######## ps2_key_event ########
$ cat src/rtl/ps2_key_event.sv
// PS/2 set-2 key event decoder: synchronises the Ps2_Interface byte strobe into clk and folds E0/F0 prefixes into one event.
// Optional auto-repeat suppression is enabled by defining TYPEMATIC_FILTER_EN.
module ps2_key_event #(
    parameter int unsigned SYNC_STAGES    = 2,
    parameter int unsigned TIMEOUT_CYCLES = 200000
) (
    input  logic       clk,
    input  logic       rst_n,
    input  logic       ps2_strobe,
    input  logic [7:0] ps2_byte,
    output logic       key_valid,
    output logic [7:0] key_code,
    output logic       key_ext,
    output logic       key_release,
    output logic       proto_err
);

    localparam int unsigned CNT_W = (TIMEOUT_CYCLES > 2) ? $clog2(TIMEOUT_CYCLES) : 1;
    localparam logic [CNT_W-1:0] CNT_LAST = CNT_W'(TIMEOUT_CYCLES - 1);
    localparam logic [7:0] BYTE_EXT = 8'hE0;
    localparam logic [7:0] BYTE_BRK = 8'hF0;
    localparam logic [7:0] BYTE_BAT = 8'hAA;

    typedef enum logic [1:0] {
        ST_IDLE,
        ST_EXT,
        ST_BRK,
        ST_EXT_BRK
    } state_t;

    state_t                 state_q;
    logic [CNT_W-1:0]       cnt_q;
    logic [SYNC_STAGES-1:0] sync_q;
    logic                   edge_q;
    logic                   byte_rdy_c;
    logic                   is_pfx_c;
    logic                   overrun_c;
    logic                   emit_c;
    logic                   emit_ext_c;
    logic                   emit_rel_c;
    logic                   err_c;
    logic                   suppress_c;
    logic                   fire_c;

    // Strobe synchroniser and rising-edge detector: one byte_rdy per strobe high period
    always_ff @(posedge clk or negedge rst_n) begin
        if (!rst_n) begin
            sync_q <= '0;
            edge_q <= 1'b0;
        end else begin
            sync_q <= {sync_q[SYNC_STAGES-2:0], ps2_strobe};
            edge_q <= sync_q[SYNC_STAGES-1];
        end
    end

    assign byte_rdy_c = sync_q[SYNC_STAGES-1] & ~edge_q;
    assign is_pfx_c   = (ps2_byte == BYTE_EXT) || (ps2_byte == BYTE_BRK);
    assign overrun_c  = (ps2_byte == 8'h00) || (ps2_byte == 8'hFF);

    // Byte classification in the current state; a byte arriving on the timeout cycle wins
    always_comb begin
        emit_c     = 1'b0;
        emit_ext_c = 1'b0;
        emit_rel_c = 1'b0;
        err_c      = 1'b0;
        if (byte_rdy_c) begin
            if (overrun_c) begin
                err_c = 1'b1;
            end else begin
                case (state_q)
                    ST_IDLE: emit_c = !is_pfx_c && (ps2_byte != BYTE_BAT);
                    ST_EXT: begin
                        emit_c     = !is_pfx_c;
                        emit_ext_c = 1'b1;
                    end
                    ST_BRK: begin
                        emit_c     = !is_pfx_c;
                        err_c      = is_pfx_c;
                        emit_rel_c = 1'b1;
                    end
                    default: begin
                        emit_c     = !is_pfx_c;
                        err_c      = is_pfx_c;
                        emit_ext_c = 1'b1;
                        emit_rel_c = 1'b1;
                    end
                endcase
            end
        end else if ((state_q != ST_IDLE) && (cnt_q == CNT_LAST)) begin
            err_c = 1'b1;
        end
    end

`ifdef TYPEMATIC_FILTER_EN
    logic       held_valid_q;
    logic       held_ext_q;
    logic [7:0] held_code_q;
    logic       held_hit_c;

    assign held_hit_c = held_valid_q && (held_ext_q == emit_ext_c) && (held_code_q == ps2_byte);
    assign suppress_c = emit_c && !emit_rel_c && held_hit_c;

    // Last key made and not yet released; repeats of it are swallowed
    always_ff @(posedge clk or negedge rst_n) begin
        if (!rst_n) begin
            held_valid_q <= 1'b0;
            held_ext_q   <= 1'b0;
            held_code_q  <= 8'h00;
        end else if (emit_c) begin
            if (!emit_rel_c) begin
                held_valid_q <= 1'b1;
                held_ext_q   <= emit_ext_c;
                held_code_q  <= ps2_byte;
            end else if (held_hit_c) begin
                held_valid_q <= 1'b0;
            end
        end
    end
`else
    assign suppress_c = 1'b0;
`endif

    assign fire_c = emit_c & ~suppress_c;

    // Prefix FSM, prefix timeout counter and registered event outputs
    always_ff @(posedge clk or negedge rst_n) begin
        if (!rst_n) begin
            state_q     <= ST_IDLE;
            cnt_q       <= '0;
            key_valid   <= 1'b0;
            key_code    <= 8'h00;
            key_ext     <= 1'b0;
            key_release <= 1'b0;
            proto_err   <= 1'b0;
        end else begin
            key_valid <= fire_c;
            proto_err <= err_c;
            if (fire_c) begin
                key_code    <= ps2_byte;
                key_ext     <= emit_ext_c;
                key_release <= emit_rel_c;
            end
            if (byte_rdy_c) begin
                cnt_q <= '0;
                if (overrun_c) begin
                    state_q <= ST_IDLE;
                end else begin
                    case (state_q)
                        ST_IDLE: begin
                            if (ps2_byte == BYTE_EXT)      state_q <= ST_EXT;
                            else if (ps2_byte == BYTE_BRK) state_q <= ST_BRK;
                        end
                        ST_EXT: begin
                            if (ps2_byte == BYTE_BRK)      state_q <= ST_EXT_BRK;
                            else if (ps2_byte != BYTE_EXT) state_q <= ST_IDLE;
                        end
                        default: state_q <= ST_IDLE;
                    endcase
                end
            end else if (err_c || (state_q == ST_IDLE)) begin
                state_q <= ST_IDLE;
                cnt_q   <= '0;
            end else begin
                cnt_q <= cnt_q + CNT_W'(1);
            end
        end
    end

endmodule

$ cat config.mk
export PLATFORM = sky130hd
export DESIGN_NAME = ps2_key_event
export DESIGN_NICKNAME = d
export VERILOG_FILES = /design/src/rtl/ps2_key_event.sv
export SDC_FILE = /design/constraint.sdc
export NUM_CORES = 1
export LEC_CHECK = 0
export CELL_PAD_IN_SITES_DETAIL_PLACEMENT = 1
export CELL_PAD_IN_SITES_GLOBAL_PLACEMENT = 2
export CORE_AREA = 10 10 69 94
export CTS_CLUSTER_DIAMETER = 30
export DETAILED_ROUTE_END_ITERATION = 8
export DIE_AREA = 0 0 79 104
export MAX_ROUTING_LAYER = met4
export PLACE_DENSITY = 0.8
export SLEW_MARGIN = 20
export SYNTH_ARGS = -nofsm -noshare
export SYNTH_HDL_FRONTEND = slang
export SYNTH_SLANG_ARGS = --single-unit
$ cat constraint.sdc
create_clock -name clk -period 4.7 [get_ports clk]
set_clock_uncertainty 0.05 [all_clocks]
set_input_delay 1.41 -clock clk [delete_from_list [all_inputs] [get_ports clk]]
set_output_delay 1.41 -clock clk [all_outputs]
set_load 0.005 [all_outputs]
######## ivector_driver ########
===== src/rtl/ivector_driver.sv =====
// Client end of the IVector request/indication pair: bursts self-describing vectors
// and checks the echoes. Optional watchdog when IVECTOR_DRV_TIMEOUT_EN is defined.
module ivector_driver #(
  parameter int WIDTH   = 704,
  parameter int CNT_W   = 16,
  parameter int MAX_OUT = 4,
  parameter int TO_W    = 12
) (
  input  logic              CLK,
  input  logic              RST,
  input  logic              start__ENA,
  input  logic [CNT_W-1:0]  start_count,
  output logic              start__RDY,
  output logic              say__ENA,
  output logic [WIDTH-1:0]  say_v,
  input  logic              say__RDY,
  input  logic              heard__ENA,
  input  logic [WIDTH-1:0]  heard_v,
  output logic              heard__RDY,
  output logic              done,
  output logic [CNT_W-1:0]  err_count,
  output logic              timeout
);

  localparam int WORDS = WIDTH / 32;

  typedef enum logic [1:0] {IDLE, RUN, DRAIN, DONE} state_t;

  state_t           state_reg;
  logic [CNT_W-1:0] sent_reg;
  logic [CNT_W-1:0] recv_reg;
  logic [CNT_W-1:0] n_reg;
  logic [CNT_W-1:0] err_reg;
  logic             done_reg;

  logic [CNT_W-1:0] in_flight;
  logic [15:0]      sent_seq;
  logic [15:0]      recv_seq;
  logic [WIDTH-1:0] expect_v;
  logic             say_fire;
  logic             heard_acc;
  logic             heard_expected;
  logic             err_inc;

  assign in_flight = sent_reg - recv_reg;
  assign sent_seq  = 16'(sent_reg);
  assign recv_seq  = 16'(recv_reg);

  // Word k of pattern(s) is {s[15:0], k[15:0]}; the expected echo is pattern(recv).
  for (genvar gi = 0; gi < WORDS; gi++) begin : g_pattern
    assign say_v[32*gi +: 32]    = {sent_seq, 16'(gi)};
    assign expect_v[32*gi +: 32] = {recv_seq, 16'(gi)};
  end

  assign start__RDY = (state_reg == IDLE) || (state_reg == DONE);
  assign heard__RDY = (state_reg == RUN) || (state_reg == DRAIN);
  assign say_fire   = (state_reg == RUN) && (sent_reg < n_reg) &&
                      (in_flight < CNT_W'(MAX_OUT)) && say__RDY;
  assign say__ENA   = say_fire;

  assign heard_acc      = heard__ENA && heard__RDY;
  assign heard_expected = heard_acc && (in_flight != '0);
  // A response with nothing outstanding is an error even if a say fires this cycle.
  assign err_inc        = heard_acc && ((in_flight == '0) || (heard_v != expect_v));

  assign done      = done_reg;
  assign err_count = err_reg;

`ifdef IVECTOR_DRV_TIMEOUT_EN
  logic [TO_W-1:0] wd_reg;
  logic            timeout_reg;
  assign timeout = timeout_reg;
`else
  logic [TO_W-1:0] wd_unused;
  assign wd_unused = '0;
  assign timeout   = 1'b0;
`endif

  always_ff @(posedge CLK) begin
    if (RST) begin
      state_reg <= IDLE;
      sent_reg  <= '0;
      recv_reg  <= '0;
      n_reg     <= '0;
      err_reg   <= '0;
      done_reg  <= 1'b0;
`ifdef IVECTOR_DRV_TIMEOUT_EN
      wd_reg      <= '0;
      timeout_reg <= 1'b0;
`endif
    end else begin
      case (state_reg)
        IDLE, DONE: begin
          if (start__ENA) begin
            n_reg    <= start_count;
            sent_reg <= '0;
            recv_reg <= '0;
            err_reg  <= '0;
`ifdef IVECTOR_DRV_TIMEOUT_EN
            wd_reg      <= '0;
            timeout_reg <= 1'b0;
`endif
            if (start_count == '0) begin
              state_reg <= DONE;
              done_reg  <= 1'b1;
            end else begin
              state_reg <= RUN;
              done_reg  <= 1'b0;
            end
          end
        end
        RUN, DRAIN: begin
          if (say_fire)
            sent_reg <= sent_reg + CNT_W'(1);
          if (heard_expected)
            recv_reg <= recv_reg + CNT_W'(1);
          if (err_inc && (err_reg != '1))
            err_reg <= err_reg + CNT_W'(1);

          if (state_reg == RUN && say_fire && (sent_reg + CNT_W'(1) == n_reg))
            state_reg <= DRAIN;
          if (state_reg == DRAIN && heard_expected && (recv_reg + CNT_W'(1) == n_reg)) begin
            state_reg <= DONE;
            done_reg  <= 1'b1;
          end

`ifdef IVECTOR_DRV_TIMEOUT_EN
          if (heard_acc)
            wd_reg <= '0;
          else if (in_flight != '0)
            wd_reg <= wd_reg + TO_W'(1);
          // Expiry wins over any transition decided above.
          if (!heard_acc && (in_flight != '0) && (wd_reg == '1)) begin
            state_reg   <= DONE;
            done_reg    <= 1'b1;
            timeout_reg <= 1'b1;
          end
`endif
        end
        default: state_reg <= IDLE;
      endcase
    end
  end

endmodule

===== config.mk =====
export PLATFORM = sky130hd
export DESIGN_NAME = ivector_driver
export DESIGN_NICKNAME = d
export VERILOG_FILES = /design/src/rtl/ivector_driver.sv
export SDC_FILE = /design/constraint.sdc
export NUM_CORES = 1
export LEC_CHECK = 0
export ABC_AREA = 0
export CAP_MARGIN = 20
export CORE_AREA = 3 3 566 568
export CTS_CLUSTER_DIAMETER = 30
export DETAILED_ROUTE_END_ITERATION = 10
export DIE_AREA = 0 0 569 571
export PLACE_DENSITY = 0.3
export SETUP_SLACK_MARGIN = 0.4
export SLEW_MARGIN = 30
export SYNTH_ARGS = -nofsm -noshare
export SYNTH_HDL_FRONTEND = slang
export SYNTH_SLANG_ARGS = --single-unit

===== constraint.sdc =====
create_clock -name CLK -period 5.3 [get_ports CLK]
set_clock_uncertainty 0.1 [all_clocks]
set_input_delay 1.06 -clock CLK [delete_from_list [all_inputs] [get_ports CLK]]
set_output_delay 1.06 -clock CLK [all_outputs]
set_load 0.03 [all_outputs]

######## epcs_cmd_seq ########
### src/rtl/epcs_pkg.sv
// Shared definitions for the EPCS command sequencer: op and error encodings,
// FSM state enum, busy blanking length and command legality helper.
package epcs_pkg;

    typedef enum logic [1:0] {
        OP_READ  = 2'b00,
        OP_WRITE = 2'b01,
        OP_ERASE = 2'b10,
        OP_RSVD  = 2'b11
    } epcs_op_e;

    typedef enum logic [1:0] {
        ERR_OK      = 2'b00,
        ERR_ILLEGAL = 2'b01,
        ERR_FLASH   = 2'b10,
        ERR_TIMEOUT = 2'b11
    } epcs_err_e;

    typedef enum logic [2:0] {
        ST_IDLE      = 3'd0,
        ST_RD_RUN    = 3'd1,
        ST_RD_DRAIN  = 3'd2,
        ST_WR_LOAD   = 3'd3,
        ST_WR_PULSE  = 3'd4,
        ST_ER_PULSE  = 3'd5,
        ST_BUSY_WAIT = 3'd6,
        ST_DONE      = 3'd7
    } epcs_state_e;

    localparam logic [1:0] BUSY_BLANK_CYC = 2'd2;
    localparam logic [8:0] MAX_LEN        = 9'd256;

    // Reserved op, or a read/write whose length falls outside 1..256.
    function automatic logic cmd_illegal(input logic [1:0] op, input logic [8:0] len);
        logic bad_len;
        bad_len = (len == 9'd0) || (len > MAX_LEN);
        return (op == OP_RSVD) || (((op == OP_READ) || (op == OP_WRITE)) && bad_len);
    endfunction

endpackage

### src/rtl/epcs_busy_wdog.sv
// Busy-wait watchdog: counts enabled cycles and flags expiry once the
// count reaches TIMEOUT_CYC. Only built with EPCS_CMD_SEQ_TIMEOUT_EN.
module epcs_busy_wdog #(
    parameter logic [23:0] TIMEOUT_CYC = 24'd16_000_000
) (
    input  logic clkin,
    input  logic reset_n,
    input  logic enable,
    input  logic clear,
    output logic expired
);

    logic [23:0] cnt_r;

    // Cycle counter, saturating at the limit.
    always_ff @(posedge clkin) begin
        if (!reset_n) begin
            cnt_r <= 24'd0;
        end else if (clear) begin
            cnt_r <= 24'd0;
        end else if (enable && (cnt_r != TIMEOUT_CYC)) begin
            cnt_r <= cnt_r + 24'd1;
        end else begin
            cnt_r <= cnt_r;
        end
    end

    // Flag one cycle early so the FSM leaves after exactly TIMEOUT_CYC waiting cycles.
    assign expired = enable && (cnt_r >= (TIMEOUT_CYC - 24'd1));

endmodule

### src/rtl/epcs_cmd_seq.sv
// Host-command sequencer for an ASMI/EPCS flash controller (read, page write,
// sector erase). Optional busy watchdog enabled by EPCS_CMD_SEQ_TIMEOUT_EN.
module epcs_cmd_seq
    import epcs_pkg::*;
#(
    parameter logic [23:0] TIMEOUT_CYC = 24'd16_000_000,
    parameter logic        ADDR_4B     = 1'b1
) (
    input  logic        clkin,
    input  logic        reset_n,
    input  logic        cmd_valid,
    output logic        cmd_ready,
    input  logic [1:0]  cmd_op,
    input  logic [31:0] cmd_addr,
    input  logic [8:0]  cmd_len,
    input  logic [7:0]  wr_data,
    input  logic        wr_valid,
    output logic        wr_ready,
    output logic [7:0]  rd_data,
    output logic        rd_valid,
    output logic        done,
    output logic [1:0]  err,
    output logic        asmi_read,
    output logic        asmi_rden,
    output logic        asmi_write,
    output logic        asmi_wren,
    output logic        asmi_sector_erase,
    output logic        asmi_en4b_addr,
    output logic [31:0] asmi_addr,
    output logic [7:0]  asmi_datain,
    input  logic [7:0]  asmi_dataout,
    input  logic        asmi_busy,
    input  logic        asmi_data_valid,
    input  logic        asmi_illegal_write,
    input  logic        asmi_illegal_erase
);

    epcs_state_e state_r, state_nxt_s;
    epcs_op_e    op_r, op_nxt_s;
    logic [31:0] addr_r, addr_nxt_s;
    logic [8:0]  cnt_r, cnt_nxt_s;
    logic [1:0]  blank_r, blank_nxt_s;
    logic [1:0]  err_r, err_nxt_s;
    logic [7:0]  rd_data_r, rd_data_nxt_s;
    logic [31:0] asmi_addr_r, asmi_addr_nxt_s;
    logic [7:0]  datain_r, datain_nxt_s;
    logic        cmd_ready_r, rd_valid_r, wr_ready_r, done_r;
    logic        read_r, rden_r, write_r, wren_r, erase_r;
    logic        rd_valid_nxt_s, wr_ready_nxt_s;
    logic        read_nxt_s, rden_nxt_s, write_nxt_s, wren_nxt_s, erase_nxt_s;
    logic        wdog_expired_s;

`ifdef EPCS_CMD_SEQ_TIMEOUT_EN
    logic wdog_en_s;

    assign wdog_en_s = (state_r == ST_BUSY_WAIT) || (state_r == ST_RD_DRAIN);

    epcs_busy_wdog #(.TIMEOUT_CYC(TIMEOUT_CYC)) u_wdog (
        .clkin   (clkin),
        .reset_n (reset_n),
        .enable  (wdog_en_s),
        .clear   (!wdog_en_s),
        .expired (wdog_expired_s)
    );
`else
    // Without the watchdog the limit has no consumer; fold it into a dead sink.
    logic unused_timeout_s;
    assign unused_timeout_s = ^TIMEOUT_CYC;
    assign wdog_expired_s   = 1'b0;
`endif

    // Next-state and next-output decode; every output is registered below.
    always_comb begin
        state_nxt_s     = state_r;
        op_nxt_s        = op_r;
        addr_nxt_s      = addr_r;
        cnt_nxt_s       = cnt_r;
        blank_nxt_s     = blank_r;
        err_nxt_s       = err_r;
        rd_data_nxt_s   = rd_data_r;
        asmi_addr_nxt_s = asmi_addr_r;
        datain_nxt_s    = datain_r;
        rd_valid_nxt_s  = 1'b0;
        wr_ready_nxt_s  = 1'b0;
        read_nxt_s      = 1'b0;
        rden_nxt_s      = 1'b0;
        write_nxt_s     = 1'b0;
        wren_nxt_s      = 1'b0;
        erase_nxt_s     = 1'b0;
        case (state_r)
            ST_IDLE: begin
                if (cmd_valid) begin
                    op_nxt_s   = epcs_op_e'(cmd_op);
                    addr_nxt_s = cmd_addr;
                    cnt_nxt_s  = cmd_len;
                    err_nxt_s  = ERR_OK;
                    if (cmd_illegal(cmd_op, cmd_len)) begin
                        err_nxt_s   = ERR_ILLEGAL;
                        state_nxt_s = ST_DONE;
                    end else if (cmd_op == OP_READ) begin
                        read_nxt_s      = 1'b1;
                        rden_nxt_s      = 1'b1;
                        asmi_addr_nxt_s = cmd_addr;
                        state_nxt_s     = ST_RD_RUN;
                    end else if (cmd_op == OP_WRITE) begin
                        state_nxt_s = ST_WR_LOAD;
                    end else begin
                        wren_nxt_s      = 1'b1;
                        erase_nxt_s     = 1'b1;
                        asmi_addr_nxt_s = cmd_addr;
                        state_nxt_s     = ST_ER_PULSE;
                    end
                end else begin
                    state_nxt_s = ST_IDLE;
                end
            end
            ST_RD_RUN: begin
                if (asmi_data_valid) begin
                    rd_data_nxt_s  = asmi_dataout;
                    rd_valid_nxt_s = 1'b1;
                    cnt_nxt_s      = cnt_r - 9'd1;
                    if (cnt_r == 9'd1) begin
                        state_nxt_s = ST_RD_DRAIN;
                    end else begin
                        rden_nxt_s = 1'b1;
                    end
                end else begin
                    rden_nxt_s = 1'b1;
                end
            end
            ST_RD_DRAIN: begin
                if (wdog_expired_s) begin
                    err_nxt_s   = ERR_TIMEOUT;
                    state_nxt_s = ST_DONE;
                end else if (!asmi_busy) begin
                    state_nxt_s = ST_DONE;
                end else begin
                    state_nxt_s = ST_RD_DRAIN;
                end
            end
            ST_WR_LOAD: begin
                if (wr_valid) begin
                    wr_ready_nxt_s  = 1'b1;
                    datain_nxt_s    = wr_data;
                    asmi_addr_nxt_s = addr_r;
                    write_nxt_s     = 1'b1;
                    wren_nxt_s      = 1'b1;
                    state_nxt_s     = ST_WR_PULSE;
                end else begin
                    state_nxt_s = ST_WR_LOAD;
                end
            end
            ST_WR_PULSE, ST_ER_PULSE: begin
                blank_nxt_s = BUSY_BLANK_CYC;
                state_nxt_s = ST_BUSY_WAIT;
            end
            ST_BUSY_WAIT: begin
                if (asmi_illegal_write || asmi_illegal_erase) begin
                    err_nxt_s   = ERR_FLASH;
                    state_nxt_s = ST_DONE;
                end else if (wdog_expired_s) begin
                    err_nxt_s   = ERR_TIMEOUT;
                    state_nxt_s = ST_DONE;
                end else if (blank_r != 2'd0) begin
                    // The controller raises busy late; trust it only after blanking.
                    blank_nxt_s = blank_r - 2'd1;
                end else if (!asmi_busy) begin
                    if ((op_r == OP_WRITE) && (cnt_r != 9'd1)) begin
                        addr_nxt_s  = addr_r + 32'd1;
                        cnt_nxt_s   = cnt_r - 9'd1;
                        state_nxt_s = ST_WR_LOAD;
                    end else begin
                        cnt_nxt_s   = 9'd0;
                        state_nxt_s = ST_DONE;
                    end
                end else begin
                    state_nxt_s = ST_BUSY_WAIT;
                end
            end
            ST_DONE: begin
                state_nxt_s = ST_IDLE;
            end
            default: begin
                state_nxt_s = ST_IDLE;
            end
        endcase
    end

    // State and registered-output update with synchronous reset.
    always_ff @(posedge clkin) begin
        if (!reset_n) begin
            state_r     <= ST_IDLE;
            op_r        <= OP_READ;
            addr_r      <= 32'd0;
            cnt_r       <= 9'd0;
            blank_r     <= 2'd0;
            err_r       <= ERR_OK;
            rd_data_r   <= 8'd0;
            asmi_addr_r <= 32'd0;
            datain_r    <= 8'd0;
            cmd_ready_r <= 1'b1;
            rd_valid_r  <= 1'b0;
            wr_ready_r  <= 1'b0;
            done_r      <= 1'b0;
            read_r      <= 1'b0;
            rden_r      <= 1'b0;
            write_r     <= 1'b0;
            wren_r      <= 1'b0;
            erase_r     <= 1'b0;
        end else begin
            state_r     <= state_nxt_s;
            op_r        <= op_nxt_s;
            addr_r      <= addr_nxt_s;
            cnt_r       <= cnt_nxt_s;
            blank_r     <= blank_nxt_s;
            err_r       <= err_nxt_s;
            rd_data_r   <= rd_data_nxt_s;
            asmi_addr_r <= asmi_addr_nxt_s;
            datain_r    <= datain_nxt_s;
            cmd_ready_r <= (state_nxt_s == ST_IDLE);
            rd_valid_r  <= rd_valid_nxt_s;
            wr_ready_r  <= wr_ready_nxt_s;
            done_r      <= (state_nxt_s == ST_DONE);
            read_r      <= read_nxt_s;
            rden_r      <= rden_nxt_s;
            write_r     <= write_nxt_s;
            wren_r      <= wren_nxt_s;
            erase_r     <= erase_nxt_s;
        end
    end

    assign cmd_ready         = cmd_ready_r;
    assign wr_ready          = wr_ready_r;
    assign rd_data           = rd_data_r;
    assign rd_valid          = rd_valid_r;
    assign done              = done_r;
    assign err               = err_r;
    assign asmi_read         = read_r;
    assign asmi_rden         = rden_r;
    assign asmi_write        = write_r;
    assign asmi_wren         = wren_r;
    assign asmi_sector_erase = erase_r;
    assign asmi_en4b_addr    = ADDR_4B;
    assign asmi_addr         = asmi_addr_r;
    assign asmi_datain       = datain_r;

endmodule

### config.mk
export PLATFORM = sky130hd
export DESIGN_NAME = epcs_cmd_seq
export DESIGN_NICKNAME = d
export VERILOG_FILES = /design/src/rtl/epcs_pkg.sv /design/src/rtl/epcs_busy_wdog.sv /design/src/rtl/epcs_cmd_seq.sv
export SDC_FILE = /design/constraint.sdc
export NUM_CORES = 1
export LEC_CHECK = 0
export CAP_MARGIN = 20
export CORE_MARGIN = 8
export CORE_UTILIZATION = 35
export DETAILED_ROUTE_END_ITERATION = 8
export HOLD_SLACK_MARGIN = 0.05
export SYNTH_ARGS = -nofsm -noshare
export SYNTH_HDL_FRONTEND = slang
export SYNTH_SLANG_ARGS = --single-unit
export TNS_END_PERCENT = 100
### constraint.sdc
create_clock -name clkin -period 2.5 [get_ports clkin]
set_input_delay 0.5 -clock clkin [delete_from_list [all_inputs] [get_ports clkin]]
set_output_delay 0.5 -clock clkin [all_outputs]
set_load 0.05 [all_outputs]
Fig. 1: epcs_cmd_seq, sizing map
Drawn at 3 px/um.
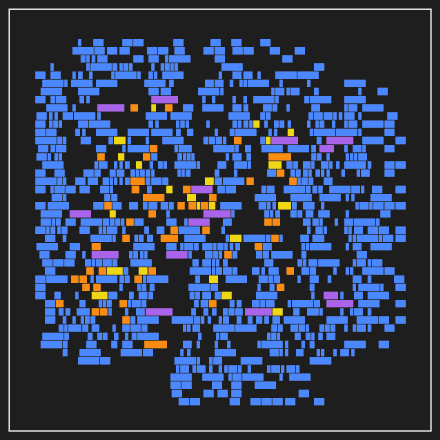
| color | size | cells |
|---|---|---|
| yellow | _2 cells | 22 |
| purple | _6 and larger | 15 |
| blue | _0 and _1 cells | 753 |
| orange | _3 and _4 cells | 48 |
Non-clk bufs: 170
Area Growth Syn to Fin: 35.7%

==> flow_summary_export.csv, epcs_cmd_seq <==
group,metric,value,unit
cts,ctsResizeCount,0,
cells_and_area,sh_comb_area,0.410,
drt,drt-total-wl,17.2,mm
cells_and_area,lay_top_count,"nand2_1",
worst_setup_path,crit_buf_inv,0,
cts,max-clock-path-buffers,2,
cts,clock_latency,0.36,ns
drt,drtIter0Drc,359,
hold_path,hold_path_startpoint,"rd_data[3]",
worst_setup_path,cpLargestDelayFamily,"simple AND/OR/NAND/NOR gates",
die,initial_utilization,0.356,
worst_setup_path,cpPeakStageDelay,0.43,ns
power,irDropWorstVdd,434,uV
die,coreArea,15100,um2
timing,min_period,2.27,ns
place,dp_cells,1010,
cells_and_area,logic_area,3000,um2
die,die_w,140,um
power,comb_cell_power,0.00429,W
cells_and_area,drive_above_1_share,0.101,
timing,final_max_slew_viol_count,0,
drt,vias_per_cell,5.50,
status,status,"finished, final reports clean",
grt,gr-usage-met2,0.299,
place,routabilityCongestion,0.893,
drt,wl_met1,7.59,mm
-- epcs_cmd_seq: kinds of logic (layout without fill, tap and decap cells) --
group / after synthesis / count (layout) / synth area share
AND-OR/OR-AND: 202 / 202 / 0.264
XOR/XNOR: 3 / 3 / 0.00488
adder cells (fa/ha/maj): 4 / 4 / 0.00929
buffers and inverters: 61 / 194 / 0.0497
flip-flops: 106 / 106 / 0.394
multiplexers: 1 / 1 / 0.00186
other: 1 / 1 / 0.000696
AND/OR/NAND/NOR: 327 / 327 / 0.276
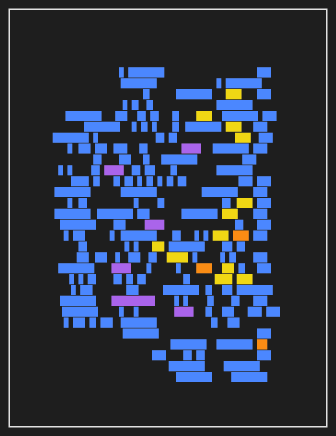
Fig. 2. Sizing map (ps2_key_event).
Drawn at 4 px/um.
| color | size | cells |
|---|---|---|
| yellow | _2 cells | 12 |
| purple | _6 and larger | 6 |
| blue | _0 and _1 cells | 155 |
| orange | _3 and _4 cells | 3 |

==> flow_summary_export.csv, ps2_key_event <==
group,metric,value,unit
drt,first_pass_iters,4,
worst_setup_path,crit_fanout,11,
synthesis,flop_cell,"dfrtp_1",
timing,final_max_slew_viol_count,0,
worst_setup_path,startpoint_type,"input pin",
die,row_count,30,
synthesis,adder_share,0.00768,
drt,dr_wl_met3,168,um
synthesis,ys_chip_area,1630,um2
drt,drc,0,
grt,grt_antenna_before_repair,0,
synthesis,synth_nets,165,
die,die_height,104,um
timing,slew-limit-headroom,0.620,
cells_and_area,fin_cells,240,
timing,max_freq,0.309,GHz
cts,cts_setup_buffers,0,
place,dpl_worst_slack,1.17,ns
worst_setup_path,cp.depth,5,
timing,rsz0062_at_grt,"false",
cts,cts_buffers,5,
status,status,"finished, final reports clean",
cts,htree_num_levels,2,
drt,wl_met1,1.67,mm
cts,max-clock-path-buffers,2,
cells_and_area,largest_reg_flops,18,
power,irDropWorstVdd,205,uV
synthesis,synth.cellmix.simpleShare,0.212,
grt,grt_pass1_wl,6.91,mm
## ps2_key_event: where the power goes
part           total (W)  leakage (nW)  switching (W)  internal, W
logic          0.0000618         0.258      0.0000245    0.0000373
clock network   0.000259        0.0513       0.000104     0.000155
registers       0.000320         0.463     0.00000634     0.000314
## ps2_key_event: layout make-up
cell class / instances / area share
repair buffers: 23 / 0.114
flip-flops and latches: 35 / 0.438
clock inverters: 1 / 0.0150
multi-input cells: 105 / 0.345
clock buffers: 6 / 0.0363
inverters: 6 / 0.0113
well taps: 64 / 0.0401
Fig. 3: ivector_driver, track usage over the die
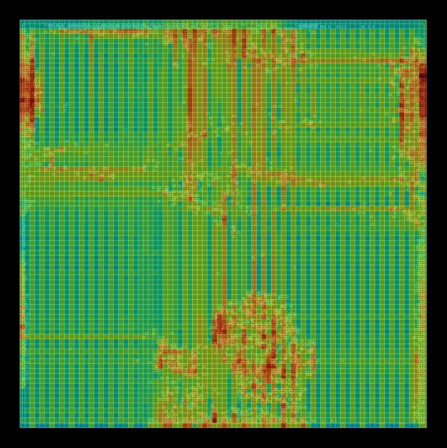
GR Layer Usage met1: 0.112
routed len/inst: 23.3 um
busiest grt layer: met2

Fig. 4: ivector_driver, where the registers sit
Drawn at 1 px/um. Other sequential cells in the stronger gray, the rest of the logic in the fainter gray.
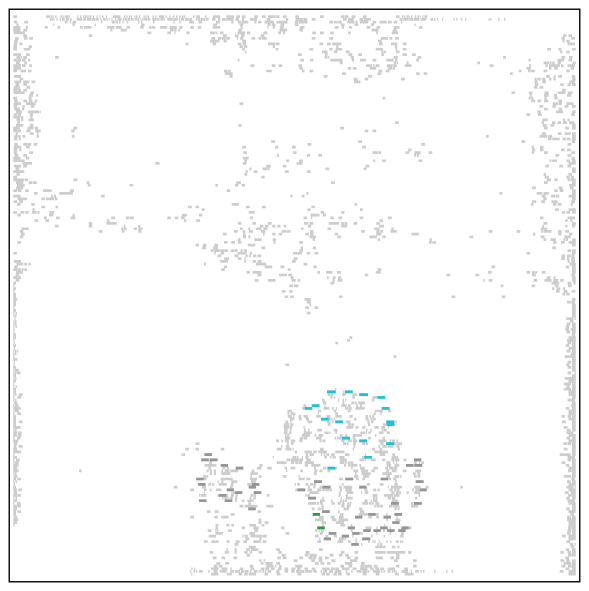
| color | signal | sequential cells |
|---|---|---|
| cyan | recv_reg | 16 |
| green | state_reg | 2 |

==> flow_summary_export.csv, ivector_driver <==
group,metric,value,unit
timing,layout_setup_ws,0.556,ns
worst_setup_path,worstPathCellList,"buf_4 > ha_1 > nor2b_1 > o21a_1 > o211a_1 > or4_4 > nand2_1 > nand4_1 > nor4b_1 > buf_4 > buf_12",
die,row_count,206,
die,io_pins,1450,
cells_and_area,n_all_inverters,42,
synthesis,syn_area_per_cell,7.11,um2
place,placed_cell_area,27200,um2
cells_and_area,ff_latch_area,1380,um2
cells_and_area,n_clock_buffer,9,
place,hpwl,149,mm
cts,cts_setup_buffers,1,
timing,max_freq,0.211,GHz
die,coreArea,315000,um2
synthesis,synth.top_cell.area_share,0.363,
power,p_per_area,101,nW/um2
synthesis,flop_cell,"dfxtp_1",
job,cap_violations,0,
grt,grt_pass1_vias,15761,
power,irDropWorstVdd,166,uV
cells_and_area,buffers,1207,
drt,routed-via-count,17525,
power,clock_power,0.000593,W
timing,tightest_slew,1.05,ns
cells_and_area,lay_top_count,"clkdlybuf4s50_1",
grt,grt_pass1_wl,193,mm
worst_setup_path,slowest_stage,"or4_4",
synthesis,yosysTopAreaCell,"buf_4",
synthesis,numSynthFlops,67,
status,status,"finished, final reports clean",
die,nWellTaps,4160,
drt,vias_per_cell,2.49,
synthesis,top_cells_by_count,"buf_4, nand2_1, nor4_1",
cells_and_area,clk_share,0.00960,
cts,ctsHoldBuffers,0,
[ivector_driver: cells by family (layout without fill, tap and decap cells)]
kind of cell    count (synthesis)  in the layout  share of synthesized area
simple gates                  730            730                      0.293
xor+xnor                       91             91                     0.0559
compound gates                260            260                      0.118
mux                            18             18                     0.0128
buf+inv                       801           1264                      0.394
flops                          67             67                     0.0941
other cells                     2            407                   0.000527
fa+ha+maj                      36             36                     0.0316
[ivector_driver: worst paths after layout]
path | startpoint | cells after the start | to
min reg2reg | done | 1 | done
max | sent_reg[1] | 11 | say__ENA
min | done | 1 | done
max reg2reg | recv_reg[7] | 13 | err_count[14]

==> screenshots <==
Signal wires on met1.
(a)
Drawn at 4 px/um.
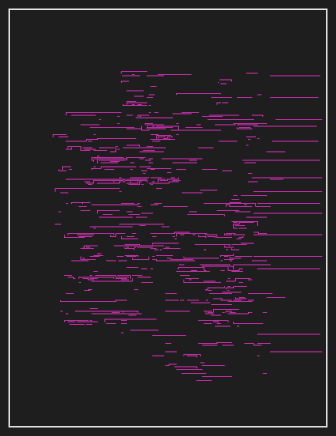
(b)
Drawn at 1 px/um.
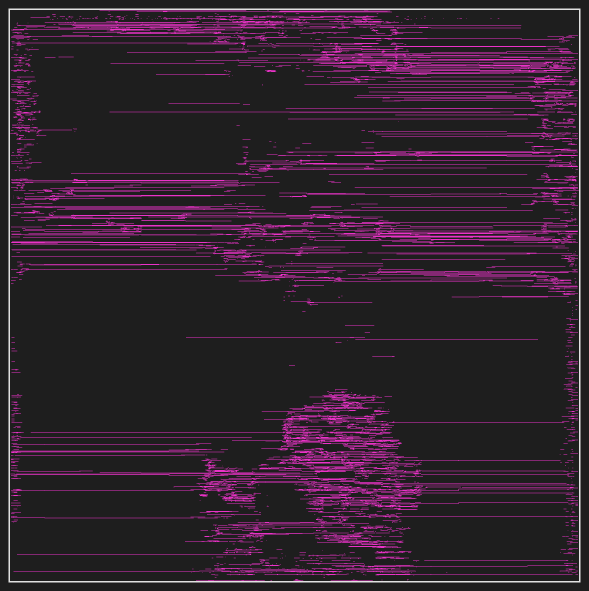
(c)
Drawn at 3 px/um.
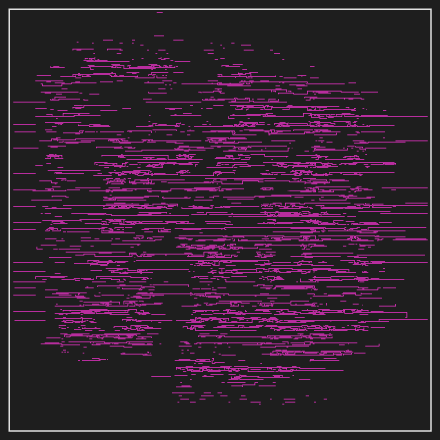
The one with the smallest die is (a).
| picture | from |
|---|---|
| (b) | ivector_driver |
| (a) | ps2_key_event |
| (c) | epcs_cmd_seq |


######## rob_free_list ########
### src/rtl/rob_free_list_pkg.sv
// Shared ROB definitions: default sizing, the tag type and the
// pointer-increment-with-wrap helper reused by the ROB and commit logic.
package rob_free_list_pkg;

  localparam int unsigned ROB_NUM_ENTRIES = 8;
  localparam int unsigned ROB_TAG_WIDTH   = $clog2(ROB_NUM_ENTRIES);

  typedef logic [ROB_TAG_WIDTH-1:0] rob_tag_t;

  // Advance a circular pointer by one, wrapping num_entries-1 back to 0.
  // Works for any num_entries >= 2, power of two or not.
  function automatic logic [31:0] ptr_inc_wrap(input logic [31:0] ptr,
                                               input logic [31:0] num_entries);
    logic [31:0] nxt;
    if (ptr == (num_entries - 32'd1)) begin
      nxt = 32'd0;
    end else begin
      nxt = ptr + 32'd1;
    end
    return nxt;
  endfunction

endpackage

### src/rtl/v3_Mem1r1w.sv
// One-read one-write register-file storage. Combinational (zero-latency)
// read, synchronous write. Reset loads slot i with the value i so that a
// free list built on top starts out holding every tag in order.
module v3_Mem1r1w
  import rob_free_list_pkg::*;
#(
  parameter int unsigned p_num_entries = 8,
  parameter int unsigned p_bit_width   = 3,
  parameter int unsigned p_addr_width  = 3
) (
  input  logic                    clk,
  input  logic                    reset,
  input  logic                    read_en,
  input  logic [p_addr_width-1:0] read_addr,
  output logic [p_bit_width-1:0]  read_data,
  input  logic                    write_en,
  input  logic [p_addr_width-1:0] write_addr,
  input  logic [p_bit_width-1:0]  write_data
);

  logic [p_bit_width-1:0] mem_q [p_num_entries];
  logic [p_bit_width-1:0] mem_d [p_num_entries];

  // Next-state of the array: copy current contents, overlay the one write.
  always_comb begin
    for (int i = 0; i < int'(p_num_entries); i++) begin
      mem_d[i] = mem_q[i];
    end
    if (write_en) begin
      mem_d[write_addr] = write_data;
    end else begin
      mem_d[write_addr] = mem_q[write_addr];
    end
  end

  // Storage update; reset restores the identity contents.
  always_ff @(posedge clk) begin
    if (reset) begin
      for (int i = 0; i < int'(p_num_entries); i++) begin
        mem_q[i] <= p_bit_width'(i);
      end
    end else begin
      for (int i = 0; i < int'(p_num_entries); i++) begin
        mem_q[i] <= mem_d[i];
      end
    end
  end

  // Read port: data forced to zero when the read is not enabled.
  always_comb begin
    read_data = {p_bit_width{1'b0}};
    if (read_en) begin
      read_data = mem_q[read_addr];
    end else begin
      read_data = {p_bit_width{1'b0}};
    end
  end

endmodule

### src/rtl/rob_free_list.sv
// Circular free-tag queue for ROB allocation. Hands out one tag per cycle at
// the head and accepts returned tags at the tail. Ready signals depend only
// on registered count so the consumer/producer handshakes cannot loop.
module rob_free_list
  import rob_free_list_pkg::*;
#(
  parameter int unsigned p_num_entries = 8,
  parameter int unsigned p_tag_width   = $clog2(p_num_entries)
) (
  input  logic                                 clk,
  input  logic                                 reset,
  input  logic                                 alloc_val,
  output logic                                 alloc_rdy,
  output logic [p_tag_width-1:0]               alloc_tag,
  input  logic                                 free_val,
  output logic                                 free_rdy,
  input  logic [p_tag_width-1:0]               free_tag,
  output logic [$clog2(p_num_entries+1)-1:0]   free_count,
  output logic                                 err_overflow
);

  localparam int unsigned p_count_width = $clog2(p_num_entries + 1);

  logic [p_tag_width-1:0]   head_q, head_d;
  logic [p_tag_width-1:0]   tail_q, tail_d;
  logic [p_count_width-1:0] count_q, count_d;
  logic                     err_q, err_d;
  logic                     alloc_fire;
  logic                     free_fire;
  logic                     mem_write_en;

  // Handshakes and next-state of the head/tail/count/error registers.
  always_comb begin
    alloc_rdy  = (count_q != {p_count_width{1'b0}});
    free_rdy   = (count_q != p_count_width'(p_num_entries));
    alloc_fire = alloc_val & alloc_rdy;
    free_fire  = free_val & free_rdy;

    head_d = head_q;
    if (alloc_fire) begin
      head_d = p_tag_width'(ptr_inc_wrap(32'(head_q), 32'(p_num_entries)));
    end else begin
      head_d = head_q;
    end

    tail_d = tail_q;
    if (free_fire) begin
      tail_d = p_tag_width'(ptr_inc_wrap(32'(tail_q), 32'(p_num_entries)));
    end else begin
      tail_d = tail_q;
    end

    count_d = count_q;
    case ({alloc_fire, free_fire})
      2'b10:   count_d = count_q - p_count_width'(1);
      2'b01:   count_d = count_q + p_count_width'(1);
      default: count_d = count_q;
    endcase

    // A return attempt while full is a caller bug; remember it until reset.
    err_d = err_q | (free_val & ~free_rdy);
  end

  // Control registers; reset restores a full list with pointers at slot 0.
  always_ff @(posedge clk) begin
    if (reset) begin
      head_q  <= {p_tag_width{1'b0}};
      tail_q  <= {p_tag_width{1'b0}};
      count_q <= p_count_width'(p_num_entries);
      err_q   <= 1'b0;
    end else begin
      head_q  <= head_d;
      tail_q  <= tail_d;
      count_q <= count_d;
      err_q   <= err_d;
    end
  end

  assign mem_write_en = free_fire & ~reset;
  assign free_count   = count_q;
  assign err_overflow = err_q;

  v3_Mem1r1w #(
    .p_num_entries (p_num_entries),
    .p_bit_width   (p_tag_width),
    .p_addr_width  (p_tag_width)
  ) u_storage (
    .clk        (clk),
    .reset      (reset),
    .read_en    (alloc_rdy),
    .read_addr  (head_q),
    .read_data  (alloc_tag),
    .write_en   (mem_write_en),
    .write_addr (tail_q),
    .write_data (free_tag)
  );

endmodule

### config.mk
export PLATFORM = sky130hd
export DESIGN_NAME = rob_free_list
export DESIGN_NICKNAME = d
export VERILOG_FILES = /design/src/rtl/rob_free_list_pkg.sv /design/src/rtl/v3_Mem1r1w.sv /design/src/rtl/rob_free_list.sv
export SDC_FILE = /design/constraint.sdc
export NUM_CORES = 1
export LEC_CHECK = 0
export CAP_MARGIN = 20
export CORE_ASPECT_RATIO = 0.75
export CORE_UTILIZATION = 52
export DETAILED_ROUTE_END_ITERATION = 8
export PLACE_DENSITY = 0.85
export SYNTH_ARGS = -nofsm -noshare
export SYNTH_HDL_FRONTEND = slang
export SYNTH_SLANG_ARGS = --single-unit
### constraint.sdc
create_clock -name clk -period 2.5 [get_ports clk]
set_input_delay 0.5 -clock clk [delete_from_list [all_inputs] [get_ports clk]]
set_output_delay 0.5 -clock clk [all_outputs]
set_load 0.03 [all_outputs]
######## serial_subtractor ########
`src/rtl/serial_subtractor.sv`:
```
// Bit-serial unsigned subtractor: diff = a - b, LSB first, one full-subtractor
// stage per cycle with a registered borrow, behind a start/done handshake.
module serial_subtractor #(
   parameter int unsigned WIDTH = 8
) (
   input  logic             clk,
   input  logic             rst,
   input  logic             start,
   input  logic [WIDTH-1:0] a,
   input  logic [WIDTH-1:0] b,
   output logic             busy,
   output logic             done,
   output logic [WIDTH-1:0] diff,
   output logic             borrow
);

   localparam int unsigned CW = $clog2(WIDTH) + 1;

   typedef enum logic [1:0] {IDLE, SHIFT, DONE} state_t;

   state_t           state, state_nx;
   logic [WIDTH-1:0] sa, sb;
   logic             bin;
   logic [CW-1:0]    count;
   logic             load, last, d_bit, bout;

   always_ff @(posedge clk or posedge rst) begin
      if (rst) state <= IDLE;
      else     state <= state_nx;
   end

   always_comb begin
      state_nx = state;
      load     = 1'b0;
      busy     = 1'b0;
      done     = 1'b0;
      last     = (count == CW'(WIDTH - 1));
      case (state)
         IDLE: begin
            if (start) begin
               load     = 1'b1;
               state_nx = SHIFT;
            end
         end
         SHIFT: begin
            busy = 1'b1;
            if (last) state_nx = DONE;
         end
         DONE: begin
            done     = 1'b1;
            state_nx = IDLE;
         end
         default: state_nx = IDLE;
      endcase
   end

   always_comb begin
      d_bit = sa[0] ^ sb[0] ^ bin;
      bout  = (~sa[0] & sb[0]) | (~(sa[0] ^ sb[0]) & bin);
   end

   // diff/borrow are only written while shifting, so they hold across IDLE/DONE
   always_ff @(posedge clk or posedge rst) begin
      if (rst) begin
         sa     <= '0;
         sb     <= '0;
         bin    <= 1'b0;
         count  <= '0;
         diff   <= '0;
         borrow <= 1'b0;
      end else if (load) begin
         sa    <= a;
         sb    <= b;
         bin   <= 1'b0;
         count <= '0;
      end else if (busy) begin
         sa    <= sa >> 1;
         sb    <= sb >> 1;
         bin   <= bout;
         diff  <= {d_bit, diff[WIDTH-1:1]};
         count <= count + CW'(1);
         if (last) borrow <= bout;
      end
   end

endmodule

```
`config.mk`:
```
export PLATFORM = sky130hd
export DESIGN_NAME = serial_subtractor
export DESIGN_NICKNAME = d
export VERILOG_FILES = /design/src/rtl/serial_subtractor.sv
export SDC_FILE = /design/constraint.sdc
export NUM_CORES = 1
export LEC_CHECK = 0
export CORE_UTILIZATION = 40
export DETAILED_ROUTE_END_ITERATION = 7
export SKIP_LAST_GASP = 1
export SYNTH_ARGS = -nofsm -noshare
export SYNTH_HDL_FRONTEND = slang
export SYNTH_SLANG_ARGS = --single-unit
```
`constraint.sdc`:
```
create_clock -name clk -period 1.4 [get_ports clk]
set_input_delay 0.21 -clock clk [delete_from_list [all_inputs] [get_ports clk]]
set_output_delay 0.21 -clock clk [all_outputs]
set_load 0.1 [all_outputs]
```
######## v_encoder ########
**config.mk**
```make
export PLATFORM = sky130hd
export DESIGN_NAME = v_encoder
export DESIGN_NICKNAME = d
export VERILOG_FILES = /design/src/rtl/v_encoder.sv
export SDC_FILE = /design/constraint.sdc
export NUM_CORES = 1
export LEC_CHECK = 0
export CAP_MARGIN = 20
export CELL_PAD_IN_SITES_DETAIL_PLACEMENT = 0
export CELL_PAD_IN_SITES_GLOBAL_PLACEMENT = 1
export CORE_UTILIZATION = 50
export CTS_CLUSTER_SIZE = 10
export DETAILED_ROUTE_END_ITERATION = 7
export PLACE_DENSITY_LB_ADDON = 0.3
export SYNTH_ARGS = -nofsm -noshare
export SYNTH_HDL_FRONTEND = slang
export SYNTH_SLANG_ARGS = --single-unit
```
**constraint.sdc**
```tcl
create_clock -name clk -period 4.24 [get_ports clk]
set_input_delay 0.848 -clock clk [delete_from_list [all_inputs] [get_ports clk]]
set_output_delay 0.848 -clock clk [all_outputs]
set_load 0.02 [all_outputs]
```
**src/rtl/v_encoder.sv**
```systemverilog
// v_encoder: turns decoded vector micro-op requests into RVV 1.0 words.
// Legal requests are encoded at the input and buffered in a DEPTH-entry FIFO.
// Illegal requests are dropped and flagged with a one-cycle enc_err pulse.
// Words leave through a single output register with a valid/ready handshake.
// Optional feature macro: V_ENC_AUTO_VSET_EN. When it is defined, the encoder
// tracks the current SEW and emits "vsetvli x0,x0,<sew>" ahead of any op
// whose SEW differs from the last one programmed. When it is undefined,
// req_sew is ignored and each request produces exactly one word.
//
// Op codes (req_op) per unit:
//   ALU : 1 ADD, 2 SUB, 3 RSUB, 4 AND, 5 OR, 6 XOR, 7 SLL, 8 SRL, 9 SRA,
//         10 MINU, 11 MIN, 12 MAXU, 13 MAX
//   MUL : op ignored (vmul)
//   RED : 1 SUM, 2 AND, 3 OR, 4 XOR, 5 MINU, 6 MIN, 7 MAXU, 8 MAX
//   SLDU: 1 SLIDEUP, 2 SLIDEDOWN, 3 SLIDE1UP, 4 SLIDE1DOWN, 5 RGATHER
//   LSU : 1-3 VLE8/16/32, 4-6 VLSE8/16/32, 7-9 VSE8/16/32, 10-12 VSSE8/16/32
module v_encoder #(
    parameter int DEPTH = 4
) (
    input  logic        clk,
    input  logic        nrst,
    input  logic        flush,
    input  logic        req_valid,
    output logic        req_ready,
    input  logic [2:0]  req_unit,
    input  logic [3:0]  req_op,
    input  logic [1:0]  req_src,
    input  logic [4:0]  req_vd,
    input  logic [4:0]  req_a,
    input  logic [4:0]  req_b,
    input  logic [1:0]  req_sew,
    output logic [31:0] instr,
    output logic        instr_valid,
    input  logic        instr_ready,
    output logic        enc_err
);

    localparam int PTR_W = (DEPTH > 1) ? $clog2(DEPTH) : 1;
    localparam logic [PTR_W:0] FULL_COUNT = (PTR_W + 1)'(DEPTH);

    localparam logic [6:0] OPC_RTYPE = 7'b1010111;
    localparam logic [6:0] OPC_LTYPE = 7'b0000111;
    localparam logic [6:0] OPC_STYPE = 7'b0100111;

    localparam logic [2:0] OPI_VV = 3'b000;
    localparam logic [2:0] OPI_VX = 3'b100;
    localparam logic [2:0] OPI_VI = 3'b011;
    localparam logic [2:0] OPM_VV = 3'b010;
    localparam logic [2:0] OPM_VX = 3'b110;

    localparam logic [1:0] MOP_UNIT_STRIDE = 2'b00;
    localparam logic [1:0] MOP_STRIDED     = 2'b10;

    localparam logic [2:0] WIDTH_8  = 3'b000;
    localparam logic [2:0] WIDTH_16 = 3'b101;
    localparam logic [2:0] WIDTH_32 = 3'b110;

    localparam logic [1:0] SRC_VV = 2'b01;
    localparam logic [1:0] SRC_VX = 2'b10;
    localparam logic [1:0] SRC_VI = 2'b11;

    localparam logic [2:0] UNIT_ALU  = 3'd0;
    localparam logic [2:0] UNIT_MUL  = 3'd1;
    localparam logic [2:0] UNIT_RED  = 3'd2;
    localparam logic [2:0] UNIT_SLDU = 3'd3;
    localparam logic [2:0] UNIT_LSU  = 3'd4;

    localparam logic [3:0] VALU_ADD  = 4'd1;
    localparam logic [3:0] VALU_SUB  = 4'd2;
    localparam logic [3:0] VALU_RSUB = 4'd3;
    localparam logic [3:0] VALU_AND  = 4'd4;
    localparam logic [3:0] VALU_OR   = 4'd5;
    localparam logic [3:0] VALU_XOR  = 4'd6;
    localparam logic [3:0] VALU_SLL  = 4'd7;
    localparam logic [3:0] VALU_SRL  = 4'd8;
    localparam logic [3:0] VALU_SRA  = 4'd9;
    localparam logic [3:0] VALU_MINU = 4'd10;
    localparam logic [3:0] VALU_MIN  = 4'd11;
    localparam logic [3:0] VALU_MAXU = 4'd12;
    localparam logic [3:0] VALU_MAX  = 4'd13;

    localparam logic [3:0] VRED_SUM  = 4'd1;
    localparam logic [3:0] VRED_AND  = 4'd2;
    localparam logic [3:0] VRED_OR   = 4'd3;
    localparam logic [3:0] VRED_XOR  = 4'd4;
    localparam logic [3:0] VRED_MINU = 4'd5;
    localparam logic [3:0] VRED_MIN  = 4'd6;
    localparam logic [3:0] VRED_MAXU = 4'd7;
    localparam logic [3:0] VRED_MAX  = 4'd8;

    localparam logic [3:0] VSLDU_SLIDEUP    = 4'd1;
    localparam logic [3:0] VSLDU_SLIDEDOWN  = 4'd2;
    localparam logic [3:0] VSLDU_SLIDE1UP   = 4'd3;
    localparam logic [3:0] VSLDU_SLIDE1DOWN = 4'd4;
    localparam logic [3:0] VSLDU_RGATHER    = 4'd5;

    localparam logic [3:0] VLSU_VLE8   = 4'd1;
    localparam logic [3:0] VLSU_VLE16  = 4'd2;
    localparam logic [3:0] VLSU_VLE32  = 4'd3;
    localparam logic [3:0] VLSU_VLSE8  = 4'd4;
    localparam logic [3:0] VLSU_VLSE16 = 4'd5;
    localparam logic [3:0] VLSU_VLSE32 = 4'd6;
    localparam logic [3:0] VLSU_VSE8   = 4'd7;
    localparam logic [3:0] VLSU_VSE16  = 4'd8;
    localparam logic [3:0] VLSU_VSE32  = 4'd9;
    localparam logic [3:0] VLSU_VSSE8  = 4'd10;
    localparam logic [3:0] VLSU_VSSE16 = 4'd11;
    localparam logic [3:0] VLSU_VSSE32 = 4'd12;

    // Per-request decode results. src_mask bit0 = VV allowed, bit1 = VX, bit2 = VI.
    logic [5:0]  funct6;
    logic [2:0]  funct3;
    logic [2:0]  src_mask;
    logic        use_opm;
    logic        slide1;
    logic        op_known;
    logic        src_ok;
    logic        sew_ok;
    logic        lsu_store;
    logic        lsu_strided;
    logic [2:0]  lsu_width;
    logic        enc_legal;
    logic [31:0] enc_word;

    // FIFO and output-side control.
    logic [31:0]    fifo_word [DEPTH];
    logic [PTR_W-1:0] wr_ptr;
    logic [PTR_W-1:0] rd_ptr;
    logic [PTR_W:0] count;
    logic           push;
    logic           pop;
    logic           load;
    logic [31:0]    load_word;
    logic [31:0]    head_word;
    logic           slot_free;
    logic           fifo_empty;

    // Look up funct6, permitted operand sources and LSU fields for the request.
    always_comb begin
        funct6      = 6'b000000;
        src_mask    = 3'b000;
        use_opm     = 1'b0;
        slide1      = 1'b0;
        op_known    = 1'b1;
        lsu_store   = 1'b0;
        lsu_strided = 1'b0;
        lsu_width   = WIDTH_8;
        case (req_unit)
            UNIT_ALU: begin
                case (req_op)
                    VALU_ADD:  begin funct6 = 6'b000000; src_mask = 3'b111; end
                    VALU_SUB:  begin funct6 = 6'b000010; src_mask = 3'b011; end
                    VALU_RSUB: begin funct6 = 6'b000011; src_mask = 3'b110; end
                    VALU_AND:  begin funct6 = 6'b001001; src_mask = 3'b111; end
                    VALU_OR:   begin funct6 = 6'b001010; src_mask = 3'b111; end
                    VALU_XOR:  begin funct6 = 6'b001011; src_mask = 3'b111; end
                    VALU_SLL:  begin funct6 = 6'b100101; src_mask = 3'b111; end
                    VALU_SRL:  begin funct6 = 6'b101000; src_mask = 3'b111; end
                    VALU_SRA:  begin funct6 = 6'b101001; src_mask = 3'b111; end
                    VALU_MINU: begin funct6 = 6'b000100; src_mask = 3'b011; end
                    VALU_MIN:  begin funct6 = 6'b000101; src_mask = 3'b011; end
                    VALU_MAXU: begin funct6 = 6'b000110; src_mask = 3'b011; end
                    VALU_MAX:  begin funct6 = 6'b000111; src_mask = 3'b011; end
                    default:   op_known = 1'b0;
                endcase
            end
            UNIT_MUL: begin
                funct6   = 6'b100101;
                src_mask = 3'b011;
                use_opm  = 1'b1;
            end
            UNIT_RED: begin
                src_mask = 3'b001;
                use_opm  = 1'b1;
                case (req_op)
                    VRED_SUM:  funct6 = 6'b000000;
                    VRED_AND:  funct6 = 6'b000001;
                    VRED_OR:   funct6 = 6'b000010;
                    VRED_XOR:  funct6 = 6'b000011;
                    VRED_MINU: funct6 = 6'b000100;
                    VRED_MIN:  funct6 = 6'b000101;
                    VRED_MAXU: funct6 = 6'b000110;
                    VRED_MAX:  funct6 = 6'b000111;
                    default:   op_known = 1'b0;
                endcase
            end
            UNIT_SLDU: begin
                case (req_op)
                    VSLDU_SLIDEUP:    begin funct6 = 6'b001110; src_mask = 3'b110; end
                    VSLDU_SLIDEDOWN:  begin funct6 = 6'b001111; src_mask = 3'b110; end
                    VSLDU_SLIDE1UP:   begin funct6 = 6'b001110; src_mask = 3'b010; slide1 = 1'b1; end
                    VSLDU_SLIDE1DOWN: begin funct6 = 6'b001111; src_mask = 3'b010; slide1 = 1'b1; end
                    VSLDU_RGATHER:    begin funct6 = 6'b001100; src_mask = 3'b111; end
                    default:          op_known = 1'b0;
                endcase
            end
            UNIT_LSU: begin
                src_mask = 3'b111;
                case (req_op)
                    VLSU_VLE8:   lsu_width = WIDTH_8;
                    VLSU_VLE16:  lsu_width = WIDTH_16;
                    VLSU_VLE32:  lsu_width = WIDTH_32;
                    VLSU_VLSE8:  begin lsu_strided = 1'b1; lsu_width = WIDTH_8;  end
                    VLSU_VLSE16: begin lsu_strided = 1'b1; lsu_width = WIDTH_16; end
                    VLSU_VLSE32: begin lsu_strided = 1'b1; lsu_width = WIDTH_32; end
                    VLSU_VSE8:   begin lsu_store = 1'b1; lsu_width = WIDTH_8;  end
                    VLSU_VSE16:  begin lsu_store = 1'b1; lsu_width = WIDTH_16; end
                    VLSU_VSE32:  begin lsu_store = 1'b1; lsu_width = WIDTH_32; end
                    VLSU_VSSE8:  begin lsu_store = 1'b1; lsu_strided = 1'b1; lsu_width = WIDTH_8;  end
                    VLSU_VSSE16: begin lsu_store = 1'b1; lsu_strided = 1'b1; lsu_width = WIDTH_16; end
                    VLSU_VSSE32: begin lsu_store = 1'b1; lsu_strided = 1'b1; lsu_width = WIDTH_32; end
                    default:     op_known = 1'b0;
                endcase
            end
            default: op_known = 1'b0;
        endcase
    end

    // Pick funct3 from the operand source, judge legality and build the word.
    always_comb begin
        src_ok = 1'b0;
        funct3 = OPI_VV;
        case (req_src)
            SRC_VV: begin src_ok = src_mask[0]; funct3 = use_opm ? OPM_VV : OPI_VV; end
            SRC_VX: begin src_ok = src_mask[1]; funct3 = use_opm ? OPM_VX : OPI_VX; end
            SRC_VI: begin src_ok = src_mask[2]; funct3 = OPI_VI; end
            default: src_ok = 1'b0;
        endcase
        if (slide1) begin
            funct3 = OPM_VX;
        end
`ifdef V_ENC_AUTO_VSET_EN
        sew_ok = (req_sew != 2'd3);
`else
        sew_ok = 1'b1;
`endif
        enc_legal = op_known && src_ok && sew_ok;
        if (req_unit == UNIT_LSU) begin
            enc_word = {3'b000, 1'b0,
                        lsu_strided ? MOP_STRIDED : MOP_UNIT_STRIDE, 1'b1,
                        lsu_strided ? req_b : 5'd0,
                        req_a, lsu_width, req_vd,
                        lsu_store ? OPC_STYPE : OPC_LTYPE};
        end else begin
            enc_word = {funct6, 1'b1, req_b, req_a, funct3, req_vd, OPC_RTYPE};
        end
    end

    assign req_ready  = (count != FULL_COUNT);
    assign fifo_empty = (count == '0);
    assign slot_free  = !instr_valid || instr_ready;
    assign push       = req_valid && req_ready && enc_legal && !flush;
    assign head_word  = fifo_word[rd_ptr];

`ifdef V_ENC_AUTO_VSET_EN
    typedef enum logic {RUN, VSET} state_t;

    state_t      state;
    state_t      state_next;
    logic [1:0]  fifo_sew [DEPTH];
    logic [1:0]  head_sew;
    logic [1:0]  cur_sew;
    logic        cur_sew_valid;
    logic        set_sew;
    logic [31:0] vset_word;

    assign head_sew  = fifo_sew[rd_ptr];
    assign vset_word = {1'b0, 3'b000, 1'b0, 1'b0, 1'b0, head_sew, 3'b000,
                        5'd0, 3'b111, 5'd0, OPC_RTYPE};

    // Store the encoded word and its SEW together so the vset decision is made at the head.
    always_ff @(posedge clk) begin
        if (push) begin
            fifo_word[wr_ptr] <= enc_word;
            fifo_sew[wr_ptr]  <= req_sew;
        end
    end

    // State register; flush always returns to RUN.
    always_ff @(posedge clk or negedge nrst) begin
        if (!nrst) begin
            state <= RUN;
        end else if (flush) begin
            state <= RUN;
        end else begin
            state <= state_next;
        end
    end

    // Remember the SEW last programmed; invalid forces a vset on the next op.
    always_ff @(posedge clk or negedge nrst) begin
        if (!nrst) begin
            cur_sew       <= 2'd0;
            cur_sew_valid <= 1'b0;
        end else if (flush) begin
            cur_sew       <= 2'd0;
            cur_sew_valid <= 1'b0;
        end else if (set_sew) begin
            cur_sew       <= head_sew;
            cur_sew_valid <= 1'b1;
        end
    end

    // Decide each free output slot: a vset (head stays put) or the head op (popped).
    always_comb begin
        state_next = state;
        load       = 1'b0;
        load_word  = head_word;
        pop        = 1'b0;
        set_sew    = 1'b0;
        case (state)
            RUN: begin
                if (slot_free && !fifo_empty) begin
                    load = 1'b1;
                    if (!cur_sew_valid || (head_sew != cur_sew)) begin
                        load_word  = vset_word;
                        set_sew    = 1'b1;
                        state_next = VSET;
                    end else begin
                        pop = 1'b1;
                    end
                end
            end
            VSET: begin
                if (slot_free) begin
                    load       = 1'b1;
                    pop        = 1'b1;
                    state_next = RUN;
                end
            end
            default: state_next = RUN;
        endcase
    end
`else
    logic unused_sew;
    assign unused_sew = ^req_sew;

    // Store the encoded word; SEW plays no part in this build.
    always_ff @(posedge clk) begin
        if (push) begin
            fifo_word[wr_ptr] <= enc_word;
        end
    end

    // Every free output slot takes the head op directly.
    always_comb begin
        load      = slot_free && !fifo_empty;
        pop       = load;
        load_word = head_word;
    end
`endif

    // FIFO pointers and occupancy; pointers wrap naturally because DEPTH is a power of two.
    always_ff @(posedge clk or negedge nrst) begin
        if (!nrst) begin
            wr_ptr <= '0;
            rd_ptr <= '0;
            count  <= '0;
        end else if (flush) begin
            wr_ptr <= '0;
            rd_ptr <= '0;
            count  <= '0;
        end else begin
            if (push) begin
                wr_ptr <= wr_ptr + 1'b1;
            end
            if (pop) begin
                rd_ptr <= rd_ptr + 1'b1;
            end
            case ({push, pop})
                2'b10:   count <= count + 1'b1;
                2'b01:   count <= count - 1'b1;
                default: count <= count;
            endcase
        end
    end

    // Output register: holds its word until the consumer takes it.
    always_ff @(posedge clk or negedge nrst) begin
        if (!nrst) begin
            instr       <= '0;
            instr_valid <= 1'b0;
        end else if (flush) begin
            instr       <= '0;
            instr_valid <= 1'b0;
        end else if (load) begin
            instr       <= load_word;
            instr_valid <= 1'b1;
        end else if (instr_ready) begin
            instr_valid <= 1'b0;
        end
    end

    // One-cycle error pulse for an accepted but illegal request; flush suppresses it.
    always_ff @(posedge clk or negedge nrst) begin
        if (!nrst) begin
            enc_err <= 1'b0;
        end else begin
            enc_err <= req_valid && req_ready && !enc_legal && !flush;
        end
    end

endmodule

```
######## fetch_thread_scheduler ########
### src/rtl/fetch_thread_scheduler.sv
// Two-thread fetch scheduler: switch-on-event with a one-cycle SWITCH bubble.
// Define SCHED_QUANTUM_EN to add time-sliced round-robin (QUANTUM RUN cycles per slice).
module fetch_thread_scheduler #(
    parameter int QUANTUM = 16
) (
    input  logic       clk,
    input  logic       rst,
    input  logic [1:0] i_thread_en,
    input  logic       i_miss,
    input  logic [1:0] i_fill_done,
    input  logic       i_hc_stall,
    output logic       o_thread_id,
    output logic       o_switch,
    output logic       o_fetch_stall,
    output logic [1:0] o_blocked
);

    typedef enum logic [1:0] {
        IDLE   = 2'd0,
        SWITCH = 2'd1,
        RUN    = 2'd2
    } state_t;

    if (QUANTUM < 2) begin : g_quantum_check
        $error("fetch_thread_scheduler: QUANTUM must be at least 2");
    end

    state_t     state, state_nxt;
    logic       thread_nxt;
    logic [1:0] blocked_nxt;
    logic [1:0] runnable;
    logic       cur, oth;
    logic       leave_run;
    logic       quantum_expired;

    assign cur      = o_thread_id;
    assign oth      = ~o_thread_id;
    // Registered blocked flags: a fill only makes its thread runnable one cycle later.
    assign runnable = i_thread_en & ~o_blocked;

    // A miss is honoured even under stall; an enable drop waits for the stall to clear.
    assign leave_run = i_miss | (~i_thread_en[cur] & ~i_hc_stall);

`ifdef SCHED_QUANTUM_EN
    localparam int CNT_W = $clog2(QUANTUM);

    logic [CNT_W-1:0] quantum_cnt, quantum_cnt_nxt;

    assign quantum_expired = (quantum_cnt == CNT_W'(QUANTUM - 1)) & ~i_hc_stall;

    // Counter only survives RUN->RUN; any state entry (or a slice renewal) clears it.
    always_comb begin
        quantum_cnt_nxt = '0;
        if (state == RUN && state_nxt == RUN) begin
            if (i_hc_stall)
                quantum_cnt_nxt = quantum_cnt;
            else if (!quantum_expired)
                quantum_cnt_nxt = quantum_cnt + CNT_W'(1);
        end
    end

    always_ff @(posedge clk) begin
        if (rst)
            quantum_cnt <= '0;
        else
            quantum_cnt <= quantum_cnt_nxt;
    end
`else
    assign quantum_expired = 1'b0;
`endif

    // NOTE: every always_comb output gets a default first so no path can infer a latch.
    always_comb begin
        state_nxt  = state;
        thread_nxt = o_thread_id;
        case (state)
            IDLE: begin
                if (runnable[oth]) begin
                    state_nxt  = SWITCH;
                    thread_nxt = oth;
                end else if (runnable[cur]) begin
                    state_nxt = RUN;
                end
            end
            SWITCH: state_nxt = RUN;
            RUN: begin
                if (leave_run) begin
                    if (runnable[oth]) begin
                        state_nxt  = SWITCH;
                        thread_nxt = oth;
                    end else begin
                        state_nxt = IDLE;
                    end
                end else if (quantum_expired && runnable[oth]) begin
                    state_nxt  = SWITCH;
                    thread_nxt = oth;
                end
            end
            default: state_nxt = IDLE;
        endcase
    end

    // Set on a RUN-state miss of the owning thread wins over a same-cycle fill.
    assign blocked_nxt = (o_blocked & ~i_fill_done)
                       | ({2{state == RUN && i_miss}} & (cur ? 2'b10 : 2'b01));

    // NOTE: sequential state uses non-blocking assignments so all registers update together.
    always_ff @(posedge clk) begin
        if (rst) begin
            state       <= IDLE;
            o_thread_id <= 1'b0;
            o_blocked   <= 2'b00;
        end else begin
            state       <= state_nxt;
            o_thread_id <= thread_nxt;
            o_blocked   <= blocked_nxt;
        end
    end

    assign o_switch      = (state == SWITCH);
    assign o_fetch_stall = (state != RUN);

endmodule

### config.mk
export PLATFORM = sky130hd
export DESIGN_NAME = fetch_thread_scheduler
export DESIGN_NICKNAME = d
export VERILOG_FILES = /design/src/rtl/fetch_thread_scheduler.sv
export SDC_FILE = /design/constraint.sdc
export NUM_CORES = 1
export LEC_CHECK = 0
export CORE_AREA = 2 2 39 41
export CTS_CLUSTER_DIAMETER = 150
export CTS_CLUSTER_SIZE = 10
export DETAILED_ROUTE_END_ITERATION = 10
export DIE_AREA = 0 0 41 43
export SLEW_MARGIN = 30
export SYNTH_ARGS = -nofsm -noshare
export SYNTH_HDL_FRONTEND = slang
export SYNTH_SLANG_ARGS = --single-unit
### constraint.sdc
create_clock -name clk -period 4.1 [get_ports clk]
set_clock_uncertainty 0.05 [all_clocks]
set_input_delay 0.82 -clock clk [delete_from_list [all_inputs] [get_ports clk]]
set_output_delay 0.82 -clock clk [all_outputs]
set_load 0.02 [all_outputs]
Fig. 5: rob_free_list, signal wires on met1
Drawn at 6 px/um.
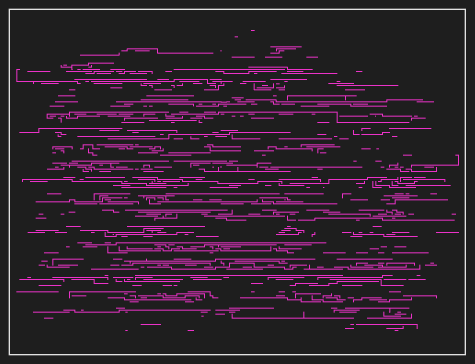
share of all routed wire: 46%
longest straight run: 35.0 um
wire length on this layer: 2,230 um
nets with wire on the layer: 222
GR Layer Usage met1: 0.332
vias post-DR: 1,740
Routed Wire Length: 4.81 mm

==> flow_summary_export.csv, rob_free_list <==
group,metric,value,unit
status,status,"finished, final reports clean",
power,comb_cell_power,0.00110,W
cts,cts_root_buf,"clkbuf_8",
worst_setup_path,startpoint_type,"flop",
grt,grt_pass1_wl,7.44,mm
synthesis,ys_sh_xor,0.00825,
cts,numClockSinks,41,
power,p_int,0.00148,W
die,die_height,57.3,um
worst_setup_path,slowest_stage,"clkdlybuf4s50_1",
cells_and_area,nets,245,
cts,cts_buffers,5,
drt,dr_wl_met3,283,um
synthesis,synth_warnings,0,
synthesis,compound_area_frac,0.155,
timing,setup_viol,0,
worst_setup_path,worstPathCellList,"or4b_4 > clkdlybuf4s50_1",
timing,max_freq,0.417,GHz
cells_and_area,ff_latch_area,826,um2
synthesis,ys_chip_area,2120,um2
synthesis,synth_nets,229,
synthesis,synth_area,2120,um2
timing,slew-limit-headroom,0.629,
synthesis,edf_count,0,
grt,gr-usage-met2,0.360,
worst_setup_path,cpLargestDelayFamily,"buffers and inverters",
place,hpwl,3.67,mm
hold_path,hold_path_class,"flop to flop",
cells_and_area,buffers,23,
worst_setup_path,crit_fanout,5,
cells_and_area,n_clock_buffer,7,
timing,layout_setup_ws,0.103,ns
die,initial_utilization,0.561,
timing,setup_tns,0,ns
cells_and_area,sh_comb_area,0.506,
synthesis,synth_stat.cells,214,
cells_and_area,dominant_cells,"multi-input combinational cells",
grt,grt_pass1_vias,1505,
die,coreArea,3780,um2
synthesis,logic_family,"multiplexers",
-- rob_free_list: how the worst min path moves through the flow --
stage                       startpoint      endpoint  slack, ns  depth (start not counted)
after detailed placement  err_overflow  err_overflow       0.46                          1
after global routing         head_q[2]     head_q[2]       0.51                          2
final                     err_overflow  err_overflow       0.47                          1
after floorplan              head_q[1]          flop       0.45                          2
after CTS                 err_overflow  err_overflow       0.48                          1
after global placement    err_overflow  err_overflow       0.45                          1
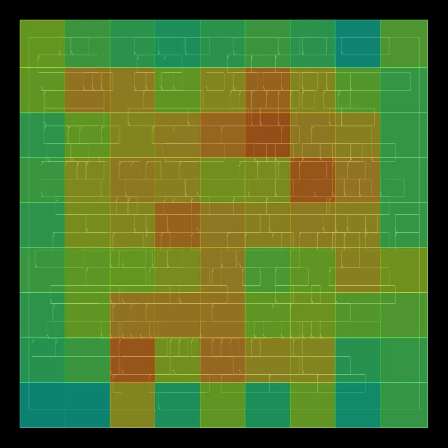
Fig. 6. Track usage over the die (serial_subtractor).
routed len/inst: 13.4 um
busiest grt layer: met2
met3 Track Usage GR: 0.0566

==> flow_summary_export.csv, serial_subtractor <==
group,metric,value,unit
status,status,"complete, but fails checks",
status,violations,"setup timing",
power,clkPwrFrac,0.110,
synthesis,synth.top_cell.area_share,0.547,
cts,clk_pin_slew,0.10,ns
cts,cts_setup_buffers,7,
cells_and_area,logic_area,602,um2
power,p_seq,0.00160,W
drt,top_layer,"met4",
cells_and_area,area_growth,44.7,%
worst_setup_path,crit_start,"state[1]",
worst_setup_path,crit_fanout,3,
timing,min_period,1.41,ns
die,io_pins,30,
grt,grt_pass1_vias,1172,
synthesis,syn_area_per_cell,9.75,um2
synthesis,synth_stat.cells,150,
timing,layout_setup_ws,-0.0131,ns
worst_setup_path,r2r_start,"state[1]",
synthesis,yosysTopAreaCell,"dfrtp_1",
synthesis,synth_area,1460,um2
drt,wl_met2,1.54,mm
worst_setup_path,r2r_cells,4,
synthesis,synth_cell_types,25,
cells_and_area,drive_above_1_share,0.221,
cts,cts_tree,"done",
worst_setup_path,cp.depth,3,
cells_and_area,mostFrequentLayoutCells,"nand2_1, dfrtp_1, clkdlybuf4s50_1, o21ai_1, a22oi_1",
timing,setup_viol,1,
synthesis,flop_cell,"dfrtp_1",
synthesis,most_common_cell,"nand2_1",
drt,wl_met1,1.54,mm
hold_path,hold_path_class,"input pin to asynchronous set/reset pin",
timing,final_max_slew_viol_count,0,
synthesis,top_cells_by_count,"nand2_1, dfrtp_1, o21ai_1",
place,routabilityCongestion,0.763,
timing,max_freq,0.708,GHz
drt,ant_nets,0,
power,comb_cell_power,0.00283,W
worst_setup_path,crit_end,"done",
timing,hold-worst-slack,0.206,ns
die,initial_utilization,0.428,
-- serial_subtractor: kinds of logic after synthesis --
family	after synthesis	share of synthesized area
DFF	32	0.547
muxes	2	0.0137
buffers and inverters	16	0.0530
and+or+nand+nor	52	0.161
adders and majority gates	2	0.0222
AOI/OAI and AO/OA	46	0.203
-- serial_subtractor: area by class of cell --
cell class,instances,share of cell area
sequential,32,0.379
multi-input combinational,102,0.284
timing repair buffer,47,0.270
clock buffer,8,0.0278
tap,46,0.0272
inverter,6,0.0118
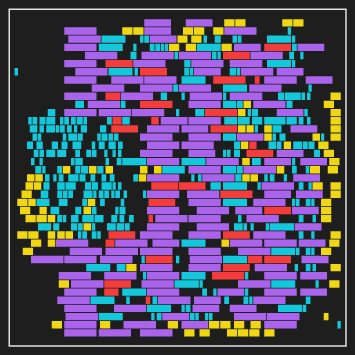
Fig. 7. Placed cells, one color a class (v_encoder).
Drawn at 3 px/um.
| color | class | cells | share of their area |
|---|---|---|---|
| purple | sequential cells | 135 | 53% |
| red | clock drivers and dummy loads | 32 | 9.0% |
| yellow | remaining buffers and delay cells | 95 | 12% |
| cyan | combinational and other logic | 277 | 27% |

==> flow_summary_export.csv, v_encoder <==
group,metric,value,unit
status,status,"complete, but fails checks",
timing,rsz0062_at_grt,"false",
cells_and_area,seq_share,0.513,
grt,grt_usage,0.218,
synthesis,flop_cell,"edfxtp_1",
power,seqPwrFrac,0.369,
worst_setup_path,crit_start,"req_op[0]",
timing,min_period,3.67,ns
synthesis,synthArstFlopShare,0.259,
status,violations,"DRC",
drt,wl_per_cell,18.5,um
cells_and_area,largest_reg_flops,100,
cells_and_area,clk_share,0.0879,
drt,drc,6,
cells_and_area,fin_cells,682,
cells_and_area,ff_latch_area,3880,um2
cells_and_area,area_growth,25.5,%
worst_setup_path,crit_buf_inv,3,
die,die_height,112,um
power,top_power_group,"sequential cells",
worst_setup_path,cp.depth,14,
die,fp.dieArea,12500,um2
place,hpwl,7.98,mm
worst_setup_path,endpoint_kind,"flop",
synthesis,synth_warnings,0,
synthesis,compound_area_frac,0.0786,
place,routabilityCongestion,0.929,
cts,htree_num_levels,4,
-- v_encoder: metal layers --
metal	vias to the layer above	GRT usage	wire length, um	share of wire
met5	-	0	0	0
met4	0	0.0910	129	0.010
met3	11	0.0523	728	0.058
met2	144	0.356	6390	0.51
met1	1946	0.281	5340	0.42
li1	1807	-	-	-
-- v_encoder: synth_stat cells (7+ instances only) --
cell type and number:
nor2_1 24, edfxtp_1 100, dfrtp_1 35, nand2b_1 9
nand2_1 67, nor2b_1 8, mux4_2 25, nor3_1 7
buf_4 8, clkbuf_1 18, a21oi_1 42, o21ai_0 16
and2_1 10
Fig. 8: fetch_thread_scheduler, placed cells, one color a class
Drawn at 8 px/um.
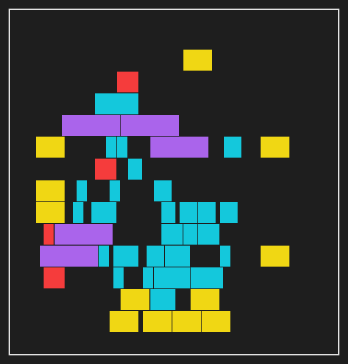
| color | class | cells | share of their area |
|---|---|---|---|
| yellow | remaining buffers and delay cells | 12 | 28% |
| cyan | combinational and other logic | 27 | 42% |
| purple | sequential cells | 5 | 24% |
| red | clock drivers and dummy loads | 4 | 6.2% |
Placement Rows: 14
Seq/total area: 0.227
post-route cell area: 442 um2
Core Util, Final: 0.319
core area: 1380 um2

==> flow_summary_export.csv, fetch_thread_scheduler <==
group,metric,value,unit
status,status,"finished, final reports clean",
synthesis,top_cells_by_area,"dfxtp_1, nor2b_1, inv_1",
job,warnings,26,
worst_setup_path,cp.depth,3,
worst_setup_path,worstPathCellList,"nor2b_1 > inv_1 > clkdlybuf4s50_1",
timing,setup_viol,0,
cells_and_area,comb_cells,22,
drt,first_pass_iters,2,
worst_setup_path,worstPathArrival,1.53,ns
cts,cts_tree,"done",
timing,hold_viol,0,
power,p_int,0.000142,W
synthesis,synthArstFlopShare,0,
timing,slew-limit-headroom,0.790,
grt,grt_overflow_total,0,
die,die_w,41,um
cells_and_area,clk_share,0.0595,
hold_path,min_to,"o_blocked[1]",
cells_and_area,logic_area,156,um2
job,cap_violations,0,
cells_and_area,n_clock_buffer,4,
place,hpwl,489,um
synthesis,numSynthFlops,5,
worst_setup_path,cpLargestDelayFamily,"buffers and inverters",
power,clkPwrFrac,0.261,
synthesis,synth_cell_types,16,
worst_setup_path,crit_start,"state[1]",
cells_and_area,ff_latch_area,100,um2
hold_path,hold_path_startpoint,"o_blocked[1]",
## fetch_thread_scheduler: power groups by stage
stage	Combinational [W]	Sequential, W	Clock [W]
floorplan	0.0000479	0.0000752	0
global placement	0.0000841	0.0000732	0
detailed placement	0.0000852	0.0000730	0
CTS	0.0000858	0.0000721	0.0000591
global route	0.0000935	0.0000748	0.0000643
finish	0.0000848	0.0000722	0.0000554
## fetch_thread_scheduler: routing by layer
layer  GRT usage  wire length [um]  vias up
met3      0.0471                24        0
met5           0                 0        -
met2       0.138               312        6
li1            -                 -      142
met1       0.113               292      128
met4      0.0800                 0        0

==> screenshots <==
Sizing map.
shot_01.png
Drawn at 8 px/um.
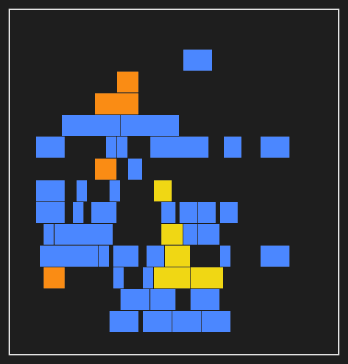
shot_02.png
Drawn at 3 px/um.
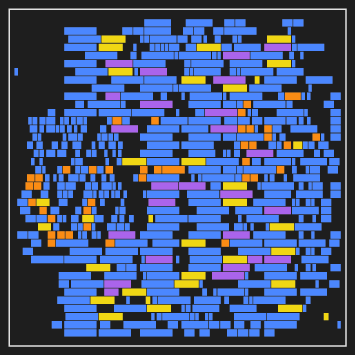
shot_03.png
Drawn at 4 px/um.
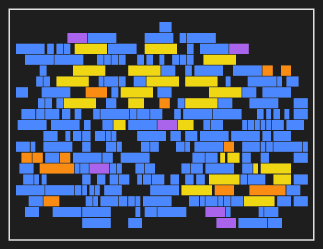
shot_04.png
Drawn at 6 px/um.
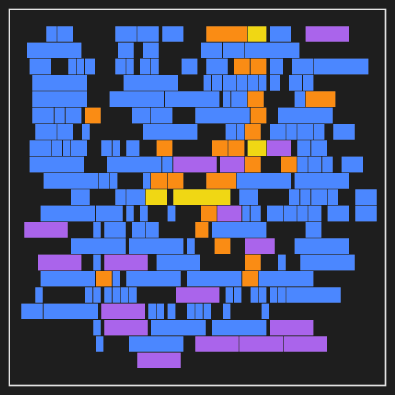
rob_free_list is shot_03.png.
serial_subtractor is shot_04.png.
v_encoder is shot_02.png.
fetch_thread_scheduler is shot_01.png.
Of these, largest die: shot_02.png
Of these, fewest cells: shot_01.png

Key to shot_02.png:
| color | size | cells |
|---|---|---|
| purple | _6 and larger | 25 |
| blue | _0 and _1 cells | 441 |
| orange | _3 and _4 cells | 40 |
| yellow | _2 cells | 33 |



==> layout pictures side by side <==
Close-up of the layout.
Plate I
Window x 3 to 28, y 34 to 59 um. Cells in gray, sequential cells in the stronger gray; small squares are vias.
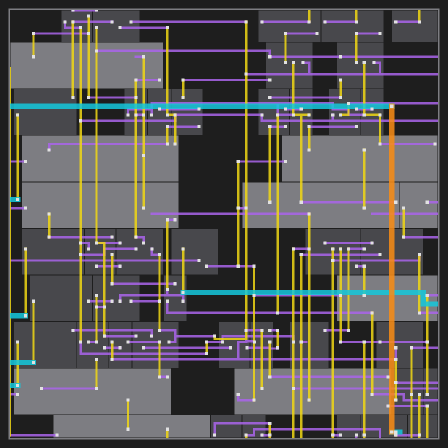
Plate II
Window x 15 to 40, y 71 to 96 um. Cells in gray, sequential cells in the stronger gray; small squares are vias.
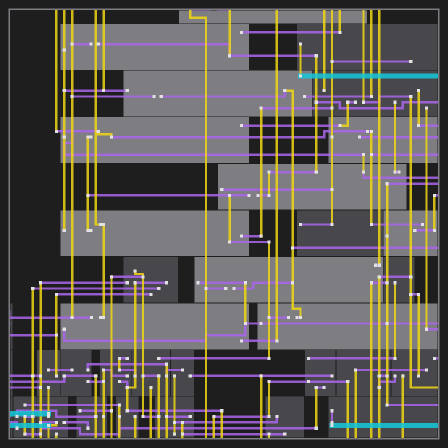
Plate III
Window x 6 to 31, y 30 to 55 um. Cells in gray, sequential cells in the stronger gray; small squares are vias.
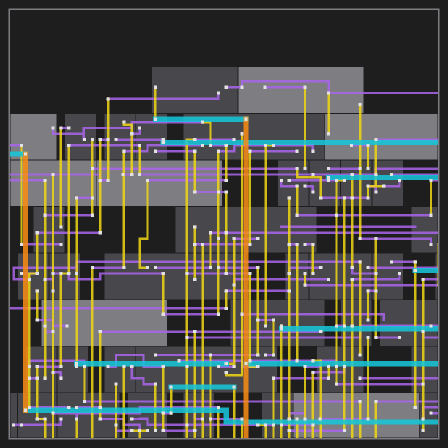
Plate IV
Window x 7 to 32, y 66 to 91 um. Cells in gray, sequential cells in the stronger gray; small squares are vias.
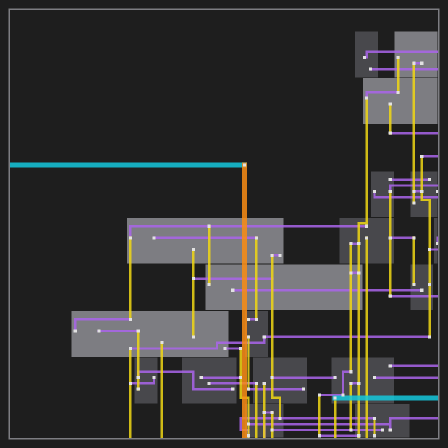
Plate V
Window x 0 to 25, y 18 to 43 um. Cells in gray, sequential cells in the stronger gray; small squares are vias.
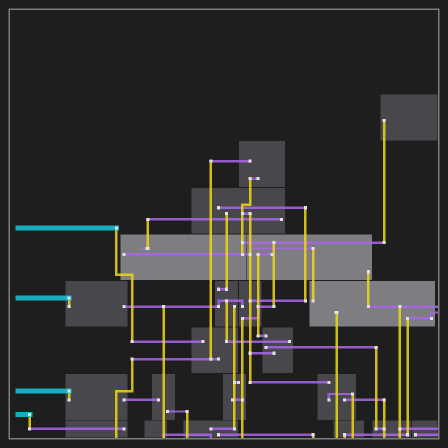
Plate VI
Window x 23 to 48, y 93 to 118 um. Cells in gray, sequential cells in the stronger gray; small squares are vias.
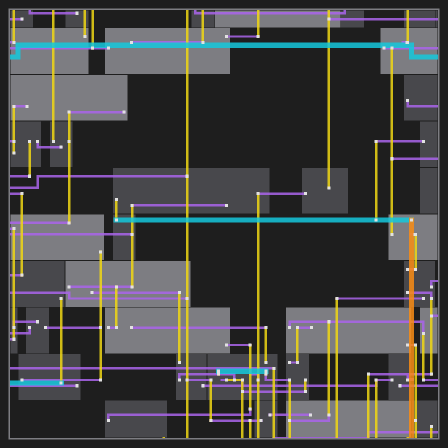
| from | picture |
|---|---|
| epcs_cmd_seq | Plate VI |
| fetch_thread_scheduler | Plate V |
| serial_subtractor | Plate I |
| ps2_key_event | Plate IV |
| v_encoder | Plate II |
| rob_free_list | Plate III |


==> layout pictures side by side <==
Placed cells, one color a class.
picture 1
Drawn at 3 px/um.
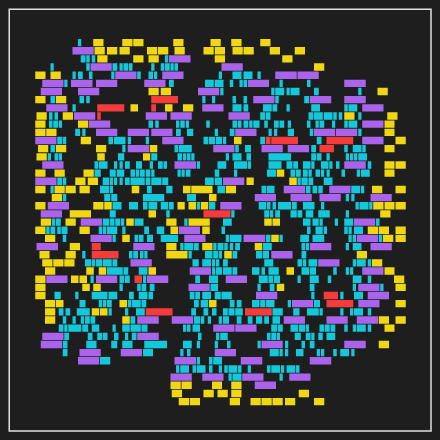
picture 2
Drawn at 4 px/um.
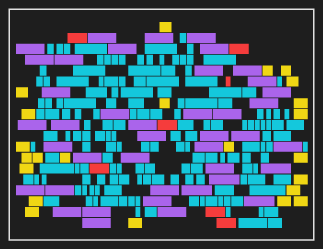
picture 3
Drawn at 1 px/um.
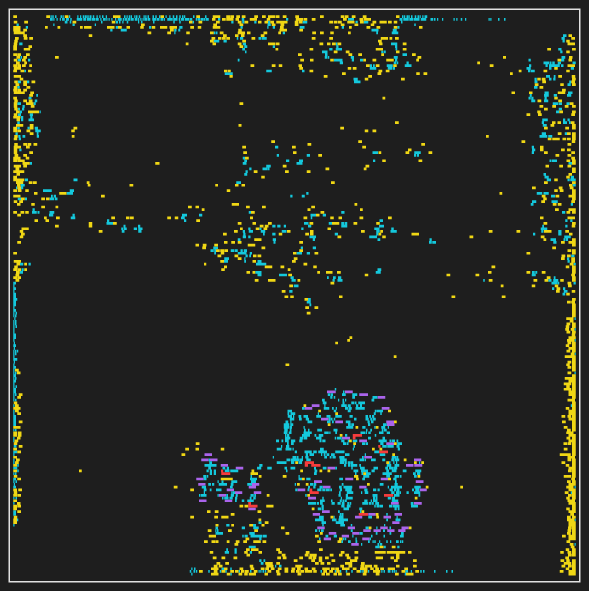
picture 4
Drawn at 6 px/um.
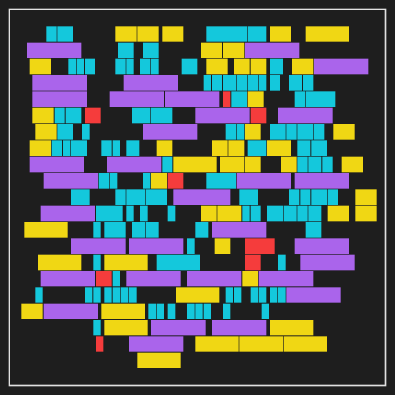
picture 5
Drawn at 4 px/um.
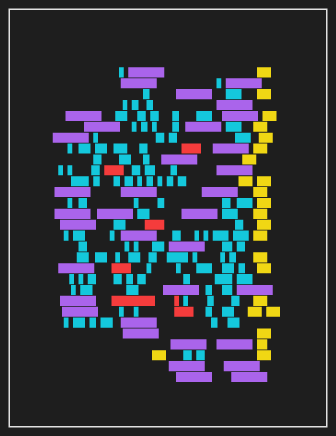
- lowest utilization: picture 3
- most cells: picture 3
| picture | from |
|---|---|
| picture 2 | rob_free_list |
| picture 1 | epcs_cmd_seq |
| picture 3 | ivector_driver |
| picture 4 | serial_subtractor |
| picture 5 | ps2_key_event |

Key to picture 3:
| color | class | cells | share of their area |
|---|---|---|---|
| red | clock drivers and dummy loads | 15 | 1.2% |
| purple | sequential cells | 67 | 6.1% |
| yellow | remaining buffers and delay cells | 1,207 | 53% |
| cyan | combinational and other logic | 1,530 | 40% |

Power and IR drop assume default switching activity.
